# str_num_parser

### Floorplan with the power grid, str_num_parser

Pins as bars on the die edge. Tap cells in gray.
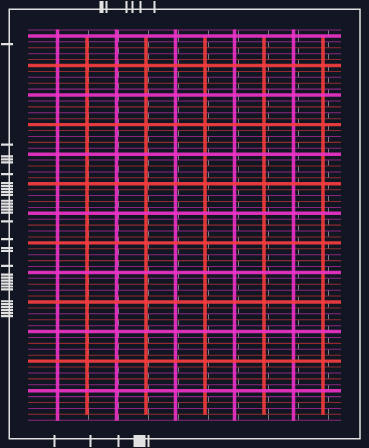

## src/rtl/str_num_parser.sv

```systemverilog
// rtl/str_num_parser.sv - streaming ASCII decimal/0x-hex token parser, one record per token
// Define STR_NUM_PARSER_SIGNED_EN to accept a leading '-' and emit two's-complement results.
module str_num_parser #(
  parameter int DATA_W = 32
) (
  input  logic              clk,
  input  logic              rst_n,
  input  logic              in_valid,
  output logic              in_ready,
  input  logic [7:0]        in_char,
  input  logic              in_last,
  output logic              out_valid,
  input  logic              out_ready,
  output logic [DATA_W-1:0] out_value,
  output logic [1:0]        out_err,
  output logic              out_last
);

`ifdef STR_NUM_PARSER_SIGNED_EN
  localparam bit SignedEn = 1'b1;
`else
  localparam bit SignedEn = 1'b0;
`endif

  localparam int EW = DATA_W + 4;
  localparam logic [1:0] ERR_OK = 2'd0, ERR_BAD = 2'd1, ERR_OVF = 2'd2, ERR_EMPTY = 2'd3;
  localparam logic [DATA_W-1:0] MAG_LIM = {1'b1, {(DATA_W-1){1'b0}}};

  typedef enum logic [2:0] {S_SKIP, S_ZERO, S_DEC, S_HEX0, S_HEX, S_BAD, S_EMIT, S_SGN} state_t;

  state_t              state_q;
  logic [DATA_W-1:0]   acc_q;
  logic                ovf_q, sign_q;
  logic                in_ready_q, out_valid_q, out_last_q;
  logic [DATA_W-1:0]   out_value_q;
  logic [1:0]          out_err_q;

  logic                is_delim, is_dec, is_alpha_hex, hex_mode, is_dig, is_minus;
  logic [3:0]          dig_v;
  logic [EW-1:0]       ext;
  logic                ovf_d;
  logic [DATA_W-1:0]   acc_d;
  logic [DATA_W+1:0]   tok_rec, dig_rec;
  logic                emit, load_acc, set_sign;
  logic [1:0]          rec_err;
  logic [DATA_W-1:0]   rec_val;
  state_t              nxt_state;

  // Final {err, value} of a token; a clamped or too-large magnitude reports OVERFLOW.
  function automatic logic [DATA_W+1:0] fin_rec(input logic [DATA_W-1:0] a, input logic o,
                                                input logic s);
    if (o || (s && (a > MAG_LIM))) return {ERR_OVF, {DATA_W{1'b1}}};
    return {ERR_OK, (s ? -a : a)};
  endfunction

  always_comb begin
    is_delim     = in_char inside {8'h20, 8'h09, 8'h0A, 8'h0D, 8'h2C};
    is_dec       = in_char inside {[8'h30:8'h39]};
    is_alpha_hex = in_char inside {[8'h41:8'h46], [8'h61:8'h66]};
    is_minus     = SignedEn && (in_char == 8'h2D);
    hex_mode     = state_q inside {S_HEX0, S_HEX};
    is_dig       = is_dec || (hex_mode && is_alpha_hex);
    dig_v        = is_dec ? in_char[3:0] : in_char[3:0] + 4'd9;
    // Four guard bits catch any carry past DATA_W from one *10+d or <<4|d step.
    ext          = hex_mode ? {acc_q, dig_v} : (EW'(acc_q) * EW'(10) + EW'(dig_v));
    ovf_d        = ovf_q | (|ext[EW-1:DATA_W]);
    acc_d        = ovf_d ? {DATA_W{1'b1}} : ext[DATA_W-1:0];
    tok_rec      = fin_rec(acc_q, ovf_q, sign_q);
    dig_rec      = fin_rec(acc_d, ovf_d, sign_q);

    nxt_state = state_q;
    emit      = 1'b0;
    load_acc  = 1'b0;
    set_sign  = 1'b0;
    rec_err   = ERR_BAD;
    rec_val   = '0;
    if (is_delim) begin
      if (state_q == S_SKIP) begin
        emit    = in_last;
        rec_err = ERR_EMPTY;
      end else if (state_q inside {S_ZERO, S_DEC, S_HEX}) begin
        emit               = 1'b1;
        {rec_err, rec_val} = tok_rec;
      end else begin
        emit = 1'b1;
      end
    end else if (is_dig && (state_q != S_BAD)) begin
      load_acc           = 1'b1;
      emit               = in_last;
      {rec_err, rec_val} = dig_rec;
      if (hex_mode) nxt_state = S_HEX;
      else if ((state_q inside {S_SKIP, S_SGN}) && (in_char == 8'h30)) nxt_state = S_ZERO;
      else nxt_state = S_DEC;
    end else if ((state_q == S_ZERO) && ((in_char == 8'h78) || (in_char == 8'h58))) begin
      emit      = in_last;
      nxt_state = S_HEX0;
    end else if ((state_q == S_SKIP) && is_minus) begin
      set_sign  = 1'b1;
      emit      = in_last;
      nxt_state = S_SGN;
    end else begin
      emit      = in_last;
      nxt_state = S_BAD;
    end
  end

  always_ff @(posedge clk or negedge rst_n) begin
    if (!rst_n) begin
      state_q     <= S_SKIP;
      acc_q       <= '0;
      ovf_q       <= 1'b0;
      sign_q      <= 1'b0;
      in_ready_q  <= 1'b1;
      out_valid_q <= 1'b0;
      out_value_q <= '0;
      out_err_q   <= ERR_OK;
      out_last_q  <= 1'b0;
    end else if (state_q == S_EMIT) begin
      if (out_ready) begin
        state_q     <= S_SKIP;
        acc_q       <= '0;
        ovf_q       <= 1'b0;
        sign_q      <= 1'b0;
        out_valid_q <= 1'b0;
        in_ready_q  <= 1'b1;
      end
    end else if (in_valid && in_ready_q) begin
      if (load_acc) begin
        acc_q <= acc_d;
        ovf_q <= ovf_d;
      end
      if (set_sign) sign_q <= 1'b1;
      if (emit) begin
        state_q     <= S_EMIT;
        out_valid_q <= 1'b1;
        out_value_q <= rec_val;
        out_err_q   <= rec_err;
        out_last_q  <= in_last;
        in_ready_q  <= 1'b0;
      end else begin
        state_q <= nxt_state;
      end
    end
  end

  assign in_ready  = in_ready_q;
  assign out_valid = out_valid_q;
  assign out_value = out_value_q;
  assign out_err   = out_err_q;
  assign out_last  = out_last_q;

endmodule

```

## config.mk

```make
export PLATFORM = sky130hd
export DESIGN_NAME = str_num_parser
export DESIGN_NICKNAME = d
export VERILOG_FILES = /design/src/rtl/str_num_parser.sv
export SDC_FILE = /design/constraint.sdc
export NUM_CORES = 1
export LEC_CHECK = 0
export ABC_AREA = 1
export CAP_MARGIN = 20
export CORE_ASPECT_RATIO = 1.25
export CORE_MARGIN = 8
export CORE_UTILIZATION = 30
export CTS_CLUSTER_DIAMETER = 100
export DETAILED_ROUTE_END_ITERATION = 12
export PLACE_DENSITY = 0.48
export SLEW_MARGIN = 0
export SYNTH_ARGS = -nofsm -noshare
export SYNTH_HDL_FRONTEND = slang
export SYNTH_SLANG_ARGS = --single-unit
```

## constraint.sdc

```tcl
create_clock -name clk -period 3.2 [get_ports clk]
set_input_delay 0.64 -clock clk [delete_from_list [all_inputs] [get_ports clk]]
set_output_delay 0.64 -clock clk [all_outputs]
set_load 0.005 [all_outputs]
```

# param_counter

[src/rtl/param_counter.sv]
`default_nettype none
// ============================================================================
// Module      : param_counter
// Description : Free-running counter 0..MAX_COUNT with an asynchronous,
//               active-low reset and a combinational terminal-count flag.
// Revision    : 1.0 - initial release
// ============================================================================
module param_counter #(
  parameter  int MAX_COUNT = 255,
  localparam int CW        = $clog2(MAX_COUNT + 1)
) (
  input  logic          clk,
  input  logic          rst,
  output logic [CW-1:0] count,
  output logic          wrap
);

  localparam logic [CW-1:0] c_max_count = CW'(MAX_COUNT);

  if (MAX_COUNT < 1) begin : g_max_count_check
    $error("param_counter: MAX_COUNT must be at least 1");
  end

  logic [CW-1:0] count_q;
  logic [CW-1:0] count_d;

  // Explicit compare even at power-of-two periods; any out-of-range value
  // falls back to zero on the next edge.
  assign count_d = (count_q >= c_max_count) ? '0 : count_q + CW'(1);

  always_ff @(posedge clk or negedge rst) begin
    if (!rst) begin
      count_q <= '0;
    end else begin
      count_q <= count_d;
    end
  end

  assign count = count_q;
  assign wrap  = (count_q == c_max_count);

endmodule
`default_nettype wire

[config.mk]
export PLATFORM = sky130hd
export DESIGN_NAME = param_counter
export DESIGN_NICKNAME = d
export VERILOG_FILES = /design/src/rtl/param_counter.sv
export SDC_FILE = /design/constraint.sdc
export NUM_CORES = 1
export LEC_CHECK = 0
export CAP_MARGIN = 20
export CORE_AREA = 2 2 39 41
export DETAILED_ROUTE_END_ITERATION = 8
export DIE_AREA = 0 0 41 43
export SLEW_MARGIN = 20
export SYNTH_ARGS = -nofsm -noshare
export SYNTH_HDL_FRONTEND = slang
export SYNTH_SLANG_ARGS = --single-unit
export TNS_END_PERCENT = 100
[constraint.sdc]
create_clock -name clk -period 1.5 [get_ports clk]
set_clock_uncertainty 0.1 [all_clocks]
set_input_delay 0.45 -clock clk [delete_from_list [all_inputs] [get_ports clk]]
set_output_delay 0.45 -clock clk [all_outputs]
set_load 0.005 [all_outputs]
# fht_input_loader

**src/rtl/fht_input_loader_pkg.sv**
```systemverilog
// fht_input_loader_pkg
// Constants, the loader state encoding and the bit-reverse helper shared by
// the input loader and the FHT stage controller.
//   A_BIT  : per-bank address width (256 words per bank)
//   D_BIT  : sample width
//   N_BIT  : frame index width (N = 2^N_BIT points spread over N_BANK banks)
//   N_BANK : number of RAM banks, selected by the two LSBs of the reversed index
package fht_input_loader_pkg;

  localparam int A_BIT  = 8;
  localparam int D_BIT  = 16;
  localparam int N_BIT  = A_BIT + 2;
  localparam int N_BANK = 4;
  localparam int N_PTS  = 1 << N_BIT;

  typedef enum logic [2:0] {
    ST_IDLE      = 3'd0,
    ST_LOAD      = 3'd1,
    ST_KICK      = 3'd2,
    ST_WAIT_BUSY = 3'd3,
    ST_WAIT_DONE = 3'd4
  } state_t;

  // Pure wire permutation: bit i of the result is bit N_BIT-1-i of the input.
  function automatic logic [N_BIT-1:0] bit_rev(input logic [N_BIT-1:0] i_val);
    logic [N_BIT-1:0] v_rev;
    for (int i = 0; i < N_BIT; i++) begin
      v_rev[i] = i_val[N_BIT-1-i];
    end
    return v_rev;
  endfunction

endpackage

```
**src/rtl/fht_input_loader.sv**
```systemverilog
// fht_input_loader
// Collects one frame of N time-domain samples from a valid/ready stream and
// writes them into four RAM banks in bit-reversed order, then pulses the FHT
// controller's start and waits for the transform to finish.
//
// Handshake: a sample transfers on a rising clock edge where iVALID and oREADY
// are both high. oREADY is high only in LOAD while the controller reports
// idle (iFHT_RDY=1); iVALID while oREADY is low is ignored entirely.
//
// Ports:
//   iCLK      clock
//   iRESET    asynchronous active-high reset
//   iVALID    input sample valid
//   iDATA     input sample
//   oREADY    loader accepts a sample this cycle
//   oWR_ADDR  bank write address, shared by all banks
//   oWR_DATA  bank write data
//   oWE       one-hot bank write enable (bit b selects bank b)
//   oSTART    one-cycle start pulse to the FHT controller
//   iFHT_RDY  ready/idle flag from the FHT controller
//   oBUSY     frame handed off, transform in progress
//   oCNT      samples accepted in the current frame
//   oSTATE    current FSM state (debug visibility)
module fht_input_loader
  import fht_input_loader_pkg::*;
(
  input  logic              iCLK,
  input  logic              iRESET,
  input  logic              iVALID,
  input  logic [D_BIT-1:0]  iDATA,
  output logic              oREADY,
  output logic [A_BIT-1:0]  oWR_ADDR,
  output logic [D_BIT-1:0]  oWR_DATA,
  output logic [N_BANK-1:0] oWE,
  output logic              oSTART,
  input  logic              iFHT_RDY,
  output logic              oBUSY,
  output logic [N_BIT-1:0]  oCNT,
  output state_t            oSTATE
);

  state_t            r_state;
  state_t            w_next;
  logic              w_ready;
  logic              w_start;
  logic              w_busy;
  logic              w_accept;
  logic              w_last;
  logic [N_BIT-1:0]  r_cnt;
  logic [N_BIT-1:0]  w_rev;
  logic [N_BANK-1:0] w_bank_sel;
  logic [N_BANK-1:0] r_we;
  logic [A_BIT-1:0]  r_addr;
  logic [D_BIT-1:0]  r_data;

  assign w_accept = iVALID & w_ready;
  assign w_last   = (r_cnt == {N_BIT{1'b1}});
  assign w_rev    = bit_rev(r_cnt);

  // Bank select from the two LSBs of the reversed index.
  always_comb begin
    w_bank_sel = '0;
    w_bank_sel[w_rev[1:0]] = 1'b1;
  end

  // State register.
  always_ff @(posedge iCLK or posedge iRESET) begin
    if (iRESET) begin
      r_state <= ST_IDLE;
    end else begin
      r_state <= w_next;
    end
  end

  // Next state and state-decoded outputs.
  always_comb begin
    w_next  = r_state;
    w_ready = 1'b0;
    w_start = 1'b0;
    w_busy  = 1'b0;
    unique case (r_state)
      ST_IDLE: begin
        if (iFHT_RDY) w_next = ST_LOAD;
      end
      ST_LOAD: begin
        // Gated by iFHT_RDY so an external start never lets a sample slip in.
        w_ready = iFHT_RDY;
        if (!iFHT_RDY) begin
          w_next = ST_IDLE;
        end else if (w_accept && w_last) begin
          w_next = ST_KICK;
        end
      end
      ST_KICK: begin
        w_start = 1'b1;
        w_next  = ST_WAIT_BUSY;
      end
      ST_WAIT_BUSY: begin
        w_busy = 1'b1;
        if (!iFHT_RDY) w_next = ST_WAIT_DONE;
      end
      ST_WAIT_DONE: begin
        w_busy = 1'b1;
        if (iFHT_RDY) w_next = ST_LOAD;
      end
      default: begin
        w_next = ST_IDLE;
      end
    endcase
  end

  // Sample counter. Outside an active LOAD it is held at zero, which also
  // discards a partial frame when the controller drops iFHT_RDY. The
  // increment past N-1 wraps to zero on the LOAD -> KICK edge by itself.
  always_ff @(posedge iCLK or posedge iRESET) begin
    if (iRESET) begin
      r_cnt <= '0;
    end else if ((r_state != ST_LOAD) || !iFHT_RDY) begin
      r_cnt <= '0;
    end else if (w_accept) begin
      r_cnt <= r_cnt + N_BIT'(1);
    end
  end

  // Registered bank write, one cycle after acceptance. Address and data hold
  // their last values between writes; only the enable returns to zero.
  always_ff @(posedge iCLK or posedge iRESET) begin
    if (iRESET) begin
      r_we   <= '0;
      r_addr <= '0;
      r_data <= '0;
    end else begin
      r_we <= '0;
      if (w_accept) begin
        r_we   <= w_bank_sel;
        r_addr <= w_rev[N_BIT-1:2];
        r_data <= iDATA;
      end
    end
  end

  assign oREADY   = w_ready;
  assign oSTART   = w_start;
  assign oBUSY    = w_busy;
  assign oWE      = r_we;
  assign oWR_ADDR = r_addr;
  assign oWR_DATA = r_data;
  assign oCNT     = r_cnt;
  assign oSTATE   = r_state;

endmodule

```
**config.mk**
```make
export PLATFORM = sky130hd
export DESIGN_NAME = fht_input_loader
export DESIGN_NICKNAME = d
export VERILOG_FILES = /design/src/rtl/fht_input_loader_pkg.sv /design/src/rtl/fht_input_loader.sv
export SDC_FILE = /design/constraint.sdc
export NUM_CORES = 1
export LEC_CHECK = 0
export CAP_MARGIN = 20
export CORE_ASPECT_RATIO = 2
export CORE_MARGIN = 2
export CORE_UTILIZATION = 47
export DETAILED_ROUTE_END_ITERATION = 6
export PLACE_DENSITY = 0.84
export SLEW_MARGIN = 20
export SYNTH_ARGS = -nofsm -noshare
export SYNTH_HDL_FRONTEND = slang
export SYNTH_SLANG_ARGS = --single-unit
```
**constraint.sdc**
```tcl
create_clock -name iCLK -period 4.4 [get_ports iCLK]
set_input_delay 0.88 -clock iCLK [delete_from_list [all_inputs] [get_ports iCLK]]
set_output_delay 0.88 -clock iCLK [all_outputs]
set_load 0.1 [all_outputs]
```
# hs_width_packer_flat

$ cat src/rtl/hs_width_packer_pkg.sv
// Shared handshake helpers: lane-counter sizing and packing-ratio legality.
package hs_width_packer_pkg;

   // Bits needed to count lanes 0..ratio-1; never less than one.
   function automatic int unsigned cnt_width(input int unsigned ratio);
      int unsigned w;
      w = 1;
      for (int unsigned i = 1; i < 32; i++) begin
         if ((32'd1 << w) < ratio) w = i + 1;
      end
      return w;
   endfunction

   function automatic bit ratio_legal(input int unsigned ratio);
      return (ratio >= 2) && (ratio <= 16) && ((ratio & (ratio - 1)) == 0);
   endfunction

endpackage

$ cat src/rtl/hs_width_packer_if.sv
// Beat-in / word-out handshake bundle for the width packer.
interface hs_width_packer_if #(
   parameter int unsigned WIDTH = 8,
   parameter int unsigned RATIO = 4
);
   logic                     src_vaild;
   logic [WIDTH-1:0]         src_data_in;
   logic                     src_last;
   logic                     src_ready;
   logic                     dst_vaild;
   logic [WIDTH*RATIO-1:0]   dst_data_out;
   logic [RATIO-1:0]         dst_keep;
   logic                     dst_last;
   logic                     dst_ready;

   modport master (
      output src_vaild, src_data_in, src_last, dst_ready,
      input  src_ready, dst_vaild, dst_data_out, dst_keep, dst_last
   );

   modport slave (
      input  src_vaild, src_data_in, src_last, dst_ready,
      output src_ready, dst_vaild, dst_data_out, dst_keep, dst_last
   );
endinterface

$ cat src/rtl/hs_width_packer.sv
// Packs RATIO narrow beats into one wide word, LSB-first, with per-lane keep
// and early packet close on src_last.
module hs_width_packer
   import hs_width_packer_pkg::*;
#(
   parameter int unsigned WIDTH = 8,
   parameter int unsigned RATIO = 4
) (
   input  logic               clk,
   input  logic               s_rst,
   hs_width_packer_if.slave   bus
);

   localparam int unsigned CW = cnt_width(RATIO);
   localparam int unsigned OW = WIDTH * RATIO;

   if (!ratio_legal(RATIO)) begin : g_bad_ratio
      $error("hs_width_packer: RATIO must be a power of two in 2..16");
   end

   logic [CW-1:0]    r_cnt;
   logic [WIDTH-1:0] r_acc [RATIO];
   logic             r_dst_vaild;
   logic [OW-1:0]    r_dst_data;
   logic [RATIO-1:0] r_dst_keep;
   logic             r_dst_last;

   logic             w_src_ready;
   logic             w_accept;
   logic             w_complete;
   logic             w_xfer;
   logic [OW-1:0]    w_word;
   logic [RATIO-1:0] w_keep;

   // Output stage may refill in the same cycle it drains.
   assign w_src_ready = s_rst || !r_dst_vaild || bus.dst_ready;
   assign w_accept    = bus.src_vaild && w_src_ready;
   assign w_complete  = w_accept && ((r_cnt == CW'(RATIO - 1)) || bus.src_last);
   assign w_xfer      = r_dst_vaild && bus.dst_ready;

   // Stored lanes below cnt, current beat at cnt, zero above.
   always_comb begin
      w_word = '0;
      w_keep = '0;
      for (int unsigned k = 0; k < RATIO; k++) begin
         if (k < 32'(r_cnt)) begin
            w_word[k*WIDTH +: WIDTH] = r_acc[k];
            w_keep[k]                = 1'b1;
         end else if (k == 32'(r_cnt)) begin
            w_word[k*WIDTH +: WIDTH] = bus.src_data_in;
            w_keep[k]                = 1'b1;
         end
      end
   end

   always_ff @(posedge clk) begin
      if (s_rst) begin
         r_cnt       <= '0;
         r_dst_vaild <= 1'b0;
         r_dst_data  <= '0;
         r_dst_keep  <= '0;
         r_dst_last  <= 1'b0;
         for (int unsigned k = 0; k < RATIO; k++) r_acc[k] <= '0;
      end else begin
         if (w_complete) begin
            r_cnt <= '0;
            for (int unsigned k = 0; k < RATIO; k++) r_acc[k] <= '0;
         end else if (w_accept) begin
            r_cnt        <= r_cnt + CW'(1);
            r_acc[r_cnt] <= bus.src_data_in;
         end

         if (w_complete) begin
            r_dst_vaild <= 1'b1;
            r_dst_data  <= w_word;
            r_dst_keep  <= w_keep;
            r_dst_last  <= bus.src_last;
         end else if (w_xfer) begin
            r_dst_vaild <= 1'b0;
         end
      end
   end

   assign bus.src_ready    = w_src_ready;
   assign bus.dst_vaild    = r_dst_vaild;
   assign bus.dst_data_out = r_dst_data;
   assign bus.dst_keep     = r_dst_keep;
   assign bus.dst_last     = r_dst_last;

endmodule

$ cat src/flat_wrapper.sv
// flat-port wrapper written by rule: the top's interface ports become plain ports
module hs_width_packer_flat import hs_width_packer_pkg::*;
#(
   parameter int unsigned WIDTH = 8,
   parameter int unsigned RATIO = 4
)
  (clk, s_rst, bus_src_vaild, bus_src_data_in, bus_src_last, bus_dst_ready, bus_src_ready, bus_dst_vaild, bus_dst_data_out, bus_dst_keep, bus_dst_last);
  hs_width_packer_if #(.WIDTH(WIDTH), .RATIO(RATIO)) bus_i ();
  input  logic clk;
  input  logic s_rst;
  input wire logic [$bits(bus_i.src_vaild)-1:0] bus_src_vaild;
  input wire logic [$bits(bus_i.src_data_in)-1:0] bus_src_data_in;
  input wire logic [$bits(bus_i.src_last)-1:0] bus_src_last;
  input wire logic [$bits(bus_i.dst_ready)-1:0] bus_dst_ready;
  output wire logic [$bits(bus_i.src_ready)-1:0] bus_src_ready;
  output wire logic [$bits(bus_i.dst_vaild)-1:0] bus_dst_vaild;
  output wire logic [$bits(bus_i.dst_data_out)-1:0] bus_dst_data_out;
  output wire logic [$bits(bus_i.dst_keep)-1:0] bus_dst_keep;
  output wire logic [$bits(bus_i.dst_last)-1:0] bus_dst_last;
  assign bus_i.src_vaild = bus_src_vaild;
  assign bus_i.src_data_in = bus_src_data_in;
  assign bus_i.src_last = bus_src_last;
  assign bus_i.dst_ready = bus_dst_ready;
  assign bus_src_ready = bus_i.src_ready;
  assign bus_dst_vaild = bus_i.dst_vaild;
  assign bus_dst_data_out = bus_i.dst_data_out;
  assign bus_dst_keep = bus_i.dst_keep;
  assign bus_dst_last = bus_i.dst_last;
  hs_width_packer #(.WIDTH(WIDTH), .RATIO(RATIO)) u_core (.clk(clk), .s_rst(s_rst), .bus(bus_i));
endmodule
$ cat config.mk
export PLATFORM = sky130hd
export DESIGN_NAME = hs_width_packer_flat
export DESIGN_NICKNAME = d
export VERILOG_FILES = /design/src/rtl/hs_width_packer_pkg.sv /design/src/rtl/hs_width_packer_if.sv /design/src/rtl/hs_width_packer.sv /design/src/flat_wrapper.sv
export SDC_FILE = /design/constraint.sdc
export NUM_CORES = 1
export LEC_CHECK = 0
export CORE_AREA = 2 2 120 64
export DETAILED_ROUTE_END_ITERATION = 12
export DIE_AREA = 0 0 122 66
export PLACE_DENSITY = 0.73
export SETUP_SLACK_MARGIN = 0.1
export SKIP_CTS_REPAIR_TIMING = 1
export SLEW_MARGIN = 20
export SYNTH_ARGS = -nofsm -noshare
export SYNTH_HDL_FRONTEND = slang
export SYNTH_SLANG_ARGS = --single-unit
export TNS_END_PERCENT = 1
$ cat constraint.sdc
create_clock -name clk -period 4.1 [get_ports clk]
set_input_delay 0.615 -clock clk [delete_from_list [all_inputs] [get_ports clk]]
set_output_delay 0.615 -clock clk [all_outputs]
set_load 0.05 [all_outputs]
### Track usage over the die, str_num_parser

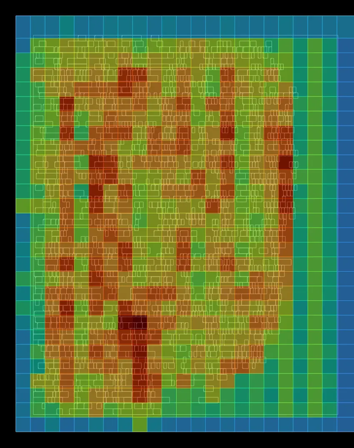
met2 usage: 34.12%
Final Core Density: 47.26%
global router's overall resource usage: 18.57%
met1 usage: 22.64%

### Cell classes on the final placement, str_num_parser

Scale bar: 50 microns.
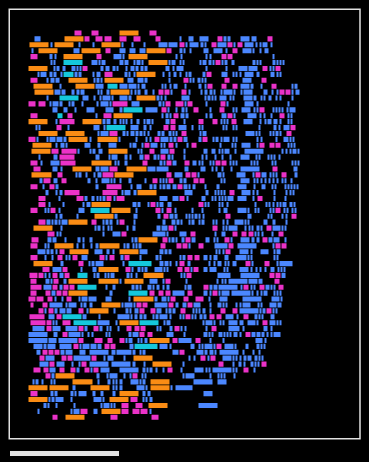
- cyan: clock drivers and dummy loads (cells 16)
- orange: flops (cells 73)
- magenta: other buffers and delay cells (cells 297)
- blue: combinational and other logic (cells 1228)

Notes on 'Floorplan with the power grid' of str_num_parser above:
- magenta: VSS
- red: VDD
- met1 rails: 67
- tap cells: 340
- met5 straps: 13
Chip Height: 196.9 microns
chip width: 160.7 microns
maximum vdd drop: 0.5655 mV
core region area: 25850 sq um

==> out/metrics.yaml, str_num_parser <==
worst_setup_path:
  cp_max_fo: 5
  path_delay_family: "simple AND/OR/NAND/NOR gates"
  setup.worst_path.start: "in_char[1]"
  start_kind: "input port"
  worstPathRequired_ns: 3.42
  critPathMostFrequentCell: "nand2_4"
routing:
  drtIter0Drc: 459
  routed_via_density: 4.746
  drt_wl_total_microns: 29700
  wl_per_cell_microns: 15.20
  drc: 0
  dr.pass1.iters: 4
global_routing:
  grt_start_max_net_pins: 44
  grt_overflow: 0
  use_met3_pct: 1.670
  antenna_found_initial: 0
status:
  status: "finished with violations"
  violations: "negative setup slack"
final_timing:
  fin_ws_ns: -0.4759
  clock_skew_ns: 0.01283
  setup_viol: 66
  maxSlewHeadroom_pct: 60.31
  worst_slew_pin_slew_ns: 0.5953
  hold_viol_final: 0
  clock.fmax_ghz: 0.2720
  rsz0062_at_grt: "yes"
yosys:
  syn_area_per_cell_sq_um: 5.895
  fa_ha_area_share_pct: 11.34
  area_leaders: "dfrtp_1 23%, nand2_1 20%, ha_1 11%"
  yosys.area.top_type: "dfrtp_1"
  ys_seq_share_pct: 23.28
power_and_ir_drop:
  powerSeq_w: 0.00189
cells_and_area:
  seq-cell-share_pct: 15.07
  drive_gt1_share_pct: 33.33
  clkbuf_count: 12
  clk_share_pct: 2.981
  logic_area_sq_um: 6172
  mostFrequentLayoutCell: "nand2_1"
  logic_gate_count: 992
clocking:
  cts_htree_levels: 3
  postCtsResizedCells: 152
floorplanning:
  die_area_sq_um: 31640
place:
  gp_congestion: 0.8787
  dpl.hpwl_microns: 22430
  io_buffers: 49
## str_num_parser: stage by stage
step                      hold WS, ns  setup TNS (ns)  power (W)  cell area (sq um)
after floorplan                0.3444          -27.69   0.006957               7940
after global placement         0.4585          -90.82    0.01164              10390
after detailed placement       0.4670          -93.43    0.01162              10390
after CTS                      0.3110          -42.14    0.01444              11430
after global routing           0.3405          -40.02    0.01675              12220
final                          0.2896          -28.97    0.01541              12220
## str_num_parser: registers in the layout (all words and copies together), names as in the netlist
name	count
acc_q	32
in_ready	1
out_err	2
out_last	1
out_valid	1
out_value	32
ovf_q	1
state_q	3
### Register map, names as in the netlist, fht_input_loader

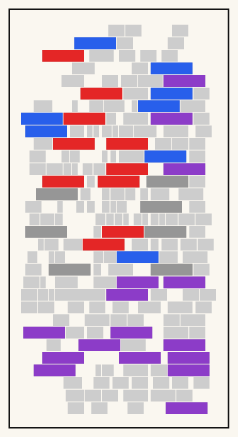
- blue: oWR_ADDR (flops 8)
- purple: oWR_DATA (flops 16)
- red: oCNT (flops 10)
- not colored: 7

==> out/metrics.yaml, fht_input_loader <==
routing:
  met2_length_microns: 2245
  drtIter0Drc: 23
  drt_wl_total_microns: 3972
cells_and_area:
  final_util_pct: 70.72
  buf_share_pct: 25.19
  largest_register_ffs: 16
  buffers: 64
  sh_comb_area_pct: 26.47
  antenna_cells: 0
clocking:
  postCtsResizedCells: 0
  cts_setup_buffers: 0
  hold_buffers: 0
yosys:
  syn_area_sq_um: 1744
floorplanning:
  rows: 31
power_and_ir_drop:
  leakagePower_nw: 1.132
  design_power_total_w: 0.001180
worst_setup_path:
  start_kind: "flip-flop"
  r2r_start: "oSTATE[2]"
  crit_type: "reg2out"
final_timing:
  maxSlewHeadroom_pct: 31.21
  slew_violations: 0
job:
  tool_warnings: 26
worst_hold_path:
  hold_depth: 1
  hp-start: "oWR_DATA[14]"
global_routing:
  top_usage_layer: "met2"
  use_met3_pct: 3.815
status:
  status: "finished clean"
fht_input_loader: cells in the mapped netlist, drive strengths merged:
library cell  number
nor4               1
or3                5
nand2              4
inv                3
a2bb2oi            1
mux2i              1
o2bb2ai            1
nor3               2
clkinv             1
a21oi              5
buf                3
clkbuf             1
nand2b             2
or4                1
a31o               1
nor2              11
nor2b              2
nand4              4
ha                 1
xor2               3
nand3              3
mux2              24
xnor2              1
o31ai              1
o21ai              5
dfrtp             41
fht_input_loader: power breakdown:
group,internal [W],switching (W)
Clock,0.000185,0.000120
Sequential,0.000412,0.0000215
Combinational,0.000120,0.000322
### Track usage over the die, param_counter

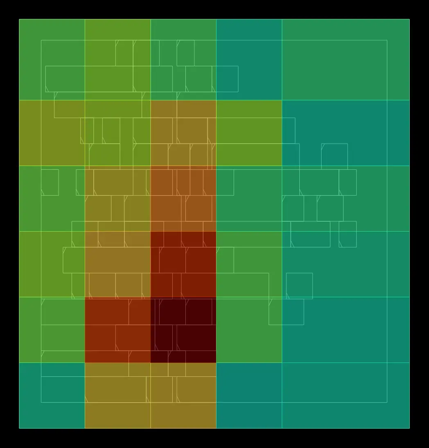
GR Util met3: 2.618%
met1 usage: 18.58%

### Floorplan with the power grid, param_counter

Pins as bars on the die edge. Tap cells in gray.
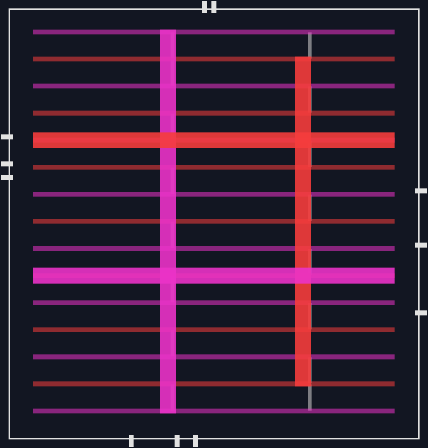
- red: VDD
- magenta: VSS
- rows: 14
- tap cells: 16
Chip Height: 43 microns
core region area: 1384 sq um
maximum vdd drop: 0.3533 mV

==> out/metrics.yaml, param_counter <==
global_routing:
  grt_pass1_wl_microns: 1593
  met2_usage_pct: 19.06
cells_and_area:
  largest_register_ffs: 8
  fillers: 128
  drive_gt1_share_pct: 63.08
  area_delta_synth_final_pct: 103.3
  antenna_cells: 0
  design_area_sq_um: 696.9
  fin_nets: 70
  logic_gate_count: 21
  finalNonFillerCells: 81
  ff_latch_area_sq_um: 200.2
yosys:
  syn_area_sq_um: 342.8
  yosys_area_sq_um: 342.8
  ys_cells: 29
routing:
  wl_met3_microns: 67
status:
  violations: "negative setup slack"
  status: "finished with violations"
worst_setup_path:
  crit_chain: "buf_4 -> buf_4 -> buf_6 -> buf_2"
  max_stage_delay_ns: 0.41
floorplanning:
  taps: 16
clocking:
  cts_htree_levels: 1
final_timing:
  fin_ws_ns: -0.2070
  setup_viol: 2
place:
  gp_congestion: 0.7423
  io_buffers: 10
  placed_cells: 66
job:
  tool_warnings: 28
  maxCapViolations: 0
-- param_counter: final timing paths --
path / start / to
min in group clk: count[1] / count[1]
hold / removal: rst / count[6]
setup reg to reg: count[1] / count[7]
max in group asynchronous: rst / count[7]
hold reg to reg: count[1] / count[1]
setup / recovery: count[1] / count[1]
-- param_counter: cell families after synthesis --
kind of cell | after synthesis | synth area share [%]
compound gates | 2 | 4.014
xor+xnor | 4 | 10.22
fa+ha+maj | 1 | 3.649
flops | 8 | 58.39
mux | 1 | 2.920
simple gates | 13 | 20.81
### Clock network drawn from the DEF, hs_width_packer_flat

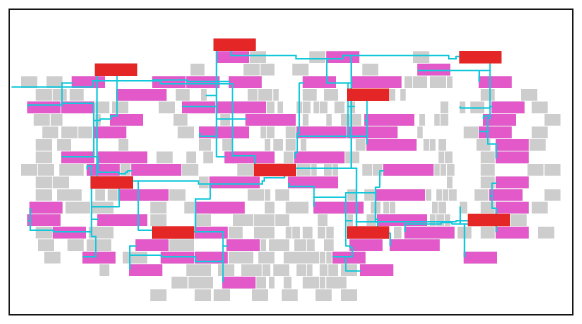
- magenta: flip-flops (count 64)
- cyan: clock wires (length 795 microns)
- red: clock drivers (count 9)
- routed clock nets: 10

==> out/metrics.yaml, hs_width_packer_flat <==
final_timing:
  final.min_clock_period_ns: 2.950
  worst_slew_pin_slew_ns: 0.6930
  fin_ws_ns: 1.150
yosys:
  ys_types: 31
  yosys.area.top_type: "dfxtp_1"
  top_cell_area_share_pct: 29.62
  common_cells: "40 x dfxtp_1, 34 x nand2_1, 24 x a22o_1, 24 x and2_1, 24 x edfxtp_1"
  synth_warnings: 0
  syn_nets: 253
worst_setup_path:
  setup.worst_path.end: "bus_src_ready"
  crit_buf_inv: 3
  ff2ff_setup_slack_ns: 1.42
status:
  status: "finished clean"
power_and_ir_drop:
  design_power_total_w: 0.001517
  pg_clk_w: 0.000670
  power_density_nw_per_um2: 434.1
  power_frac_seq_pct: 46.1
routing:
  ant_nets: 0
  drt_wl_total_microns: 6189
  drtIter0Drc: 92
global_routing:
  antenna_found_initial: 0
clocking:
  cts_root_buf: "clkbuf_16"
  cts_sinks: 64
floorplanning:
  die_area_sq_um: 8052
cells_and_area:
  ff_latch_area_sq_um: 1521
-- hs_width_packer_flat: logic make-up (layout without fill, tap and decap cells) --
kind of cell | count (synthesis) | count (layout) | synth area share, %
muxes | 8 | 8 | 2.962
AOI/OAI and AO/OA | 59 | 59 | 18.56
adders and majority gates | 5 | 5 | 2.314
and+or+nand+nor | 76 | 76 | 14.95
buffers and inverters | 23 | 72 | 4.951
DFF | 64 | 64 | 56.27
-- hs_width_packer_flat: per-layer routing --
metal	GRT usage [%]	part of all wire, %
met5	0	0
met2	23.67	41
met4	6.322	1.0
met3	8.707	9.6
met1	23.34	49

# grid_run_ctrl

### Register map, names as in the netlist, grid_run_ctrl

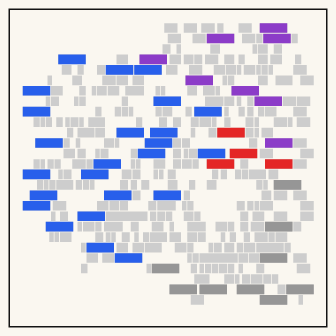

`src/rtl/grid_run_ctrl.sv`:
```
// grid_run_ctrl: run sequencer between the board start key and the grid solver.
// Each attempt clears the grid, pulses rq_start and watches done/success under a
// watchdog. Failed or timed-out attempts are retried with a stepped seed until the
// try budget is used up. The final status, attempt and seed are held for display.
module grid_run_ctrl #(
  parameter int                SEED_W      = 8,
  parameter int                MAX_TRIES   = 4,
  parameter int                TIMEOUT_CYC = 2**24,
  parameter logic [SEED_W-1:0] SEED_STEP   = SEED_W'(8'h35)
) (
  input  logic              clock,
  input  logic              reset,
  input  logic              start_btn,
  input  logic [SEED_W-1:0] base_seed,
  output logic              grid_reset,
  output logic [SEED_W-1:0] grid_seed,
  output logic              grid_rq_start,
  input  logic              grid_done,
  input  logic              grid_success,
  output logic [1:0]        status,
  output logic [3:0]        attempt
);

  localparam int            TW         = $clog2(TIMEOUT_CYC);
  localparam logic [TW-1:0] TIMER_LAST = TW'(TIMEOUT_CYC - 1);
  localparam logic [3:0]    LAST_TRY   = 4'(MAX_TRIES - 1);

  localparam logic [1:0] ST_IDLE    = 2'd0;
  localparam logic [1:0] ST_WORKING = 2'd1;
  localparam logic [1:0] ST_SUCCESS = 2'd2;
  localparam logic [1:0] ST_FAILURE = 2'd3;

  typedef enum logic [2:0] {
    S_IDLE,
    S_CLEAR,
    S_START,
    S_WAIT,
    S_PASS,
    S_FAIL
  } state_t;

  state_t            state_reg;
  logic              start_q_reg;
  logic              clr_cnt_reg;
  logic [TW-1:0]     timer_reg;
  logic [3:0]        attempt_reg;
  logic [SEED_W-1:0] seed_reg;
  logic              grid_reset_reg;
  logic              rq_start_reg;
  logic [1:0]        status_reg;
  logic              start_edge;

  // Rising edge of the (already synchronised) start key; start_q resets high so a
  // key held through reset does not count as a press.
  assign start_edge = start_btn & ~start_q_reg;

  // Sequencer: state, counters and every output are registered together here.
  always_ff @(posedge clock) begin
    if (reset) begin
      state_reg      <= S_IDLE;
      start_q_reg    <= 1'b1;
      clr_cnt_reg    <= 1'b0;
      timer_reg      <= '0;
      attempt_reg    <= 4'd0;
      seed_reg       <= '0;
      grid_reset_reg <= 1'b0;
      rq_start_reg   <= 1'b0;
      status_reg     <= ST_IDLE;
    end else begin
      start_q_reg  <= start_btn;
      rq_start_reg <= 1'b0;
      case (state_reg)
        // Idle and both final states accept a new run; start edges elsewhere are ignored.
        S_IDLE, S_PASS, S_FAIL: begin
          if (start_edge) begin
            state_reg      <= S_CLEAR;
            clr_cnt_reg    <= 1'b0;
            attempt_reg    <= 4'd0;
            seed_reg       <= base_seed;
            grid_reset_reg <= 1'b1;
            status_reg     <= ST_WORKING;
          end
        end
        // Two cycles of grid reset; grid_done here is a stale result and is ignored.
        S_CLEAR: begin
          if (clr_cnt_reg) begin
            state_reg      <= S_START;
            grid_reset_reg <= 1'b0;
            rq_start_reg   <= 1'b1;
            timer_reg      <= '0;
          end else begin
            clr_cnt_reg <= 1'b1;
          end
        end
        S_START: begin
          state_reg <= S_WAIT;
          timer_reg <= '0;
        end
        // A done in the same cycle as the watchdog expiry wins over the timeout.
        S_WAIT: begin
          if (grid_done && grid_success) begin
            state_reg  <= S_PASS;
            status_reg <= ST_SUCCESS;
          end else if (grid_done || (timer_reg == TIMER_LAST)) begin
            if (attempt_reg < LAST_TRY) begin
              state_reg      <= S_CLEAR;
              clr_cnt_reg    <= 1'b0;
              attempt_reg    <= attempt_reg + 4'd1;
              seed_reg       <= seed_reg + SEED_STEP;
              grid_reset_reg <= 1'b1;
            end else begin
              state_reg  <= S_FAIL;
              status_reg <= ST_FAILURE;
            end
          end else begin
            timer_reg <= timer_reg + 1'b1;
          end
        end
        default: begin
          state_reg      <= S_IDLE;
          grid_reset_reg <= 1'b0;
          status_reg     <= ST_IDLE;
        end
      endcase
    end
  end

  assign grid_reset    = grid_reset_reg;
  assign grid_seed     = seed_reg;
  assign grid_rq_start = rq_start_reg;
  assign status        = status_reg;
  assign attempt       = attempt_reg;

endmodule

```
`config.mk`:
```
export PLATFORM = sky130hd
export DESIGN_NAME = grid_run_ctrl
export DESIGN_NICKNAME = d
export VERILOG_FILES = /design/src/rtl/grid_run_ctrl.sv
export SDC_FILE = /design/constraint.sdc
export NUM_CORES = 1
export LEC_CHECK = 0
export CAP_MARGIN = 20
export CORE_MARGIN = 3
export CORE_UTILIZATION = 42
export CTS_BUF_LIST = sky130_fd_sc_hd__clkbuf_4 sky130_fd_sc_hd__clkbuf_8
export CTS_CLUSTER_SIZE = 30
export DETAILED_ROUTE_END_ITERATION = 6
export GPL_TIMING_DRIVEN = 0
export PLACE_DENSITY = 0.65
export REMOVE_ABC_BUFFERS = 1
export SLEW_MARGIN = 20
export SYNTH_ARGS = -nofsm -noshare
export SYNTH_HDL_FRONTEND = slang
export SYNTH_SLANG_ARGS = --single-unit
```
`constraint.sdc`:
```
create_clock -name clock -period 7.4 [get_ports clock]
set_input_delay 2.22 -clock clock [delete_from_list [all_inputs] [get_ports clock]]
set_output_delay 2.22 -clock clock [all_outputs]
set_load 0.02 [all_outputs]
```
# instr_fetch_unit

==> src/rtl/riscv_pkg.sv <==
// Shared fetch-stage definitions: datapath width, reset/step defaults and the
// fetch FSM state encoding.
package riscv_pkg;

    localparam int unsigned XLEN = 32;

    localparam logic [XLEN-1:0] DEFAULT_RESET_PC = 32'h0000_0000;
    localparam logic [XLEN-1:0] DEFAULT_PC_STEP  = 32'd4;

    typedef enum logic [1:0] {
        S_IDLE = 2'd0,
        S_REQ  = 2'd1,
        S_WAIT = 2'd2,
        S_HOLD = 2'd3
    } fetch_state_e;

endpackage

==> src/rtl/instr_fetch_unit_fetch_out_buf.sv <==
// Single-entry valid/ready holding register carrying {instr, pc} to decode.
// A load takes precedence over flush; flush drops a held entry without a transfer.
module fetch_out_buf
    import riscv_pkg::*;
(
    input  logic            clk,
    input  logic            rst_n,
    input  logic            load_i,
    input  logic            flush_i,
    input  logic            ready_i,
    input  logic [XLEN-1:0] instr_i,
    input  logic [XLEN-1:0] pc_i,
    output logic            valid_o,
    output logic [XLEN-1:0] instr_o,
    output logic [XLEN-1:0] pc_o,
    output logic            fire_o
);

    logic            valid_q, valid_d;
    logic [XLEN-1:0] instr_q;
    logic [XLEN-1:0] pc_q;

    assign fire_o = valid_q && ready_i;

    always_comb begin
        valid_d = valid_q;
        if (load_i) begin
            valid_d = 1'b1;
        end else if (flush_i || fire_o) begin
            valid_d = 1'b0;
        end
    end

    always_ff @(posedge clk or negedge rst_n) begin
        if (!rst_n) begin
            valid_q <= 1'b0;
            instr_q <= '0;
            pc_q    <= '0;
        end else begin
            valid_q <= valid_d;
            if (load_i) begin
                instr_q <= instr_i;
                pc_q    <= pc_i;
            end
        end
    end

    assign valid_o = valid_q;
    assign instr_o = instr_q;
    assign pc_o    = pc_q;

endmodule

==> src/rtl/instr_fetch_unit.sv <==
// Multi-cycle fetch stage: owns the PC, one outstanding imem request, redirect
// with stale-response drop. Optional perf counters under FETCH_PERF_CNT_EN.
module instr_fetch_unit
    import riscv_pkg::*;
#(
    parameter logic [XLEN-1:0] RESET_PC = DEFAULT_RESET_PC,
    parameter logic [XLEN-1:0] PC_STEP  = DEFAULT_PC_STEP
) (
    input  logic            clk,
    input  logic            rst_n,
    output logic            imem_req,
    output logic [XLEN-1:0] imem_addr,
    input  logic            imem_rvalid,
    input  logic [XLEN-1:0] imem_rdata,
    input  logic            redirect_valid,
    input  logic [XLEN-1:0] redirect_pc,
    output logic            instr_valid,
    input  logic            instr_ready,
    output logic [XLEN-1:0] instr,
    output logic [XLEN-1:0] instr_pc
`ifdef FETCH_PERF_CNT_EN
    ,
    output logic [31:0]     fetch_cnt,
    output logic [31:0]     stall_cnt
`endif
);

    fetch_state_e    state_q, state_d;
    logic [XLEN-1:0] pc_q, pc_d;
    logic            drop_q, drop_d;
    logic            req_q;
    logic            buf_load;
    logic            buf_flush;
    logic            buf_fire;

    always_comb begin
        state_d   = state_q;
        pc_d      = pc_q;
        drop_d    = drop_q;
        buf_load  = 1'b0;
        buf_flush = 1'b0;

        unique case (state_q)
            S_IDLE: state_d = S_REQ;
            S_REQ:  state_d = S_WAIT;
            S_WAIT: begin
                if (imem_rvalid) begin
                    if (drop_q) begin
                        drop_d  = 1'b0;
                        state_d = S_REQ;
                    end else begin
                        buf_load = 1'b1;
                        pc_d     = pc_q + PC_STEP;
                        state_d  = S_HOLD;
                    end
                end
            end
            S_HOLD: begin
                if (buf_fire) begin
                    state_d = S_REQ;
                end
            end
        endcase

        // Redirect overrides everything above; an in-flight request that can
        // no longer be cancelled is marked so its response gets dropped.
        if (redirect_valid) begin
            pc_d      = redirect_pc;
            buf_load  = 1'b0;
            buf_flush = 1'b1;
            unique case (state_q)
                S_REQ: begin
                    drop_d  = 1'b1;
                    state_d = S_WAIT;
                end
                S_WAIT: begin
                    if (imem_rvalid) begin
                        drop_d  = 1'b0;
                        state_d = S_REQ;
                    end else begin
                        drop_d  = 1'b1;
                        state_d = S_WAIT;
                    end
                end
                default: state_d = S_REQ;
            endcase
        end
    end

    always_ff @(posedge clk or negedge rst_n) begin
        if (!rst_n) begin
            state_q <= S_IDLE;
            pc_q    <= RESET_PC;
            drop_q  <= 1'b0;
            req_q   <= 1'b0;
        end else begin
            state_q <= state_d;
            pc_q    <= pc_d;
            drop_q  <= drop_d;
            req_q   <= (state_d == S_REQ);
        end
    end

    assign imem_req  = req_q;
    assign imem_addr = pc_q;

    fetch_out_buf u_out_buf (
        .clk     (clk),
        .rst_n   (rst_n),
        .load_i  (buf_load),
        .flush_i (buf_flush),
        .ready_i (instr_ready),
        .instr_i (imem_rdata),
        .pc_i    (pc_q),
        .valid_o (instr_valid),
        .instr_o (instr),
        .pc_o    (instr_pc),
        .fire_o  (buf_fire)
    );

`ifdef FETCH_PERF_CNT_EN
    logic [31:0] fetch_cnt_q;
    logic [31:0] stall_cnt_q;

    always_ff @(posedge clk or negedge rst_n) begin
        if (!rst_n) begin
            fetch_cnt_q <= '0;
            stall_cnt_q <= '0;
        end else begin
            if (buf_fire) begin
                fetch_cnt_q <= fetch_cnt_q + 32'd1;
            end
            if ((state_q == S_WAIT) || ((state_q == S_HOLD) && !instr_ready)) begin
                stall_cnt_q <= stall_cnt_q + 32'd1;
            end
        end
    end

    assign fetch_cnt = fetch_cnt_q;
    assign stall_cnt = stall_cnt_q;
`endif

endmodule

==> config.mk <==
export PLATFORM = sky130hd
export DESIGN_NAME = instr_fetch_unit
export DESIGN_NICKNAME = d
export VERILOG_FILES = /design/src/rtl/riscv_pkg.sv /design/src/rtl/instr_fetch_unit_fetch_out_buf.sv /design/src/rtl/instr_fetch_unit.sv
export SDC_FILE = /design/constraint.sdc
export NUM_CORES = 1
export LEC_CHECK = 0
export ABC_CLOCK_PERIOD_IN_PS = 5300
export CAP_MARGIN = 20
export CELL_PAD_IN_SITES_DETAIL_PLACEMENT = 0
export CELL_PAD_IN_SITES_GLOBAL_PLACEMENT = 2
export CORE_MARGIN = 4
export CORE_UTILIZATION = 42
export CTS_CLUSTER_DIAMETER = 80
export DETAILED_ROUTE_END_ITERATION = 7
export DONT_BUFFER_PORTS = 1
export PLACE_DENSITY_LB_ADDON = 0.1
export SETUP_SLACK_MARGIN = 0.1
export SLEW_MARGIN = 25
export SYNTH_ARGS = -nofsm -noshare
export SYNTH_HDL_FRONTEND = slang
export SYNTH_SLANG_ARGS = --single-unit
export TNS_END_PERCENT = 100
==> constraint.sdc <==
create_clock -name clk -period 5.3 [get_ports clk]
set_clock_uncertainty 0.2 [all_clocks]
set_input_delay 1.325 -clock clk [delete_from_list [all_inputs] [get_ports clk]]
set_output_delay 1.325 -clock clk [all_outputs]
set_load 0.01 [all_outputs]
### Floorplan with the power grid, instr_fetch_unit

Pins as bars on the die edge. Tap cells in gray.
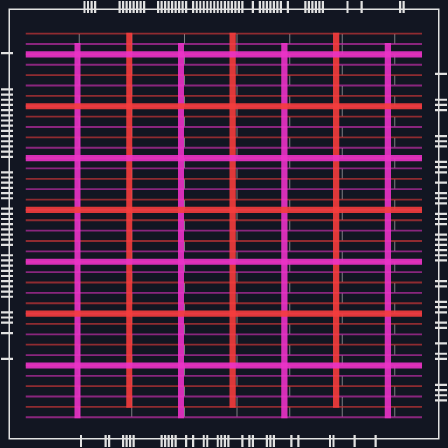
- red: VDD
- magenta: VSS
- met4 straps: 7
- signal pins: 167
- met1 rails: 38
- met5 straps: 7
- rows: 37

### Track usage over the die, instr_fetch_unit

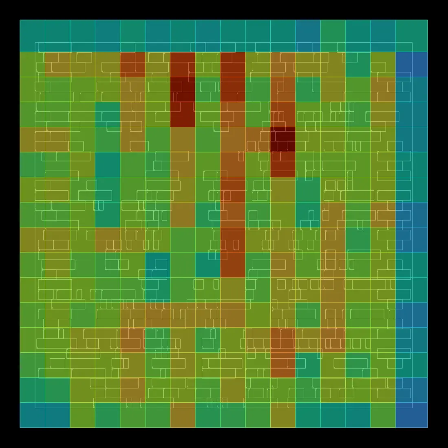
Avg WL per Cell: 19.68 microns
GR Util met3: 5.553%
busiest grt layer: met2

==> out/metrics.yaml, instr_fetch_unit <==
cells_and_area:
  sh_comb_area_pct: 39.85
  design_area_sq_um: 4848
  drive_gt1_share_pct: 22.45
worst_hold_path:
  hold_depth: 1
power_and_ir_drop:
  power_density_nw_per_um2: 459.7
  switching_share_pct: 34.39
  comb_cell_power_w: 0.000389
  design_power_total_w: 0.002229
global_routing:
  grt_start_max_net_pins: 102
  antenna_found_initial: 0
  grt_pass1_wl_microns: 16790
worst_setup_path:
  worstPathRequired_ns: 5.40
  critPathMostFrequentCell: "or4_1"
  crit_buf_inv: 0
yosys:
  yosysMostFrequentCell: "dfrtp_1"
  common_cells: "101 x dfrtp_1, 66 x mux2_2, 30 x nand2_1, 22 x nor2_1, 20 x or4_1"
  yosys.area.top_type: "dfrtp_1"
  fa_ha_area_share_pct: 1.643
place:
  post_dp_cell_area_sq_um: 4667
clocking:
  clk_latency_ns: 0.37
  clkSlewWorstSetupHoldPaths_ns: 0.11
  cts_htree_levels: 3
floorplanning:
  die_area_sq_um: 12610
status:
  status: "finished clean"
routing:
  drtIter0Drc: 177
instr_fetch_unit: flip-flops by register name, indices dropped and copies added, names as in the netlist:
name and cells:
imem_req 1, u_out_buf.valid_o 1, state_q 2, imem_addr 32, u_out_buf.instr_o 32, u_out_buf.pc_o 32, drop_q 1
instr_fetch_unit: layer usage:
layer  track usage (%)  up-vias  wire, microns
met2             25.59       98           4975
met4             4.808        0             85
li1                  -     1403              -
met5                 0        -              0
met1             21.88     1490           4381
met3             5.553        5            770
### Clock network drawn from the DEF, grid_run_ctrl

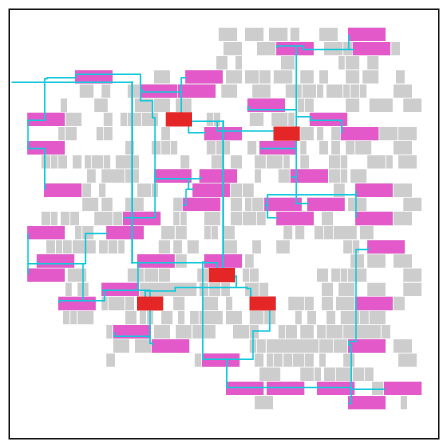
- cyan: clock wires (length 593 microns)
- magenta: flip-flops (count 45)
- red: clock drivers (count 5)
- flops lie: all over the die
- routed clock nets: 6

Notes on 'Register map, names as in the netlist' of grid_run_ctrl above:
- purple: grid_seed (flops 8; where north-east)
- blue: timer_reg (flops 24)
- red: attempt (flops 4; where east)
- not colored: 9
Final Core Density: 51.67%
combined flip-flop and latch cell area: 900.9 sq um

==> out/metrics.yaml, grid_run_ctrl <==
yosys:
  yosys_most_used_dff: "dfxtp_1"
  ys.flops: 45
  yosys_area_sq_um: 2440
  synthCells: 302
cells_and_area:
  seq-cell-share_pct: 31.28
  fin_nets: 337
  fillers: 543
clocking:
  clkSlewWorstSetupHoldPaths_ns: 0.08
  postCtsResizedCells: 0
  cts_setup_buffers: 0
  hold_buffers: 0
worst_setup_path:
  setup.worst_path.end: "timer_reg[18]"
power_and_ir_drop:
  top_power_group: "registers"
  powerSeq_w: 0.000282
  switchingPower_w: 0.0001950
global_routing:
  use_met1_pct: 24.55
  grt_use_total_pct: 18.84
routing:
  top_layer: "met4"
  ant_nets: 0
  drc: 0
final_timing:
  worst_slew_pin_slew_ns: 1.054
  maxSlewHeadroom_pct: 29.74
floorplanning:
  io_pins: 29
  die_h_microns: 82.22
  fp-utilization_pct: 43.77
status:
  status: "finished clean"
place:
  dpl.hpwl_microns: 4105
[grid_run_ctrl: cells by family (layout without fill, tap and decap cells)]
| kind of cell | Yosys count | count (layout) | synth area share (%) |
|---|---|---|---|
| AND-OR/OR-AND | 105 | 105 | 29.33 |
| XOR/XNOR | 1 | 1 | 0.3590 |
| adder cells (fa/ha/maj) | 3 | 3 | 1.539 |
| buffers and inverters | 25 | 44 | 4.564 |
| flip-flops | 45 | 45 | 36.92 |
| multiplexers | 4 | 4 | 1.641 |
| AND/OR/NAND/NOR | 119 | 119 | 25.64 |

# adc_frame_capture

### Cell classes on the final placement, adc_frame_capture

Scale bar: 20 microns.
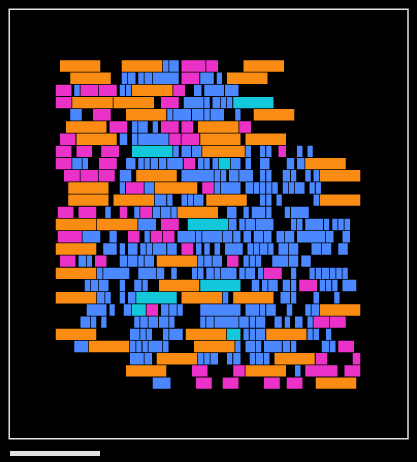

--- src/rtl/adc_cap_pkg.sv ---
`default_nettype none
// ============================================================================
// Module   : adc_cap_pkg
// Purpose  : Shared types and helpers for the ADC frame capture block.
//            - cap_state_e : capture FSM state encoding
//            - cnt_width() : counter width able to hold the value 'limit'
// Revision : 1.0  initial release
// ============================================================================
package adc_cap_pkg;

  typedef enum logic [2:0] {
    ST_SETTLE  = 3'd0,
    ST_IDLE    = 3'd1,
    ST_HUNT    = 3'd2,
    ST_CAPTURE = 3'd3,
    ST_DONE    = 3'd4
  } cap_state_e;

  // One extra bit over $clog2 so that a counter can represent 'limit' itself,
  // which keeps power-of-two limits from aliasing back to zero.
  function automatic int unsigned cnt_width(input int unsigned limit);
    return $clog2(limit) + 1;
  endfunction

endpackage
`default_nettype wire

--- src/rtl/adc_sync_detect.sv ---
`default_nettype none
// ============================================================================
// Module   : adc_sync_detect
// Purpose  : Counts consecutive SYNC_WORD samples while enabled and raises a
//            registered one-cycle hit pulse when SYNC_LEN of them are seen.
// Ports    : clk_i   in  1   sample clock
//            rst_ni  in  1   async active-low reset
//            en_i    in  1   hunting enabled (matching is cleared when low)
//            data_i  in  DW  raw sample from the pins
//            hit_o   out 1   registered sync hit pulse
// Revision : 1.0  initial release
// ============================================================================
module adc_sync_detect
  import adc_cap_pkg::*;
#(
  parameter int unsigned DW        = 8,
  parameter int unsigned SYNC_WORD = 209,
  parameter int unsigned SYNC_LEN  = 2
) (
  input  logic          clk_i,
  input  logic          rst_ni,
  input  logic          en_i,
  input  logic [DW-1:0] data_i,
  output logic          hit_o
);

  localparam int unsigned     MW         = cnt_width(SYNC_LEN);
  localparam logic [MW-1:0]   MATCH_LAST = MW'(SYNC_LEN - 1);
  localparam logic [DW-1:0]   SYNC_VAL   = DW'(SYNC_WORD);

  logic [MW-1:0] match_q, match_d;
  logic          hit_q, hit_d;

  // While the hit pulse is high the counter is held at zero so a run of
  // sync words longer than SYNC_LEN cannot produce a second pulse.
  always_comb begin
    match_d = '0;
    hit_d   = 1'b0;
    if (en_i && !hit_q && (data_i == SYNC_VAL)) begin
      if (match_q == MATCH_LAST) begin
        hit_d = 1'b1;
      end else begin
        match_d = match_q + MW'(1);
      end
    end
  end

  always_ff @(posedge clk_i or negedge rst_ni) begin
    if (!rst_ni) begin
      match_q <= '0;
      hit_q   <= 1'b0;
    end else begin
      match_q <= match_d;
      hit_q   <= hit_d;
    end
  end

  assign hit_o = hit_q;

endmodule
`default_nettype wire

--- src/rtl/adc_frame_capture.sv ---
`default_nettype none
// ============================================================================
// Module   : adc_frame_capture
// Purpose  : ADC front-end capture. Registers every sample, waits out a settle
//            period, hunts for a sync pattern when armed, pulses the FIFO
//            reset, then writes one decimated frame of FRAME_LEN samples.
// Ports    : ad0_clk_i   in  1      sample clock (rising edge)
//            rst_ni      in  1      async active-low reset
//            ad_data_i   in  DW     raw ADC sample
//            arm_i       in  1      request capture of one frame
//            decim_i     in  DEC_W  keep 1 of decim samples (0/1 = all)
//            fifo_full_i in  1      FIFO full flag
//            fifo_rst_o  out 1      active-low FIFO reset pulse on sync hit
//            data_reg_o  out DW     registered sample (FIFO din)
//            wr_en_o     out 1      FIFO write strobe aligned with data_reg_o
//            busy_o      out 1      high while hunting or capturing
//            done_o      out 1      one-cycle frame complete pulse
//            overflow_o  out 1      sticky dropped-sample flag, cleared on arm
// Revision : 1.0  initial release
// ============================================================================
module adc_frame_capture
  import adc_cap_pkg::*;
#(
  parameter int unsigned DW         = 8,
  parameter int unsigned SETTLE_CYC = 5,
  parameter int unsigned SYNC_WORD  = 209,
  parameter int unsigned SYNC_LEN   = 2,
  parameter int unsigned FRAME_LEN  = 1024,
  parameter int unsigned DEC_W      = 8
) (
  input  logic             ad0_clk_i,
  input  logic             rst_ni,
  input  logic [DW-1:0]    ad_data_i,
  input  logic             arm_i,
  input  logic [DEC_W-1:0] decim_i,
  input  logic             fifo_full_i,
  output logic             fifo_rst_o,
  output logic [DW-1:0]    data_reg_o,
  output logic             wr_en_o,
  output logic             busy_o,
  output logic             done_o,
  output logic             overflow_o
);

  localparam int unsigned      SET_W      = cnt_width(SETTLE_CYC);
  localparam int unsigned      FRM_W      = cnt_width(FRAME_LEN);
  localparam logic [SET_W-1:0] SET_LAST   = SET_W'(SETTLE_CYC - 1);
  localparam logic [FRM_W-1:0] FRM_LAST   = FRM_W'(FRAME_LEN - 1);

  cap_state_e       state_q, state_d;
  logic [SET_W-1:0] settle_q, settle_d;
  logic [FRM_W-1:0] frame_q, frame_d;
  logic [DEC_W-1:0] phase_q, phase_d;
  logic [DEC_W-1:0] ratio_q, ratio_d;
  logic [DW-1:0]    data_q;
  logic             overflow_q, overflow_d;

  logic             w_hit;
  logic             w_due;
  logic [DEC_W-1:0] w_phase_last;

  // --------------------------------------------------------------------------
  // Sync pattern detection (only active while hunting)
  // --------------------------------------------------------------------------
  adc_sync_detect #(
    .DW        (DW),
    .SYNC_WORD (SYNC_WORD),
    .SYNC_LEN  (SYNC_LEN)
  ) u_sync_detect (
    .clk_i  (ad0_clk_i),
    .rst_ni (rst_ni),
    .en_i   (state_q == ST_HUNT),
    .data_i (ad_data_i),
    .hit_o  (w_hit)
  );

  // Ratios 0 and 1 both mean "every sample", so the phase never leaves 0.
  assign w_phase_last = (ratio_q <= DEC_W'(1)) ? '0 : (ratio_q - DEC_W'(1));
  assign w_due        = (phase_q == '0);

  // --------------------------------------------------------------------------
  // FSM: state register
  // --------------------------------------------------------------------------
  always_ff @(posedge ad0_clk_i or negedge rst_ni) begin
    if (!rst_ni) begin
      state_q <= ST_SETTLE;
    end else begin
      state_q <= state_d;
    end
  end

  // --------------------------------------------------------------------------
  // FSM: next state
  // --------------------------------------------------------------------------
  always_comb begin
    state_d = state_q;
    case (state_q)
      ST_SETTLE:  if (settle_q == SET_LAST)                  state_d = ST_IDLE;
      ST_IDLE:    if (arm_i)                                 state_d = ST_HUNT;
      ST_HUNT:    if (w_hit)                                 state_d = ST_CAPTURE;
      ST_CAPTURE: if (w_due && (frame_q == FRM_LAST))        state_d = ST_DONE;
      ST_DONE:                                               state_d = ST_IDLE;
      default:                                               state_d = ST_SETTLE;
    endcase
  end

  // --------------------------------------------------------------------------
  // FSM: outputs (decoded from registered state; the write strobe also looks
  // at fifo_full so it can never coincide with a full FIFO)
  // --------------------------------------------------------------------------
  always_comb begin
    wr_en_o = 1'b0;
    busy_o  = 1'b0;
    done_o  = 1'b0;
    case (state_q)
      ST_HUNT: begin
        busy_o = 1'b1;
      end
      ST_CAPTURE: begin
        busy_o  = 1'b1;
        wr_en_o = w_due && !fifo_full_i;
      end
      ST_DONE: begin
        done_o = 1'b1;
      end
      default: begin
        busy_o = 1'b0;
      end
    endcase
  end

  // --------------------------------------------------------------------------
  // Datapath counters
  // --------------------------------------------------------------------------
  always_comb begin
    settle_d   = settle_q;
    frame_d    = frame_q;
    phase_d    = phase_q;
    ratio_d    = ratio_q;
    overflow_d = overflow_q;
    case (state_q)
      ST_SETTLE: begin
        if (settle_q != SET_LAST) settle_d = settle_q + SET_W'(1);
      end
      ST_IDLE: begin
        if (arm_i) overflow_d = 1'b0;
      end
      ST_HUNT: begin
        // Counters are primed here so CAPTURE starts from a clean phase.
        frame_d = '0;
        phase_d = '0;
        if (w_hit) ratio_d = decim_i;
      end
      ST_CAPTURE: begin
        phase_d = (phase_q == w_phase_last) ? '0 : (phase_q + DEC_W'(1));
        if (w_due) begin
          frame_d = frame_q + FRM_W'(1);
          if (fifo_full_i) overflow_d = 1'b1;
        end
      end
      default: begin
        settle_d = settle_q;
      end
    endcase
  end

  always_ff @(posedge ad0_clk_i or negedge rst_ni) begin
    if (!rst_ni) begin
      settle_q   <= '0;
      frame_q    <= '0;
      phase_q    <= '0;
      ratio_q    <= '0;
      overflow_q <= 1'b0;
      data_q     <= '0;
    end else begin
      settle_q   <= settle_d;
      frame_q    <= frame_d;
      phase_q    <= phase_d;
      ratio_q    <= ratio_d;
      overflow_q <= overflow_d;
      data_q     <= ad_data_i;
    end
  end

  assign data_reg_o = data_q;
  assign overflow_o = overflow_q;
  assign fifo_rst_o = !w_hit;

endmodule
`default_nettype wire

--- config.mk ---
export PLATFORM = sky130hd
export DESIGN_NAME = adc_frame_capture
export DESIGN_NICKNAME = d
export VERILOG_FILES = /design/src/rtl/adc_cap_pkg.sv /design/src/rtl/adc_sync_detect.sv /design/src/rtl/adc_frame_capture.sv
export SDC_FILE = /design/constraint.sdc
export NUM_CORES = 1
export LEC_CHECK = 0
export ABC_AREA = 1
export CORE_ASPECT_RATIO = 1.1
export CORE_MARGIN = 10
export CORE_UTILIZATION = 50
export CTS_BUF_LIST = sky130_fd_sc_hd__clkbuf_16
export DETAILED_ROUTE_END_ITERATION = 7
export GPL_TIMING_DRIVEN = 0
export HOLD_SLACK_MARGIN = 0.12
export PLACE_DENSITY_LB_ADDON = 0.3
export SLEW_MARGIN = 15
export SYNTH_ARGS = -nofsm -noshare
export SYNTH_HDL_FRONTEND = slang
export SYNTH_SLANG_ARGS = --single-unit
--- constraint.sdc ---
create_clock -name ad0_clk_i -period 1.6 [get_ports ad0_clk_i]
set_input_delay 0.48 -clock ad0_clk_i [delete_from_list [all_inputs] [get_ports ad0_clk_i]]
set_output_delay 0.48 -clock ad0_clk_i [all_outputs]
set_load 0.05 [all_outputs]
# fetch_stage

File: src/rtl/fetch_pkg.sv
// Shared types and constants for the instruction-fetch stage and its
// pipeline-register helper.
package fetch_pkg;

  typedef enum logic [1:0] {
    IDLE = 2'd0,
    WAIT = 2'd1,
    HELD = 2'd2
  } fetch_state_t;

  localparam logic [31:0] NOP              = 32'h0000_0013;
  localparam logic [31:0] DEFAULT_RESET_PC = 32'h0000_0000;

endpackage

File: src/rtl/if_id_reg.sv
// Generic stage register: flush > stall > load > bubble. A bubble clears
// valid and injects a NOP but leaves the PC fields untouched.
module if_id_reg
  import fetch_pkg::*;
#(
  parameter int              XLEN         = 32,
  parameter logic [XLEN-1:0] BUBBLE_INSTR = XLEN'(NOP)
) (
  input  logic            clk,
  input  logic            rst_n,
  input  logic            flush,
  input  logic            stall,
  input  logic            load,
  input  logic [XLEN-1:0] instr_next,
  input  logic [XLEN-1:0] pc_next,
  input  logic [XLEN-1:0] pc_plus4_next,
  output logic [XLEN-1:0] instr,
  output logic [XLEN-1:0] pc,
  output logic [XLEN-1:0] pc_plus4,
  output logic            valid
);

  // NOTE: sequential state uses non-blocking assignments so every register
  // samples pre-edge values regardless of process ordering.
  always_ff @(posedge clk or negedge rst_n) begin
    if (!rst_n) begin
      instr    <= BUBBLE_INSTR;
      pc       <= '0;
      pc_plus4 <= '0;
      valid    <= 1'b0;
    end else if (flush) begin
      instr <= BUBBLE_INSTR;
      valid <= 1'b0;
    end else if (stall) begin
      instr <= instr;
      valid <= valid;
    end else if (load) begin
      instr    <= instr_next;
      pc       <= pc_next;
      pc_plus4 <= pc_plus4_next;
      valid    <= 1'b1;
    end else begin
      instr <= BUBBLE_INSTR;
      valid <= 1'b0;
    end
  end

endmodule

File: src/rtl/fetch_stage.sv
// RV32I instruction-fetch stage: PC register, single-outstanding imem
// handshake with wrong-path squash, and the IF/ID register feeding decode.
module fetch_stage
  import fetch_pkg::*;
#(
  parameter int              XLEN     = 32,
  parameter logic [XLEN-1:0] RESET_PC = XLEN'(DEFAULT_RESET_PC)
) (
  input  logic            clk,
  input  logic            rst_n,
  input  logic            stall_f,
  input  logic            stall_d,
  input  logic            flush_d,
  input  logic            pcsrc_e,
  input  logic [XLEN-1:0] pc_target_e,
  output logic            imem_req,
  output logic [XLEN-1:0] imem_addr,
  input  logic            imem_ready,
  input  logic            imem_rvalid,
  input  logic [XLEN-1:0] imem_rdata,
  output logic [XLEN-1:0] instr_d,
  output logic [XLEN-1:0] pc_d,
  output logic [XLEN-1:0] pc_plus4_d,
  output logic            valid_d
);

  fetch_state_t    state_q, state_n;
  logic            squash_q, squash_n;
  logic            capture;
  logic [XLEN-1:0] pc_f;
  logic [XLEN-1:0] pc_plus4_f;
  logic [XLEN-1:0] hold_buf;
  logic [XLEN-1:0] fetched_instr;
  logic [XLEN-1:0] redirect_pc;
  logic            avail;
  logic            deliver;

  assign imem_req   = (state_q == IDLE);
  assign imem_addr  = pc_f;
  assign pc_plus4_f = pc_f + XLEN'(4);
  assign redirect_pc = pc_target_e & ~XLEN'(3);

  assign avail   = ((state_q == WAIT) && imem_rvalid && !squash_q) || (state_q == HELD);
  assign deliver = avail && !stall_d && !stall_f && !flush_d && !pcsrc_e;
  assign fetched_instr = (state_q == HELD) ? hold_buf : imem_rdata;

  // NOTE: every signal written here gets a default first, so no path through
  // the case leaves one unassigned and no latch is inferred.
  always_comb begin
    state_n  = state_q;
    squash_n = squash_q;
    capture  = 1'b0;
    unique case (state_q)
      IDLE: begin
        if (imem_ready) begin
          state_n  = WAIT;
          // A redirect in the accept cycle means the request carried the old PC.
          squash_n = pcsrc_e;
        end
      end
      WAIT: begin
        if (imem_rvalid) begin
          if (squash_q) begin
            state_n  = IDLE;
            squash_n = 1'b0;
          end else if (pcsrc_e || deliver) begin
            state_n = IDLE;
          end else begin
            state_n = HELD;
            capture = 1'b1;
          end
        end else if (pcsrc_e) begin
          squash_n = 1'b1;
        end
      end
      HELD: begin
        if (pcsrc_e || deliver) state_n = IDLE;
      end
      default: begin
        state_n  = IDLE;
        squash_n = 1'b0;
      end
    endcase
  end

  always_ff @(posedge clk or negedge rst_n) begin
    if (!rst_n) begin
      state_q  <= IDLE;
      squash_q <= 1'b0;
      pc_f     <= RESET_PC;
    end else begin
      state_q  <= state_n;
      squash_q <= squash_n;
      if (pcsrc_e)      pc_f <= redirect_pc;
      else if (deliver) pc_f <= pc_plus4_f;
    end
  end

  // NOTE: the hold buffer is datapath only and is never read unless HELD was
  // entered through a capture, so it carries no reset.
  always_ff @(posedge clk) begin
    if (capture) hold_buf <= imem_rdata;
  end

  if_id_reg #(
    .XLEN         (XLEN),
    .BUBBLE_INSTR (XLEN'(NOP))
  ) u_if_id (
    .clk           (clk),
    .rst_n         (rst_n),
    .flush         (flush_d),
    .stall         (stall_d),
    .load          (deliver),
    .instr_next    (fetched_instr),
    .pc_next       (pc_f),
    .pc_plus4_next (pc_plus4_f),
    .instr         (instr_d),
    .pc            (pc_d),
    .pc_plus4      (pc_plus4_d),
    .valid         (valid_d)
  );

endmodule

File: config.mk
export PLATFORM = sky130hd
export DESIGN_NAME = fetch_stage
export DESIGN_NICKNAME = d
export VERILOG_FILES = /design/src/rtl/fetch_pkg.sv /design/src/rtl/if_id_reg.sv /design/src/rtl/fetch_stage.sv
export SDC_FILE = /design/constraint.sdc
export NUM_CORES = 1
export LEC_CHECK = 0
export ABC_AREA = 1
export CORE_ASPECT_RATIO = 1.4
export CORE_MARGIN = 8
export CORE_UTILIZATION = 41
export DETAILED_ROUTE_END_ITERATION = 8
export PLACE_DENSITY = 0.77
export RECOVER_POWER = 100
export SLEW_MARGIN = 20
export SYNTH_ARGS = -nofsm -noshare
export SYNTH_HDL_FRONTEND = slang
export SYNTH_SLANG_ARGS = --single-unit
File: constraint.sdc
create_clock -name clk -period 3.1 [get_ports clk]
set_clock_uncertainty 0.15 [all_clocks]
set_input_delay 0.465 -clock clk [delete_from_list [all_inputs] [get_ports clk]]
set_output_delay 0.465 -clock clk [all_outputs]
set_load 0.02 [all_outputs]
# lock_ctrl

$ cat config.mk
export PLATFORM = sky130hd
export DESIGN_NAME = lock_ctrl
export DESIGN_NICKNAME = d
export VERILOG_FILES = /design/src/rtl/lock_pkg.sv /design/src/rtl/lock_timer.sv /design/src/rtl/lock_ctrl.sv
export SDC_FILE = /design/constraint.sdc
export NUM_CORES = 1
export LEC_CHECK = 0
export ABC_AREA = 1
export CORE_ASPECT_RATIO = 1.75
export CORE_MARGIN = 5
export CORE_UTILIZATION = 56
export DETAILED_ROUTE_END_ITERATION = 16
export PLACE_DENSITY = 0.8
export SLEW_MARGIN = 20
export SYNTH_ARGS = -nofsm -noshare
export SYNTH_HDL_FRONTEND = slang
export SYNTH_SLANG_ARGS = --single-unit
$ cat constraint.sdc
create_clock -name clk_in -period 2.8 [get_ports clk_in]
set_input_delay 0.28 -clock clk_in [delete_from_list [all_inputs] [get_ports clk_in]]
set_output_delay 0.28 -clock clk_in [all_outputs]
set_load 0.01 [all_outputs]
$ cat src/rtl/lock_pkg.sv
// rtl/lock_pkg.sv - shared state encoding and digit constants for the door lock sequencer
package lock_pkg;

  typedef enum logic [2:0] {
    IDLE,
    ENTRY,
    CHECK,
    OPEN,
    FAIL,
    LOCKOUT,
    SETPW
  } lock_state_t;

  localparam logic [3:0]  BLANK_DIGIT  = 4'hF;
  localparam int          NUM_DIGITS   = 4;
  localparam logic [15:0] BLANK_DIGITS = {NUM_DIGITS{BLANK_DIGIT}};

  function automatic logic digit_ok(input logic [3:0] v);
    return v <= 4'd9;
  endfunction

endpackage

$ cat src/rtl/lock_timer.sv
// rtl/lock_timer.sv - shared 32-bit down-counter for all timed lock states
module lock_timer (
  input  logic        clk,
  input  logic        rst,
  input  logic        load,
  input  logic [31:0] load_val,
  output logic        expired
);

  logic [31:0] count;

  always_ff @(posedge clk or posedge rst) begin
    if (rst) begin
      count <= '0;
    end else if (load) begin
      count <= load_val;
    end else if (count != '0) begin
      count <= count - 32'd1;
    end
  end

  // Flags the last cycle of a window, so a state loaded with N lasts exactly N cycles.
  assign expired = (count == 32'd1);

endmodule

$ cat src/rtl/lock_ctrl.sv
// rtl/lock_ctrl.sv - door lock sequencer: code entry, compare, unlock/err/lockout, set-password grant
module lock_ctrl
  import lock_pkg::*;
#(
  parameter logic [31:0] UNLOCK_CYC   = 32'd50_000_000,
  parameter logic [31:0] ERR_CYC      = 32'd25_000_000,
  parameter logic [31:0] LOCKOUT_CYC  = 32'd500_000_000,
  parameter logic [31:0] ENTRY_TO_CYC = 32'd250_000_000,
  parameter logic [31:0] SET_TO_CYC   = 32'd1_500_000_000,
  parameter int unsigned MAX_FAIL     = 3
) (
  input  logic        clk_in,
  input  logic        rst,
  input  logic        key_valid,
  input  logic        key_long,
  input  logic [3:0]  value_4bit,
  input  logic [15:0] password,
  input  logic        pass_busy,
  output logic        enb_set,
  output logic        unlock,
  output logic        err,
  output logic        alarm,
  output logic        set_done,
  output logic [15:0] digits,
  output logic [2:0]  fail_cnt
);

  localparam logic [2:0] MAX_FAIL_3 = 3'(MAX_FAIL);

  lock_state_t state, next_state;
  logic [2:0]  cnt, cnt_next;
  logic [15:0] digits_next;
  logic [2:0]  fail_next;
  logic [2:0]  fail_inc;
  logic        seen_busy, seen_next;
  logic        busy_d;
  logic        set_done_next;
  logic        accept;
  logic        load;
  logic [31:0] load_val;
  logic        expired;

  // key_long takes priority, so a simultaneous key_valid is dropped.
  assign accept   = key_valid && !key_long && digit_ok(value_4bit);
  assign fail_inc = fail_cnt + 3'd1;

  lock_timer u_timer (
    .clk      (clk_in),
    .rst      (rst),
    .load     (load),
    .load_val (load_val),
    .expired  (expired)
  );

  always_comb begin
    next_state    = state;
    cnt_next      = cnt;
    digits_next   = digits;
    fail_next     = fail_cnt;
    seen_next     = seen_busy;
    set_done_next = 1'b0;
    load          = 1'b0;
    load_val      = '0;

    unique case (state)
      IDLE: begin
        if (accept) begin
          digits_next = {value_4bit, digits[15:4]};
          cnt_next    = 3'd1;
          next_state  = ENTRY;
        end
      end
      ENTRY: begin
        if (key_long) begin
          next_state = IDLE;
        end else if (accept) begin
          digits_next = {value_4bit, digits[15:4]};
          cnt_next    = cnt + 3'd1;
          load        = 1'b1;
          if (cnt_next == 3'(NUM_DIGITS)) next_state = CHECK;
        end else if (expired) begin
          next_state = IDLE;
        end
      end
      CHECK: begin
        if (digits == password) begin
          fail_next  = '0;
          next_state = OPEN;
        end else begin
          fail_next  = fail_inc;
          next_state = (fail_inc == MAX_FAIL_3) ? LOCKOUT : FAIL;
        end
      end
      OPEN: begin
        if (key_long)     next_state = SETPW;
        else if (expired) next_state = IDLE;
      end
      FAIL: begin
        if (expired) next_state = IDLE;
      end
      LOCKOUT: begin
        if (expired) begin
          fail_next  = '0;
          next_state = IDLE;
        end
      end
      SETPW: begin
        if (pass_busy) seen_next = 1'b1;
        // Commit is the busy falling edge, but only once the block has actually started.
        if (busy_d && !pass_busy && seen_busy) begin
          set_done_next = 1'b1;
          next_state    = IDLE;
        end else if (expired) begin
          next_state = IDLE;
        end
      end
      default: next_state = IDLE;
    endcase

    if (next_state != state) begin
      load      = 1'b1;
      seen_next = 1'b0;
    end
    if (next_state == IDLE) digits_next = BLANK_DIGITS;

    case (next_state)
      ENTRY:   load_val = ENTRY_TO_CYC;
      OPEN:    load_val = UNLOCK_CYC;
      FAIL:    load_val = ERR_CYC;
      LOCKOUT: load_val = LOCKOUT_CYC;
      SETPW:   load_val = SET_TO_CYC;
      default: load_val = '0;
    endcase
  end

  always_ff @(posedge clk_in or posedge rst) begin
    if (rst) begin
      state     <= IDLE;
      cnt       <= '0;
      digits    <= BLANK_DIGITS;
      fail_cnt  <= '0;
      seen_busy <= 1'b0;
      busy_d    <= 1'b0;
      unlock    <= 1'b0;
      err       <= 1'b0;
      alarm     <= 1'b0;
      enb_set   <= 1'b0;
      set_done  <= 1'b0;
    end else begin
      state     <= next_state;
      cnt       <= cnt_next;
      digits    <= digits_next;
      fail_cnt  <= fail_next;
      seen_busy <= seen_next;
      busy_d    <= pass_busy;
      unlock    <= (next_state == OPEN);
      err       <= (next_state == FAIL);
      alarm     <= (next_state == LOCKOUT);
      enb_set   <= (next_state == SETPW);
      set_done  <= set_done_next;
    end
  end

endmodule
# ball_engine

--- src/rtl/pong_pkg.sv ---
// pong_pkg: shared Pong geometry defaults, game-state enum, direction encoding
// and the score increment helper used by ball_engine.
package pong_pkg;

    localparam int unsigned PONG_SCREEN_W   = 640;
    localparam int unsigned PONG_SCREEN_H   = 480;
    localparam int unsigned PONG_BALL_SIZE  = 8;
    localparam int unsigned PONG_PADDLE_W   = 8;
    localparam int unsigned PONG_PADDLE_H   = 50;
    localparam int unsigned PONG_P1_X       = 40;
    localparam int unsigned PONG_P2_X       = 600;
    localparam int unsigned PONG_SPD_X      = 8;
    localparam int unsigned PONG_SPD_Y      = 4;
    localparam int unsigned PONG_SERVE_GAP  = 25;
    localparam int unsigned PONG_HOLD_FRAMES = 30;
    localparam int unsigned PONG_WIN_SCORE  = 9;

    typedef enum logic [2:0] {
        SERVE_L,
        SERVE_R,
        PLAY,
        SCORED,
        GAME_OVER
    } game_state_t;

    // DIR_NEG is left / up, DIR_POS is right / down.
    typedef enum logic {
        DIR_NEG = 1'b0,
        DIR_POS = 1'b1
    } dir_t;

    function automatic logic [3:0] score_inc(input logic [3:0] s);
        return (s >= 4'd9) ? 4'd9 : s + 4'd1;
    endfunction

endpackage

--- src/rtl/ball_paddle_hit.sv ---
// ball_paddle_hit: box-overlap test of a candidate ball square against one
// paddle rectangle, plus whether the ball centre sits above the paddle centre.
module ball_paddle_hit #(
    parameter int unsigned BALL_SIZE = 8,
    parameter int unsigned PADDLE_W  = 8,
    parameter int unsigned PADDLE_H  = 50
) (
    input  logic [10:0] cand_x,
    input  logic [10:0] cand_y,
    input  logic [10:0] pad_x,
    input  logic [10:0] pad_y,
    output logic        hit,
    output logic        upper_half
);

    localparam logic [10:0] BS   = 11'(BALL_SIZE);
    localparam logic [10:0] PW   = 11'(PADDLE_W);
    localparam logic [10:0] PH   = 11'(PADDLE_H);
    localparam logic [10:0] BS_2 = 11'(BALL_SIZE / 2);
    localparam logic [10:0] PH_2 = 11'(PADDLE_H / 2);

    always_comb begin
        hit = (cand_x < pad_x + PW) && (cand_x + BS > pad_x) &&
              (cand_y < pad_y + PH) && (cand_y + BS > pad_y);
        upper_half = (cand_y + BS_2) < (pad_y + PH_2);
    end

endmodule

--- src/rtl/ball_engine.sv ---
// ball_engine: frame-rate Pong engine (ball motion, serve/score FSM, scores).
// Optional BALL_SPEEDUP_EN macro adds per-rally horizontal speed-up on paddle hits.
module ball_engine
    import pong_pkg::*;
#(
    parameter int unsigned SCREEN_W    = PONG_SCREEN_W,
    parameter int unsigned SCREEN_H    = PONG_SCREEN_H,
    parameter int unsigned BALL_SIZE   = PONG_BALL_SIZE,
    parameter int unsigned PADDLE_W    = PONG_PADDLE_W,
    parameter int unsigned PADDLE_H    = PONG_PADDLE_H,
    parameter int unsigned P1_X        = PONG_P1_X,
    parameter int unsigned P2_X        = PONG_P2_X,
    parameter int unsigned SPD_X       = PONG_SPD_X,
    parameter int unsigned SPD_Y       = PONG_SPD_Y,
    parameter int unsigned SERVE_GAP   = PONG_SERVE_GAP,
    parameter int unsigned HOLD_FRAMES = PONG_HOLD_FRAMES,
    parameter int unsigned WIN_SCORE   = PONG_WIN_SCORE
) (
    input  logic       clk,
    input  logic       rst,
    input  logic       frame_tick,
    input  logic       p1_srv,
    input  logic       p2_srv,
    input  logic [8:0] p1_y,
    input  logic [8:0] p2_y,
    output logic [9:0] ball_x,
    output logic [8:0] ball_y,
    output logic [3:0] score_p1,
    output logic [3:0] score_p2,
    output logic       serving,
    output logic       game_over,
    output logic       point_p1,
    output logic       point_p2
);

    localparam logic [10:0] X_MAX     = 11'(SCREEN_W - BALL_SIZE);
    localparam logic [10:0] Y_MAX     = 11'(SCREEN_H - BALL_SIZE);
    localparam logic [10:0] SPX       = 11'(SPD_X);
    localparam logic [10:0] SPY       = 11'(SPD_Y);
    localparam logic [10:0] P1X       = 11'(P1_X);
    localparam logic [10:0] P2X       = 11'(P2_X);
    localparam logic [10:0] P1_FACE   = 11'(P1_X + PADDLE_W);
    localparam logic [10:0] P2_FACE   = 11'(P2_X - BALL_SIZE);
    localparam logic [10:0] SRV_OFS   = 11'((PADDLE_H - BALL_SIZE) / 2);
    localparam logic [9:0]  SRV_L_X   = 10'(P1_X + SERVE_GAP);
    localparam logic [9:0]  SRV_R_X   = 10'(P2_X - SERVE_GAP);
    localparam logic [8:0]  Y_RST     = 9'(SCREEN_H / 2);
    localparam logic [7:0]  HOLD_LAST = 8'(HOLD_FRAMES - 1);
    localparam logic [3:0]  WIN       = 4'(WIN_SCORE);

    game_state_t state;
    dir_t        dx, dy;
    logic [7:0]  hold_cnt;
    logic        p2_scored;

    logic [10:0] cx, cy, cand_l, cand_r, nx, ny, sy_l, sy_r;
    dir_t        ndx, ndy;
    logic        hit_l, hit_r, up_l, up_r;
    logic        miss_l, miss_r, paddle_hit;
    logic [10:0] spd_x;

`ifdef BALL_SPEEDUP_EN
    localparam logic [10:0] SPX_MAX = 11'(2 * SPD_X);
    logic [1:0] hit_cnt;

    // Every fourth hit of a rally (counter wrapping 3->0) bumps the speed.
    always_ff @(posedge clk) begin
        if (rst) begin
            hit_cnt <= '0;
            spd_x   <= SPX;
        end else if (state == PLAY && frame_tick) begin
            if (miss_l || miss_r) begin
                hit_cnt <= '0;
                spd_x   <= SPX;
            end else if (paddle_hit) begin
                hit_cnt <= hit_cnt + 2'd1;
                if (hit_cnt == 2'd3)
                    spd_x <= (spd_x + 11'd2 > SPX_MAX) ? SPX_MAX : spd_x + 11'd2;
            end
        end
    end
`else
    assign spd_x = SPX;
`endif

    ball_paddle_hit #(.BALL_SIZE(BALL_SIZE), .PADDLE_W(PADDLE_W), .PADDLE_H(PADDLE_H)) u_hit_l (
        .cand_x     (cand_l),
        .cand_y     (cy),
        .pad_x      (P1X),
        .pad_y      ({2'b00, p1_y}),
        .hit        (hit_l),
        .upper_half (up_l)
    );

    ball_paddle_hit #(.BALL_SIZE(BALL_SIZE), .PADDLE_W(PADDLE_W), .PADDLE_H(PADDLE_H)) u_hit_r (
        .cand_x     (cand_r),
        .cand_y     (cy),
        .pad_x      (P2X),
        .pad_y      ({2'b00, p2_y}),
        .hit        (hit_r),
        .upper_half (up_r)
    );

    always_comb begin
        cx     = {1'b0, ball_x};
        cy     = {2'b00, ball_y};
        cand_l = (cx < spd_x) ? '0 : cx - spd_x;
        cand_r = cx + spd_x;

        sy_l = {2'b00, p1_y} + SRV_OFS;
        if (sy_l > Y_MAX) sy_l = Y_MAX;
        sy_r = {2'b00, p2_y} + SRV_OFS;
        if (sy_r > Y_MAX) sy_r = Y_MAX;

        if (dy == DIR_NEG) begin
            if (cy < SPY) begin
                ny  = '0;
                ndy = DIR_POS;
            end else begin
                ny  = cy - SPY;
                ndy = DIR_NEG;
            end
        end else if (cy + SPY > Y_MAX) begin
            ny  = Y_MAX;
            ndy = DIR_NEG;
        end else begin
            ny  = cy + SPY;
            ndy = DIR_POS;
        end

        // A paddle hit overrides the wall-derived dy and wins over a miss.
        nx         = cx;
        ndx        = dx;
        miss_l     = 1'b0;
        miss_r     = 1'b0;
        paddle_hit = 1'b0;
        if (dx == DIR_NEG) begin
            if (hit_l) begin
                nx         = P1_FACE;
                ndx        = DIR_POS;
                ndy        = up_l ? DIR_NEG : DIR_POS;
                paddle_hit = 1'b1;
            end else if (cx < spd_x) begin
                miss_l = 1'b1;
            end else begin
                nx = cand_l;
            end
        end else begin
            if (hit_r) begin
                nx         = P2_FACE;
                ndx        = DIR_NEG;
                ndy        = up_r ? DIR_NEG : DIR_POS;
                paddle_hit = 1'b1;
            end else if (cx + spd_x > X_MAX) begin
                miss_r = 1'b1;
            end else begin
                nx = cand_r;
            end
        end
    end

    logic unused_bits;
    assign unused_bits = ^{nx[10], ny[10:9], sy_l[10:9], sy_r[10:9]};

    always_ff @(posedge clk) begin
        if (rst) begin
            state     <= SERVE_R;
            ball_x    <= SRV_R_X;
            ball_y    <= Y_RST;
            dx        <= DIR_NEG;
            dy        <= DIR_POS;
            score_p1  <= '0;
            score_p2  <= '0;
            point_p1  <= 1'b0;
            point_p2  <= 1'b0;
            hold_cnt  <= '0;
            p2_scored <= 1'b0;
            serving   <= 1'b1;
            game_over <= 1'b0;
        end else begin
            point_p1 <= 1'b0;
            point_p2 <= 1'b0;
            case (state)
                SERVE_L: begin
                    if (p1_srv) begin
                        state   <= PLAY;
                        serving <= 1'b0;
                        dx      <= DIR_POS;
                        dy      <= DIR_POS;
                    end else if (frame_tick) begin
                        ball_x <= SRV_L_X;
                        ball_y <= sy_l[8:0];
                    end
                end
                SERVE_R: begin
                    if (p2_srv) begin
                        state   <= PLAY;
                        serving <= 1'b0;
                        dx      <= DIR_NEG;
                        dy      <= DIR_POS;
                    end else if (frame_tick) begin
                        ball_x <= SRV_R_X;
                        ball_y <= sy_r[8:0];
                    end
                end
                PLAY: begin
                    if (frame_tick) begin
                        ball_y <= ny[8:0];
                        dy     <= ndy;
                        if (miss_l) begin
                            point_p2  <= 1'b1;
                            score_p2  <= score_inc(score_p2);
                            p2_scored <= 1'b1;
                            hold_cnt  <= '0;
                            state     <= SCORED;
                        end else if (miss_r) begin
                            point_p1  <= 1'b1;
                            score_p1  <= score_inc(score_p1);
                            p2_scored <= 1'b0;
                            hold_cnt  <= '0;
                            state     <= SCORED;
                        end else begin
                            ball_x <= nx[9:0];
                            dx     <= ndx;
                        end
                    end
                end
                SCORED: begin
                    if (frame_tick) begin
                        if (hold_cnt == HOLD_LAST) begin
                            hold_cnt <= '0;
                            if ((p2_scored ? score_p2 : score_p1) == WIN) begin
                                state     <= GAME_OVER;
                                game_over <= 1'b1;
                            end else begin
                                state   <= p2_scored ? SERVE_L : SERVE_R;
                                serving <= 1'b1;
                            end
                        end else begin
                            hold_cnt <= hold_cnt + 8'd1;
                        end
                    end
                end
                GAME_OVER: begin
                    if (p1_srv || p2_srv) begin
                        score_p1  <= '0;
                        score_p2  <= '0;
                        state     <= SERVE_R;
                        serving   <= 1'b1;
                        game_over <= 1'b0;
                    end
                end
                default: begin
                    state   <= SERVE_R;
                    serving <= 1'b1;
                end
            endcase
        end
    end

endmodule
--- config.mk ---
export PLATFORM = sky130hd
export DESIGN_NAME = ball_engine
export DESIGN_NICKNAME = d
export VERILOG_FILES = /design/src/rtl/pong_pkg.sv /design/src/rtl/ball_paddle_hit.sv /design/src/rtl/ball_engine.sv
export SDC_FILE = /design/constraint.sdc
export NUM_CORES = 1
export LEC_CHECK = 0
export ABC_CLOCK_PERIOD_IN_PS = 10850
export CORE_AREA = 2 2 119 121
export DETAILED_ROUTE_END_ITERATION = 10
export DIE_AREA = 0 0 121 123
export DONT_BUFFER_PORTS = 1
export GPL_TIMING_DRIVEN = 0
export PLACE_DENSITY = 0.68
export REMOVE_ABC_BUFFERS = 1
export SETUP_SLACK_MARGIN = 0.4
export SYNTH_ARGS = -nofsm -noshare
export SYNTH_HDL_FRONTEND = slang
export SYNTH_SLANG_ARGS = --single-unit
--- constraint.sdc ---
create_clock -name clk -period 10.85 [get_ports clk]
set_input_delay 2.17 -clock clk [delete_from_list [all_inputs] [get_ports clk]]
set_output_delay 2.17 -clock clk [all_outputs]
set_load 0.005 [all_outputs]
### Register map, names as in the netlist, lock_ctrl

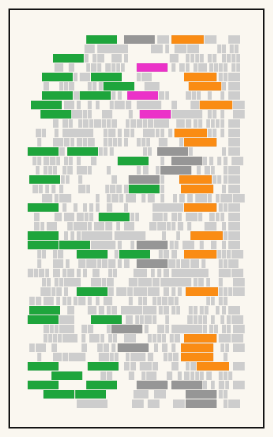
- magenta: cnt (flops 3)
- green: u_timer.count (flops 32)
- orange: digits (flops 16)

==> out/metrics.yaml, lock_ctrl <==
status:
  status: "finished clean"
cells_and_area:
  largest_register_ffs: 32
  logic_area_sq_um: 1992
  lay_top_cells: "168 x nand2_1, 70 x inv_1, 66 x nor2_1"
  seq-cell-share_pct: 33.38
  regMostFlops: "u_timer.count"
  clk_share_pct: 6.182
  antenna_cells: 0
  finalNonFillerCells: 695
global_routing:
  use_met3_pct: 5.058
  grt_pass1_wl_microns: 17940
routing:
  ant_nets: 0
  drtIter0Drc: 162
  met2_length_microns: 5884
final_timing:
  clock.fmax_ghz: 0.4055
  maxSlewHeadroom_pct: 73.91
  setup-tns-final_ns: 0
  post-route-period-util_pct: 88.09
  worst_slew_pin_slew_ns: 0.3877
yosys:
  fa_ha_area_share_pct: 2.202
  ys.flops: 64
  edf_count: 0
  yosysMostFrequentCell: "nand2_1"
  syn_nets: 582
  yosys_area_sq_um: 3978
  synthMuxAreaShare_pct: 0
  synthCells: 550
  ys_types: 35
  synthXorXnorAreaFrac_pct: 5.505
  common_cells: "168 x nand2_1, 71 x inv_1, 66 x nor2_1, 48 x dfrtp_1, 26 x o21ai_0"
  synthArstFlopShare_pct: 100.0
  ys_top_logic_family: "simple AND/OR/NAND/NOR gates"
floorplanning:
  die_area_sq_um: 8955
  io_pins: 49
  taps: 84
power_and_ir_drop:
  p_clk_share_pct: 29.5
  intPower_w: 0.002357
  p_comb_share_pct: 35.4
job:
  tool_warnings: 29
  maxCapViolations: 0
clocking:
  cts_tree: "built"
  cts_buffers: 9
worst_setup_path:
  cp_max_fo: 23
  setup.worst_path.start: "digits[11]"
  critPathArrivalTime_ns: 2.71
  crit_type: "reg2reg"
==> lock_ctrl: cell families after synthesis <==
| family | Yosys count |
|---|---|
| compound gates | 68 |
| flops | 64 |
| fa+ha+maj | 7 |
| simple gates | 299 |
| xor+xnor | 25 |
| buf+inv | 87 |
==> lock_ctrl: critical path, delay by kind of cell (launching register included) <==
| family | cells | cell delay [ns] |
|---|---|---|
| buf+inv | 1 | 0.08 |
| flops | 1 | 0.55 |
| simple gates | 12 | 1.53 |
| compound gates | 1 | 0.20 |
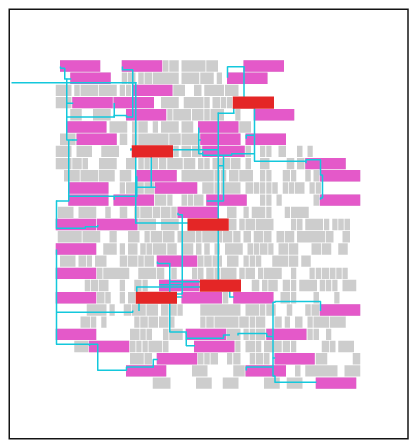
*Clock network drawn from the DEF, adc_frame_capture*
- magenta: flip-flops (count 46)
- cyan: clock wires (length 587 microns)
- red: clock drivers (count 5)
- routed clock nets: 6
clock latency (worst-skew pair): 0.29 ns
Clk power: 0.00105 W
Clock Power Share: 23.8%

## Picture notes: 'Cell classes on the final placement' of adc_frame_capture
- cyan: clock drivers and dummy loads (cells 8)
- orange: flops (cells 46)
- magenta: other buffers and delay cells (cells 58)
- blue: combinational and other logic (cells 278)

==> out/metrics.yaml, adc_frame_capture <==
final_timing:
  setup_viol: 18
  hold_viol_final: 0
  fin_ws_ns: -0.3819
worst_setup_path:
  cp.depth: 7
  cp_max_fo: 2
  reg2regPathDepth: 13
  crit_buf_inv: 2
cells_and_area:
  inv_count: 46
yosys:
  area_leaders: "dfrtp_1 44%, nand2_1 11%, nor2_1 6.2%"
  synthArstFlopShare_pct: 100.0
  ys_sh_aoi_pct: 7.302
floorplanning:
  die_area_sq_um: 8456
routing:
  dr.pass1.iters: 4
  ant_nets: 0
  wl_met1_microns: 2394
status:
  violations: "negative setup slack"
  status: "finished with violations"
worst_hold_path:
  min_to: "u_sync_detect.match_q[0]"
-- adc_frame_capture: worst register-to-register path: stages, from the launching register on --
cell	delay (ns)
dfrtp_1	0.39
inv_2	0.07
ha_4	0.17
nor2_2	0.11
nor2_2	0.05
nand2_2	0.11
buf_6	0.13
nand4_1	0.07
nand2_1	0.10
nand2_2	0.06
nor2_4	0.11
nand3_4	0.16
nand2_1	0.10
nand2_1	0.05
-- adc_frame_capture: power by group --
part           switching (W)  internal, W
Sequential         0.0000832      0.00128
Combinational        0.00115     0.000851
Clock               0.000465     0.000587
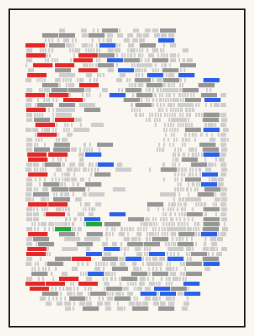
*Register map, names as in the netlist, fetch_stage*
- red: hold_buf (flops 32; where a vertical strip on the left)
- blue: u_if_id.pc_plus4 (flops 30)
- green: state_q (flops 2)
- not colored: 94
seq pwr: 0.00277 W
Final Core Density: 57.16%
combined flip-flop and latch cell area: 4118 sq um

==> out/metrics.yaml, fetch_stage <==
status:
  status: "finished clean"
final_timing:
  post-route-period-util_pct: 84.03
  setup-tns-final_ns: 0
  hold_viol_final: 0
routing:
  routed_via_density: 4.805
  drtIter0Drc: 496
  wl_met3_microns: 1598
  wl_per_cell_microns: 16.15
  top_layer: "met4"
  wl_met1_microns: 8163
  dr_total_vias: 6419
  drc: 0
clocking:
  cts_buffers: 17
  cts_setup_buffers: 0
  cts_root_buf: "clkbuf_16"
  cts_tree: "built"
  cts_sinks: 158
  postCtsResizedCells: 0
floorplanning:
  core_sq_um: 17330
  die_h_microns: 173.1
  die_area_sq_um: 22180
  io_pins: 202
cells_and_area:
  buffers: 204
  seq-cell-share_pct: 41.57
  clk_share_pct: 5.937
  drive_gt1_share_pct: 4.727
  clkbuf_count: 18
  dominant_cells: "flip-flops and latches"
  logic_gate_count: 649
  sh_comb_area_pct: 26.92
global_routing:
  antenna_found_initial: 0
  use_met1_pct: 20.61
  grt_pass1_vias: 6485
  grt_start_max_net_pins: 83
power_and_ir_drop:
  ir_drop_mv: 0.3705
  power_density_nw_per_um2: 678.5
  design_power_total_w: 0.006721
worst_setup_path:
  reg2regPathDepth: 9
  max_stage_delay_ns: 0.49
  endpoint_kind: "flip-flop"
  cp_max_fo: 20
  r2r_end: "imem_addr[6]"
yosys:
  synthXorXnorAreaFrac_pct: 1.091
  synthCells: 898
  area_leaders: "dfrtp_1 43%, nand2_1 25%, edfxtp_1 13%"
  fa_ha_area_share_pct: 0.1732
  ys_seq_share_pct: 57.00
  synthArstFlopShare_pct: 79.75
  synthMuxAreaShare_pct: 0
  ys_sh_simple_pct: 32.91
worst_hold_path:
  hold_depth: 2
place:
  dpl.hpwl_microns: 15390
-- fetch_stage: power by group --
part	switching (W)	internal [W]	total (W)
Combinational	0.00108	0.000756	0.00184
Clock	0.000912	0.00120	0.00212
Sequential	0.000252	0.00252	0.00277
Total	0.00225	0.00448	0.00672
-- fetch_stage: worst max-delay path, delay by kind of cell (launching register included) --
kind	cells	cell delay, ns
buffers and inverters	2	0.71
AND/OR/NAND/NOR	7	1.26
flip-flops	1	0.42
### Cell classes on the final placement, ball_engine

Scale bar: 20 microns.
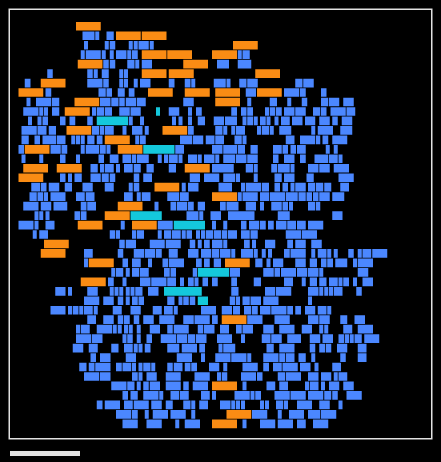
- orange: flops (cells 45)
- blue: combinational and other logic (cells 714)
- cyan: clock drivers and dummy loads (cells 8)
Final Core Density: 45.40%
Final Cell Area: 6180 sq um

==> out/metrics.yaml, ball_engine <==
floorplanning:
  die_area_sq_um: 14880
  die_w_microns: 121
  die_h_microns: 123
  rows: 43
worst_setup_path:
  slowest_stage: "a21oi_1"
  critPathArrivalTime_ns: 5.34
  ff2ff_setup_slack_ns: 6.93
  crit_type: "in2reg"
  start_kind: "input port"
  reg2regPathDepth: 14
  crit_chain: "ha_1 -> a211oi_1 -> nor2_1 -> ha_1 -> o21a_1 -> o22ai_1 -> a31o_2 -> o221ai_1 -> a21oi_1 -> o2111ai_1 -> a41oi_1 -> o21a_1"
final_timing:
  clock_skew_ns: 0.007938
  worst_slew_pin_slew_ns: 1.045
  fin_ws_ns: 5.746
  maxSlewHeadroom_pct: 30.21
  holdWs_ns: 0.4790
yosys:
  edf_count: 0
  syn_area_sq_um: 5952
  yosysMostFrequentCell: "ha_1"
  fa_ha_area_share_pct: 17.87
  ys_seq_share_pct: 15.14
  ys_types: 74
  synthCells: 801
  ys_sh_simple_pct: 24.74
cells_and_area:
  buf_share_pct: 0
  largest_register_ffs: 10
  sh_comb_area_pct: 76.15
  fillers: 1388
  logic_gate_count: 666
  logic_area_sq_um: 4706
power_and_ir_drop:
  design_power_total_w: 0.001050
  pg_clk_w: 0.000179
routing:
  top_layer: "met4"
  drt_wl_total_microns: 16610
status:
  status: "finished clean"
place:
  pre_cts_slack_ns: 5.479
  gp_congestion: 0.9682
global_routing:
  grt_use_total_pct: 22.22
  antenna_found_initial: 0
  grt_overflow: 0
  grt_start_max_net_pins: 45
worst_hold_path:
  hp-start: "p2_scored"
  min_to: "p2_scored"
[ball_engine: kinds of logic (layout without fill, tap and decap cells)]
family | Yosys count | after routing
buffers and inverters | 90 | 56
flip-flops | 45 | 45
multiplexers | 10 | 10
AND-OR/OR-AND | 235 | 235
AND/OR/NAND/NOR | 287 | 287
adder cells (fa/ha/maj) | 85 | 85
XOR/XNOR | 49 | 49
[ball_engine: worst reg2reg max path, delay by kind of cell (launching register included)]
kind	cells	cell delay (ns)
flip-flops	1	0.51
buffers and inverters	1	0.24
adder cells (fa/ha/maj)	2	0.53
AND-OR/OR-AND	5	1.15
AND/OR/NAND/NOR	6	1.36

# pipeline_hazard_ctrl

### Cell classes on the final placement, pipeline_hazard_ctrl

Scale bar: 20 microns.
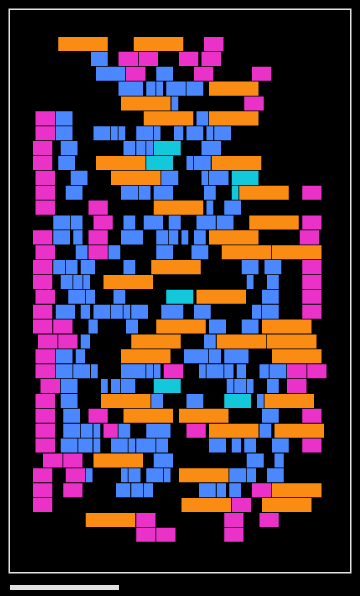

<file path="src/rtl/pipeline_hazard_ctrl_pkg.sv">
// Shared types and constants for the pipeline stall/flush controller.
package pipeline_hazard_ctrl_pkg;

  localparam int unsigned RegIdxW  = 4;
  localparam int unsigned WaitCntW = 4;

  typedef enum logic {
    StIdle = 1'b0,
    StBusy = 1'b1
  } ctrl_state_e;

endpackage

</file>
<file path="src/rtl/pipeline_hazard_ctrl_hazard_detect.sv">
// Combinational RAW comparator between ID sources and EX/MEM destinations.
module pipeline_hazard_ctrl_hazard_detect
  import pipeline_hazard_ctrl_pkg::*;
(
  input  logic               forward_en,
  input  logic [RegIdxW-1:0] src1_id,
  input  logic [RegIdxW-1:0] src2_id,
  input  logic               use_rn_id,
  input  logic               use_src2_id,
  input  logic [RegIdxW-1:0] exe_dest,
  input  logic               exe_wb_en,
  input  logic               exe_mem_read,
  input  logic [RegIdxW-1:0] mem_dest,
  input  logic               mem_wb_en,
  output logic               hazard_raw
);

  logic exe_match;
  logic mem_match;

  always_comb begin
    exe_match = (use_rn_id & (src1_id == exe_dest)) | (use_src2_id & (src2_id == exe_dest));
    mem_match = (use_rn_id & (src1_id == mem_dest)) | (use_src2_id & (src2_id == mem_dest));
  end

  // With forwarding only a load in EX cannot be bypassed in time.
  always_comb begin
    if (forward_en) begin
      hazard_raw = exe_mem_read & exe_match;
    end else begin
      hazard_raw = (exe_wb_en & exe_match) | (mem_wb_en & mem_match);
    end
  end

endmodule

</file>
<file path="src/rtl/pipeline_hazard_ctrl.sv">
// Stall/flush controller: RAW stalls, branch flushes, SRAM wait-state freeze
// and saturating stall/flush statistics.
module pipeline_hazard_ctrl
  import pipeline_hazard_ctrl_pkg::*;
#(
  parameter int unsigned MEM_WAIT = 4,
  parameter int unsigned CNT_W    = 16
) (
  input  logic               clk,
  input  logic               rst,
  input  logic               forward_en,
  input  logic [RegIdxW-1:0] src1_id,
  input  logic [RegIdxW-1:0] src2_id,
  input  logic               use_rn_id,
  input  logic               use_src2_id,
  input  logic [RegIdxW-1:0] exe_dest,
  input  logic               exe_wb_en,
  input  logic               exe_mem_read,
  input  logic [RegIdxW-1:0] mem_dest,
  input  logic               mem_wb_en,
  input  logic               mem_access,
  input  logic               b_exe,
  output logic               pc_en,
  output logic               ifid_en,
  output logic               ifid_clr,
  output logic               idex_en,
  output logic               idex_clr,
  output logic               exmem_en,
  output logic               memwb_en,
  output logic               sram_start,
  output logic               sram_done,
  output logic               hazard,
  output logic [CNT_W-1:0]   stall_cnt,
  output logic [CNT_W-1:0]   flush_cnt
);

  ctrl_state_e         state_q, state_d;
  logic [WaitCntW-1:0] wcnt_q, wcnt_d;
  logic [CNT_W-1:0]    stall_cnt_q, stall_cnt_d;
  logic [CNT_W-1:0]    flush_cnt_q, flush_cnt_d;
  logic                hazard_raw;
  logic                freeze;
  logic                start_acc;
  logic                last_acc;

  pipeline_hazard_ctrl_hazard_detect u_hazard_detect (
    .forward_en   (forward_en),
    .src1_id      (src1_id),
    .src2_id      (src2_id),
    .use_rn_id    (use_rn_id),
    .use_src2_id  (use_src2_id),
    .exe_dest     (exe_dest),
    .exe_wb_en    (exe_wb_en),
    .exe_mem_read (exe_mem_read),
    .mem_dest     (mem_dest),
    .mem_wb_en    (mem_wb_en),
    .hazard_raw   (hazard_raw)
  );

  always_ff @(posedge clk or posedge rst) begin
    if (rst) begin
      state_q     <= StIdle;
      wcnt_q      <= '0;
      stall_cnt_q <= '0;
      flush_cnt_q <= '0;
    end else begin
      state_q     <= state_d;
      wcnt_q      <= wcnt_d;
      stall_cnt_q <= stall_cnt_d;
      flush_cnt_q <= flush_cnt_d;
    end
  end

  always_comb begin
    start_acc = (state_q == StIdle) & mem_access;
    last_acc  = (state_q == StBusy) & (wcnt_q == '0);
    freeze    = start_acc | ((state_q == StBusy) & (wcnt_q != '0));
  end

  always_comb begin
    state_d = state_q;
    wcnt_d  = wcnt_q;
    unique case (state_q)
      StIdle: begin
        if (mem_access) begin
          state_d = StBusy;
          wcnt_d  = WaitCntW'(MEM_WAIT - 1);
        end
      end
      StBusy: begin
        if (wcnt_q != '0) begin
          wcnt_d = wcnt_q - WaitCntW'(1);
        end else begin
          state_d = StIdle;
        end
      end
      default: begin
        state_d = StIdle;
        wcnt_d  = '0;
      end
    endcase
  end

  // Priority: freeze > branch flush > RAW stall > free-run; all quiet in reset.
  always_comb begin
    pc_en      = 1'b0;
    ifid_en    = 1'b0;
    ifid_clr   = 1'b0;
    idex_en    = 1'b0;
    idex_clr   = 1'b0;
    exmem_en   = 1'b0;
    memwb_en   = 1'b0;
    hazard     = 1'b0;
    sram_start = 1'b0;
    sram_done  = 1'b0;
    if (!rst) begin
      sram_start = start_acc;
      sram_done  = last_acc;
      hazard     = hazard_raw & ~freeze & ~b_exe;
      if (!freeze) begin
        pc_en    = ~hazard;
        ifid_en  = ~hazard;
        idex_en  = 1'b1;
        exmem_en = 1'b1;
        memwb_en = 1'b1;
        ifid_clr = b_exe;
        idex_clr = b_exe | hazard;
      end
    end
  end

  always_comb begin
    stall_cnt_d = stall_cnt_q;
    flush_cnt_d = flush_cnt_q;
    if ((freeze | hazard) && (stall_cnt_q != '1)) begin
      stall_cnt_d = stall_cnt_q + CNT_W'(1);
    end
    if ((b_exe & ~freeze) && (flush_cnt_q != '1)) begin
      flush_cnt_d = flush_cnt_q + CNT_W'(1);
    end
  end

  assign stall_cnt = stall_cnt_q;
  assign flush_cnt = flush_cnt_q;

endmodule

</file>
<file path="config.mk">
export PLATFORM = sky130hd
export DESIGN_NAME = pipeline_hazard_ctrl
export DESIGN_NICKNAME = d
export VERILOG_FILES = /design/src/rtl/pipeline_hazard_ctrl_pkg.sv /design/src/rtl/pipeline_hazard_ctrl_hazard_detect.sv /design/src/rtl/pipeline_hazard_ctrl.sv
export SDC_FILE = /design/constraint.sdc
export NUM_CORES = 1
export LEC_CHECK = 0
export ABC_CLOCK_PERIOD_IN_PS = 6660
export CAP_MARGIN = 20
export CORE_ASPECT_RATIO = 1.75
export CORE_MARGIN = 4
export CORE_UTILIZATION = 40
export CTS_CLUSTER_DIAMETER = 120
export DETAILED_ROUTE_END_ITERATION = 16
export PLACE_DENSITY = 0.71
export SYNTH_ARGS = -nofsm -noshare
export SYNTH_HDL_FRONTEND = slang
export SYNTH_SLANG_ARGS = --single-unit
</file>
<file path="constraint.sdc">
create_clock -name clk -period 6.66 [get_ports clk]
set_input_delay 1.665 -clock clk [delete_from_list [all_inputs] [get_ports clk]]
set_output_delay 1.665 -clock clk [all_outputs]
set_load 0.05 [all_outputs]
</file>
# sb_mtrx_port

==> src/rtl/sb_mtrx_pkg.sv <==
// Shared constants for the matrix frame-buffer write port.
// Holds the register word addresses, the CTRL register bit positions
// and the value returned for reads of unmapped addresses.
package sb_mtrx_pkg;
  localparam logic [15:0] ADDR_PTR   = 16'd8;
  localparam logic [15:0] ADDR_DATA  = 16'd9;
  localparam logic [15:0] ADDR_CTRL  = 16'd10;
  localparam logic [15:0] ADDR_LEVEL = 16'd11;
  localparam logic [15:0] ADDR_ID    = 16'd12;

  // CTRL write bits
  localparam int CTRL_BSEL    = 0;
  localparam int CTRL_SWAP    = 1;
  localparam int CTRL_OVF_CLR = 3;
  // CTRL read bits
  localparam int CTRL_PEND    = 1;
  localparam int CTRL_BCUR    = 2;
  localparam int CTRL_OVF     = 3;
  localparam int CTRL_EMPTY   = 4;

  localparam logic [15:0] RD_UNMAPPED = 16'hffff;
endpackage

==> src/rtl/sb_mtrx_port_sync_fifo.sv <==
// sync_fifo: single-clock show-ahead FIFO.
// Ports: clk, rst (async, active high), push/din, pop, dout (head entry,
// zero while empty), full, empty, level (entry count).
// A push while full is dropped even if a pop happens in the same cycle.
module sync_fifo #(
  parameter int WIDTH = 8,
  parameter int DEPTH = 8
) (
  input  logic                     clk,
  input  logic                     rst,
  input  logic                     push,
  input  logic [WIDTH-1:0]         din,
  input  logic                     pop,
  output logic [WIDTH-1:0]         dout,
  output logic                     full,
  output logic                     empty,
  output logic [$clog2(DEPTH):0]   level
);
  localparam int AW = $clog2(DEPTH);

  logic [WIDTH-1:0] mem [DEPTH];
  logic [AW-1:0]    wr_ptr, rd_ptr;
  logic             do_push, do_pop;

  assign full    = (level == (AW+1)'(DEPTH));
  assign empty   = (level == '0);
  assign do_push = push && !full;
  assign do_pop  = pop && !empty;
  // Zero while empty so the head outputs have a defined reset value
  // without having to reset the storage array.
  assign dout    = empty ? '0 : mem[rd_ptr];

  always_ff @(posedge clk) begin
    if (do_push) mem[wr_ptr] <= din;
  end

  always_ff @(posedge clk or posedge rst) begin
    if (rst) begin
      wr_ptr <= '0;
      rd_ptr <= '0;
      level  <= '0;
    end else begin
      if (do_push) wr_ptr <= wr_ptr + 1'b1;
      if (do_pop)  rd_ptr <= rd_ptr + 1'b1;
      level <= level + (AW+1)'(do_push) - (AW+1)'(do_pop);
    end
  end
endmodule

==> src/rtl/sb_mtrx_port.sv <==
// sb_mtrx_port: system-bus slave feeding the matrix frame buffer.
// Ports: clk, rst (async, active high); sb_wr/sb_rd/sb_addr/sb_wr_data
// bus strobes, sb_rd_data registered read data; fb_wr_valid/ready/addr/data
// write FIFO head toward the frame buffer; buf_select displayed-buffer
// request, swap_ack frame-boundary pulse, buf_current displayed buffer.
module sb_mtrx_port
  import sb_mtrx_pkg::*;
#(
  parameter int          NUM_SCRATCH = 4,
  parameter int          ADDR_W      = 14,
  parameter int          PIX_W       = 12,
  parameter int          DEPTH       = 2048,
  parameter int          FIFO_DEPTH  = 8,
  parameter logic [15:0] ID          = 16'hfeed
) (
  input  logic              clk,
  input  logic              rst,
  input  logic              sb_wr,
  input  logic              sb_rd,
  input  logic [15:0]       sb_addr,
  input  logic [15:0]       sb_wr_data,
  output logic [15:0]       sb_rd_data,
  output logic              fb_wr_valid,
  input  logic              fb_wr_ready,
  output logic [ADDR_W-1:0] fb_wr_addr,
  output logic [PIX_W-1:0]  fb_wr_data,
  output logic              buf_select,
  input  logic              swap_ack,
  input  logic              buf_current
);
  localparam int EW = ADDR_W + PIX_W;
  localparam int LW = $clog2(FIFO_DEPTH) + 1;

  logic [NUM_SCRATCH-1:0][15:0] scratch;
  logic [ADDR_W-1:0]            ptr, ptr_inc;
  logic [ADDR_W:0]              ptr_ld;
  logic                         swap_pend, overflow;
  logic [EW-1:0]                head;
  logic                         full, empty;
  logic [LW-1:0]                level;
  logic                         is_data, push, ctrl_wr, swap_req, toggle;
  logic [15:0]                  ctrl_rd, rd_mux;

  assign is_data  = sb_wr && (sb_addr == ADDR_DATA);
  assign push     = is_data && !full;
  assign ctrl_wr  = sb_wr && (sb_addr == ADDR_CTRL);
  assign swap_req = ctrl_wr && sb_wr_data[CTRL_SWAP];
  assign toggle   = swap_ack && swap_pend;
  assign ptr_ld   = {1'b0, sb_wr_data[ADDR_W-1:0]};
  assign ptr_inc  = (ptr == ADDR_W'(DEPTH-1)) ? '0 : ptr + 1'b1;

  sync_fifo #(.WIDTH(EW), .DEPTH(FIFO_DEPTH)) u_fifo (
    .clk   (clk),
    .rst   (rst),
    .push  (push),
    .din   ({ptr, sb_wr_data[PIX_W-1:0]}),
    .pop   (fb_wr_ready),
    .dout  (head),
    .full  (full),
    .empty (empty),
    .level (level)
  );

  assign fb_wr_valid = !empty;
  assign fb_wr_addr  = head[EW-1:PIX_W];
  assign fb_wr_data  = head[PIX_W-1:0];

  always_comb begin
    ctrl_rd             = '0;
    ctrl_rd[CTRL_BSEL]  = buf_select;
    ctrl_rd[CTRL_PEND]  = swap_pend;
    ctrl_rd[CTRL_BCUR]  = buf_current;
    ctrl_rd[CTRL_OVF]   = overflow;
    ctrl_rd[CTRL_EMPTY] = empty;
  end

  always_comb begin
    rd_mux = RD_UNMAPPED;
    for (int i = 0; i < NUM_SCRATCH; i++)
      if (sb_addr == 16'(i)) rd_mux = scratch[i];
    case (sb_addr)
      ADDR_PTR:   rd_mux = 16'(ptr);
      ADDR_DATA:  rd_mux = '0;
      ADDR_CTRL:  rd_mux = ctrl_rd;
      ADDR_LEVEL: rd_mux = 16'(level);
      ADDR_ID:    rd_mux = ID;
      default:    ;
    endcase
  end

  always_ff @(posedge clk or posedge rst) begin
    if (rst) begin
      scratch    <= '0;
      ptr        <= '0;
      swap_pend  <= 1'b0;
      overflow   <= 1'b0;
      buf_select <= 1'b0;
      sb_rd_data <= RD_UNMAPPED;
    end else begin
      // Read samples pre-write state, so a colliding write is not visible.
      if (sb_rd) sb_rd_data <= rd_mux;
      if (sb_wr) begin
        for (int i = 0; i < NUM_SCRATCH; i++)
          if (sb_addr == 16'(i)) scratch[i] <= sb_wr_data;
        if (sb_addr == ADDR_PTR)
          ptr <= (ptr_ld >= (ADDR_W+1)'(DEPTH)) ? '0 : sb_wr_data[ADDR_W-1:0];
      end
      if (push) ptr <= ptr_inc;
      if (is_data && full) overflow <= 1'b1;
      else if (ctrl_wr && sb_wr_data[CTRL_OVF_CLR]) overflow <= 1'b0;
      // Frame toggle has priority over a direct buf_select write.
      if (toggle)       buf_select <= ~buf_select;
      else if (ctrl_wr) buf_select <= sb_wr_data[CTRL_BSEL];
      // A new request in the same cycle as a toggle stays pending.
      if (swap_req)    swap_pend <= 1'b1;
      else if (toggle) swap_pend <= 1'b0;
    end
  end
endmodule

==> config.mk <==
export PLATFORM = sky130hd
export DESIGN_NAME = sb_mtrx_port
export DESIGN_NICKNAME = d
export VERILOG_FILES = /design/src/rtl/sb_mtrx_pkg.sv /design/src/rtl/sb_mtrx_port_sync_fifo.sv /design/src/rtl/sb_mtrx_port.sv
export SDC_FILE = /design/constraint.sdc
export NUM_CORES = 1
export LEC_CHECK = 0
export CAP_MARGIN = 20
export CORE_ASPECT_RATIO = 1.5
export CORE_UTILIZATION = 64
export DETAILED_ROUTE_END_ITERATION = 10
export GPL_TIMING_DRIVEN = 0
export PLACE_DENSITY = 0.85
export SLEW_MARGIN = 20
export SYNTH_ARGS = -nofsm -noshare
export SYNTH_HDL_FRONTEND = slang
export SYNTH_SLANG_ARGS = --single-unit
==> constraint.sdc <==
create_clock -name clk -period 7.2 [get_ports clk]
set_clock_uncertainty 0.05 [all_clocks]
set_input_delay 0.72 -clock clk [delete_from_list [all_inputs] [get_ports clk]]
set_output_delay 0.72 -clock clk [all_outputs]
set_load 0.1 [all_outputs]
### Floorplan with the power grid, sb_mtrx_port

Pins as bars on the die edge. Tap cells in gray.
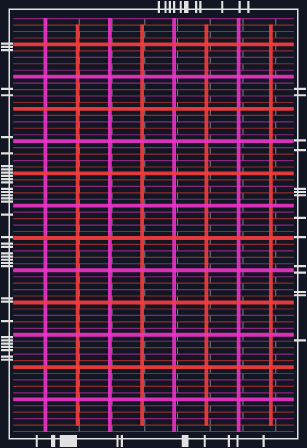
- magenta: VSS
- red: VDD
- rows: 64
- tap cells: 264
- met1 rails: 65

==> out/metrics.yaml, sb_mtrx_port <==
status:
  status: "finished clean"
clocking:
  clk_latency_ns: 0.53
  postCtsResizedCells: 0
  cts_buffer_depth: 3
  cts_root_buf: "clkbuf_16"
  cts_tree: "built"
  cts_sinks: 315
  cts_htree_levels: 1
yosys:
  ys_types: 76
  fa_ha_area_share_pct: 0.9763
  synth_warnings: 0
  edf_count: 208
  yosys.area.top_type: "edfxtp_1"
  ys.flops: 315
  syn_area_per_cell_sq_um: 16.63
  yosys_area_sq_um: 13580
power_and_ir_drop:
  pg_clk_w: 0.00145
  comb_cell_power_w: 0.00152
  leakagePower_nw: 6.174
  p_clk_share_pct: 29.4
worst_setup_path:
  worstPathRequired_ns: 6.43
  critPathArrivalTime_ns: 3.77
  path_delay_family: "buffers and inverters"
  r2r_start: "u_fifo.level[2]"
  endpoint_kind: "output pin"
  max_stage_delay_ns: 1.19
  start_kind: "flip-flop"
routing:
  routed_via_density: 6.624
  wl_met3_microns: 1938
  drtIter0Drc: 1034
  drt_wl_total_microns: 31800
final_timing:
  worst_slew_pin_slew_ns: 0.9963
  holdWs_ns: 0.4552
  setup_viol: 0
  post-route-period-util_pct: 63.00
  clock.fmax_ghz: 0.2205
  maxSlewHeadroom_pct: 33.37
worst_hold_path:
  hold_depth: 1
floorplanning:
  die_h_microns: 180.4
  die_w_microns: 121.0
cells_and_area:
  inv_count: 14
  clkbuf_count: 38
  area_delta_synth_final_pct: 16.91
job:
  maxCapViolations: 0
place:
  io_buffers: 82
global_routing:
  met2_usage_pct: 53.81
sb_mtrx_port: how the worst max path moves through the flow:
stage / endpoint / cells past startpoint
floorplan: u_fifo.mem[0][0] / 6
global placement: u_fifo.mem[0][9] / 7
detailed placement: u_fifo.mem[3][4] / 10
CTS: fb_wr_addr[13] / 6
global route: fb_wr_addr[13] / 6
finish: fb_wr_addr[13] / 6
sb_mtrx_port: flip-flops by register name (all words and copies together) (netlist names):
register       count
ptr               14
sb_rd_data        16
u_fifo.wr_ptr      3
scratch           64
buf_select         1
u_fifo.level       4
swap_pend          1
overflow           1
u_fifo.mem       208
u_fifo.rd_ptr      3
### Clock network drawn from the DEF, pipeline_hazard_ctrl

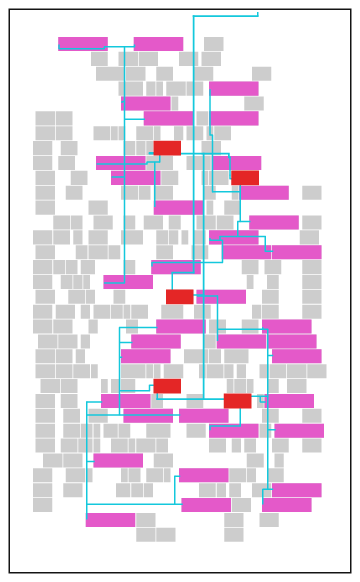
- magenta: flip-flops (count 37)
- cyan: clock wires (length 496 microns)
- red: clock drivers (count 5)
- routed clock nets: 6

About 'Cell classes on the final placement' of pipeline_hazard_ctrl:
- cyan: clock drivers and dummy loads (cells 7)
- magenta: other buffers and delay cells (cells 68)
- blue: combinational and other logic (cells 154)
- orange: flops (cells 37)
Final Cell Area: 2844 sq um
Seq/total area: 32.56%
Placement Rows: 34
core region area: 4977 sq um

==> out/metrics.yaml, pipeline_hazard_ctrl <==
power_and_ir_drop:
  leakagePower_nw: 1.214
  power_density_nw_per_um2: 355.5
  power_frac_seq_pct: 34.8
  switchingPower_w: 0.0004652
  switching_share_pct: 46.01
  powerSeq_w: 0.000352
cells_and_area:
  logic_area_sq_um: 1052
  ff_count: 37
  antenna_cells: 0
  fillers: 440
  finalNonFillerCells: 320
  buf_share_pct: 23.85
  ff_latch_area_sq_um: 925.9
  fin_nets: 295
  area_delta_synth_final_pct: 38.51
final_timing:
  fin_ws_ns: 1.024
  post-route-period-util_pct: 84.63
floorplanning:
  die_h_microns: 102.8
  fp-utilization_pct: 41.25
  die_area_sq_um: 6388
  die_w_microns: 62.16
worst_setup_path:
  critPathMostFrequentCell: "clkdlybuf4s50_1"
  endpoint_kind: "output pin"
  path_delay_family: "buffers and inverters"
  ff2ff_setup_slack_ns: 4.15
  r2r_start: "stall_cnt[3]"
  setup.worst_path.end: "ifid_en"
  reg2regPathDepth: 8
  crit_buf_inv: 2
  worstPathRequired_ns: 4.99
  setup.worst_path.start: "forward_en"
  cp.depth: 7
yosys:
  yosys_most_used_dff: "dfrtp_1"
  ys_types: 37
  yosys.area.top_type: "dfrtp_1"
  ys.flops: 37
  top_cell_area_share_pct: 45.09
  edf_count: 0
  synth_warnings: 0
  syn_nets: 226
  area_leaders: "dfrtp_1 45%, xor2_1 11%, xnor2_1 8.5%"
  synthCells: 197
global_routing:
  grt_overflow: 0
  grt_use_total_pct: 15.09
  use_met3_pct: 4.144
  antenna_found_initial: 0
  top_usage_layer: "met2"
routing:
  dr.pass1.iters: 4
  drt_wl_total_microns: 4762
  drtIter0Drc: 32
  ant_nets: 0
  drc: 0
  wl_met1_microns: 1743
  top_layer: "met4"
clocking:
  cts_tree: "built"
  cts_buffers: 5
  cts_sinks: 37
  cts_setup_buffers: 0
  cts_buffer_depth: 2
  postCtsResizedCells: 0
  hold_buffers: 0
status:
  status: "finished clean"
job:
  maxCapViolations: 0
  tool_warnings: 26
place:
  pre_cts_slack_ns: 1.045
  gp_congestion: 0.8068
  io_buffers: 67
worst_hold_path:
  min_to: "flush_cnt[9]"
  hold_path_class: "reg2reg"
pipeline_hazard_ctrl: kinds of logic after synthesis:
group	synth area share [%]
DFF	45.09
and+or+nand+nor	21.21
buffers and inverters	3.657
adders and majority gates	1.828
muxes	2.803
AOI/OAI and AO/OA	5.790
xor gates and xnor gates	19.62
pipeline_hazard_ctrl: worst reg2reg max path, stage by stage, from the launching register on:
cell and delay (ns):
dfrtp_1 0.44, and4_1 0.22, and3_1 0.20, nand2_2 0.11
nor3_2 0.24, a31oi_1 0.15, a21oi_2 0.67, nor4_1 0.17
xor2_1 0.18


==> layout pictures side by side <==
Cell classes on the final placement.
(a)
Scale bar: 20 microns.
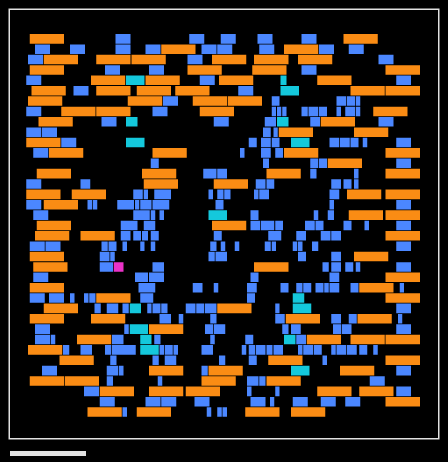
(b)
Scale bar: 20 microns.
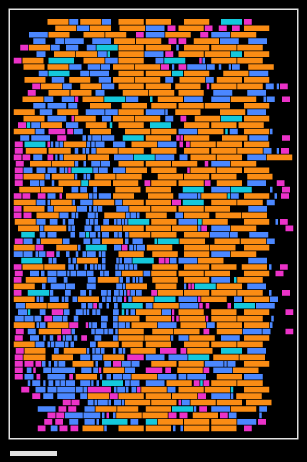
(c)
Scale bar: 10 microns.
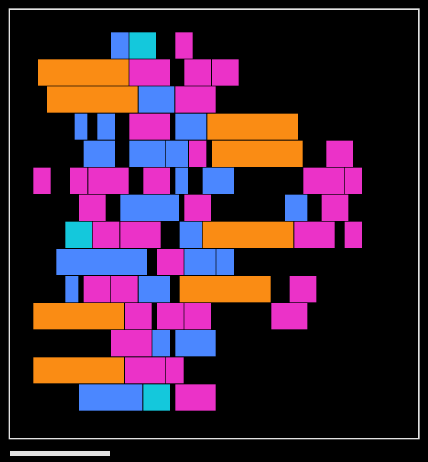
(d)
Scale bar: 20 microns.
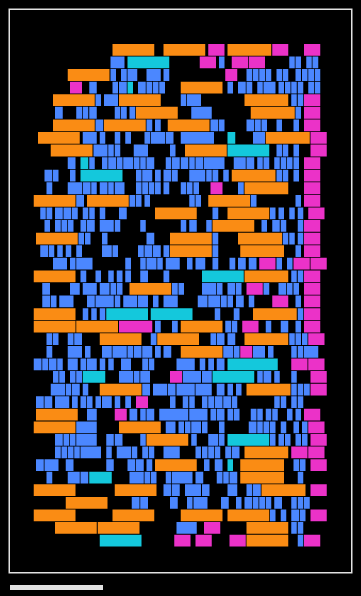
(e)
Scale bar: 50 microns.
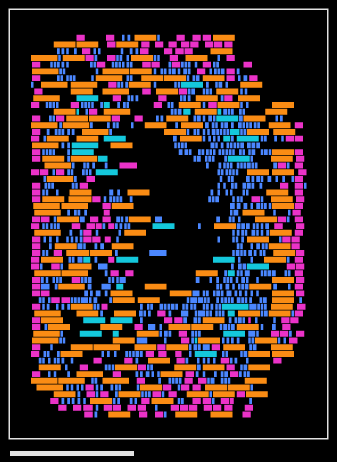
(f)
Scale bar: 10 microns.
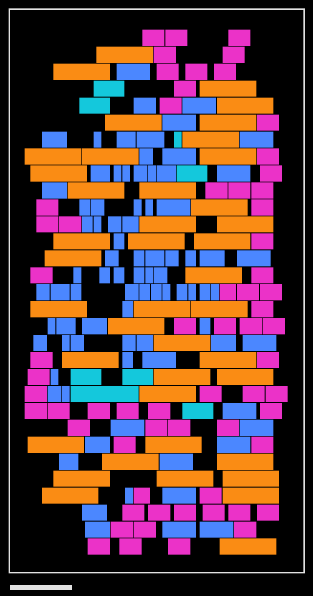
(d) is lock_ctrl.
(e) is fetch_stage.
(f) is fht_input_loader.
(a) is instr_fetch_unit.
(b) is sb_mtrx_port.
(c) is param_counter.

Key to (f):
- blue: combinational and other logic (cells 83)
- cyan: clock drivers and dummy loads (cells 8)
- orange: flops (cells 41)
- magenta: other buffers and delay cells (cells 64)


==> screenshots <==
Floorplan with the power grid.
Pins as bars on the die edge. Tap cells in gray.
Plate I
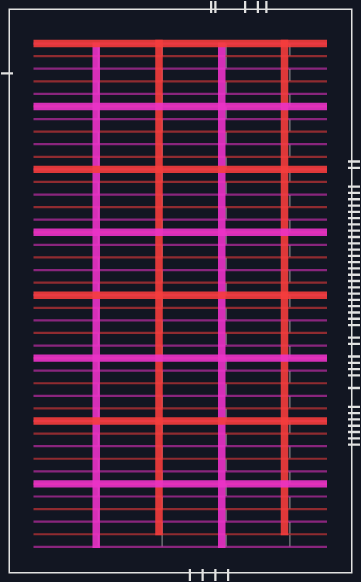
Plate II
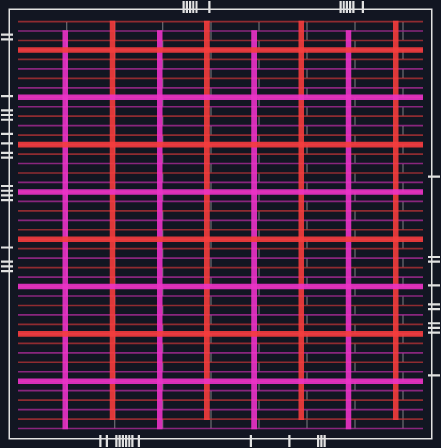
Plate III
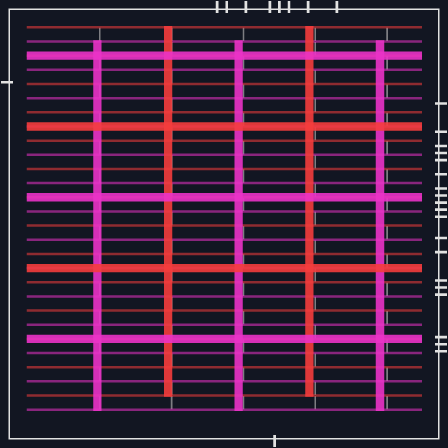
Plate IV
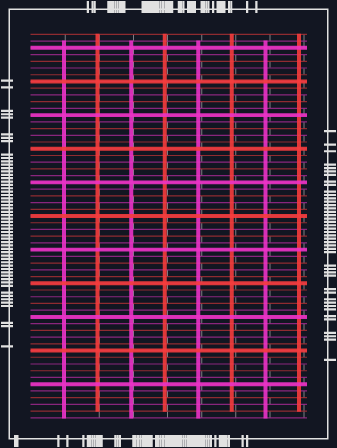
Plate V
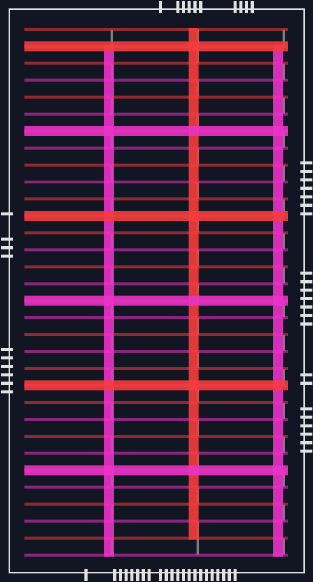
Plate VI
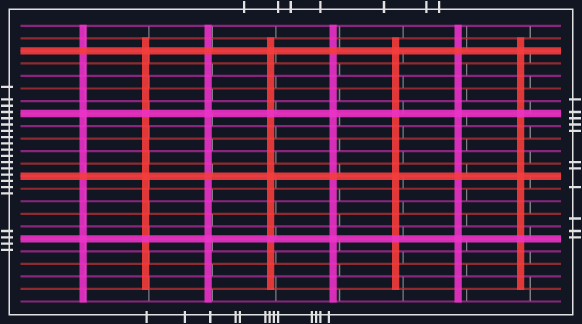
- fetch_stage = Plate IV
- lock_ctrl = Plate I
- hs_width_packer_flat = Plate VI
- grid_run_ctrl = Plate III
- fht_input_loader = Plate V
- ball_engine = Plate II
Of these, fewest pins: Plate III
Of these, largest die: Plate IV

No activity file was given, so power comes from the tool's default toggle rates.
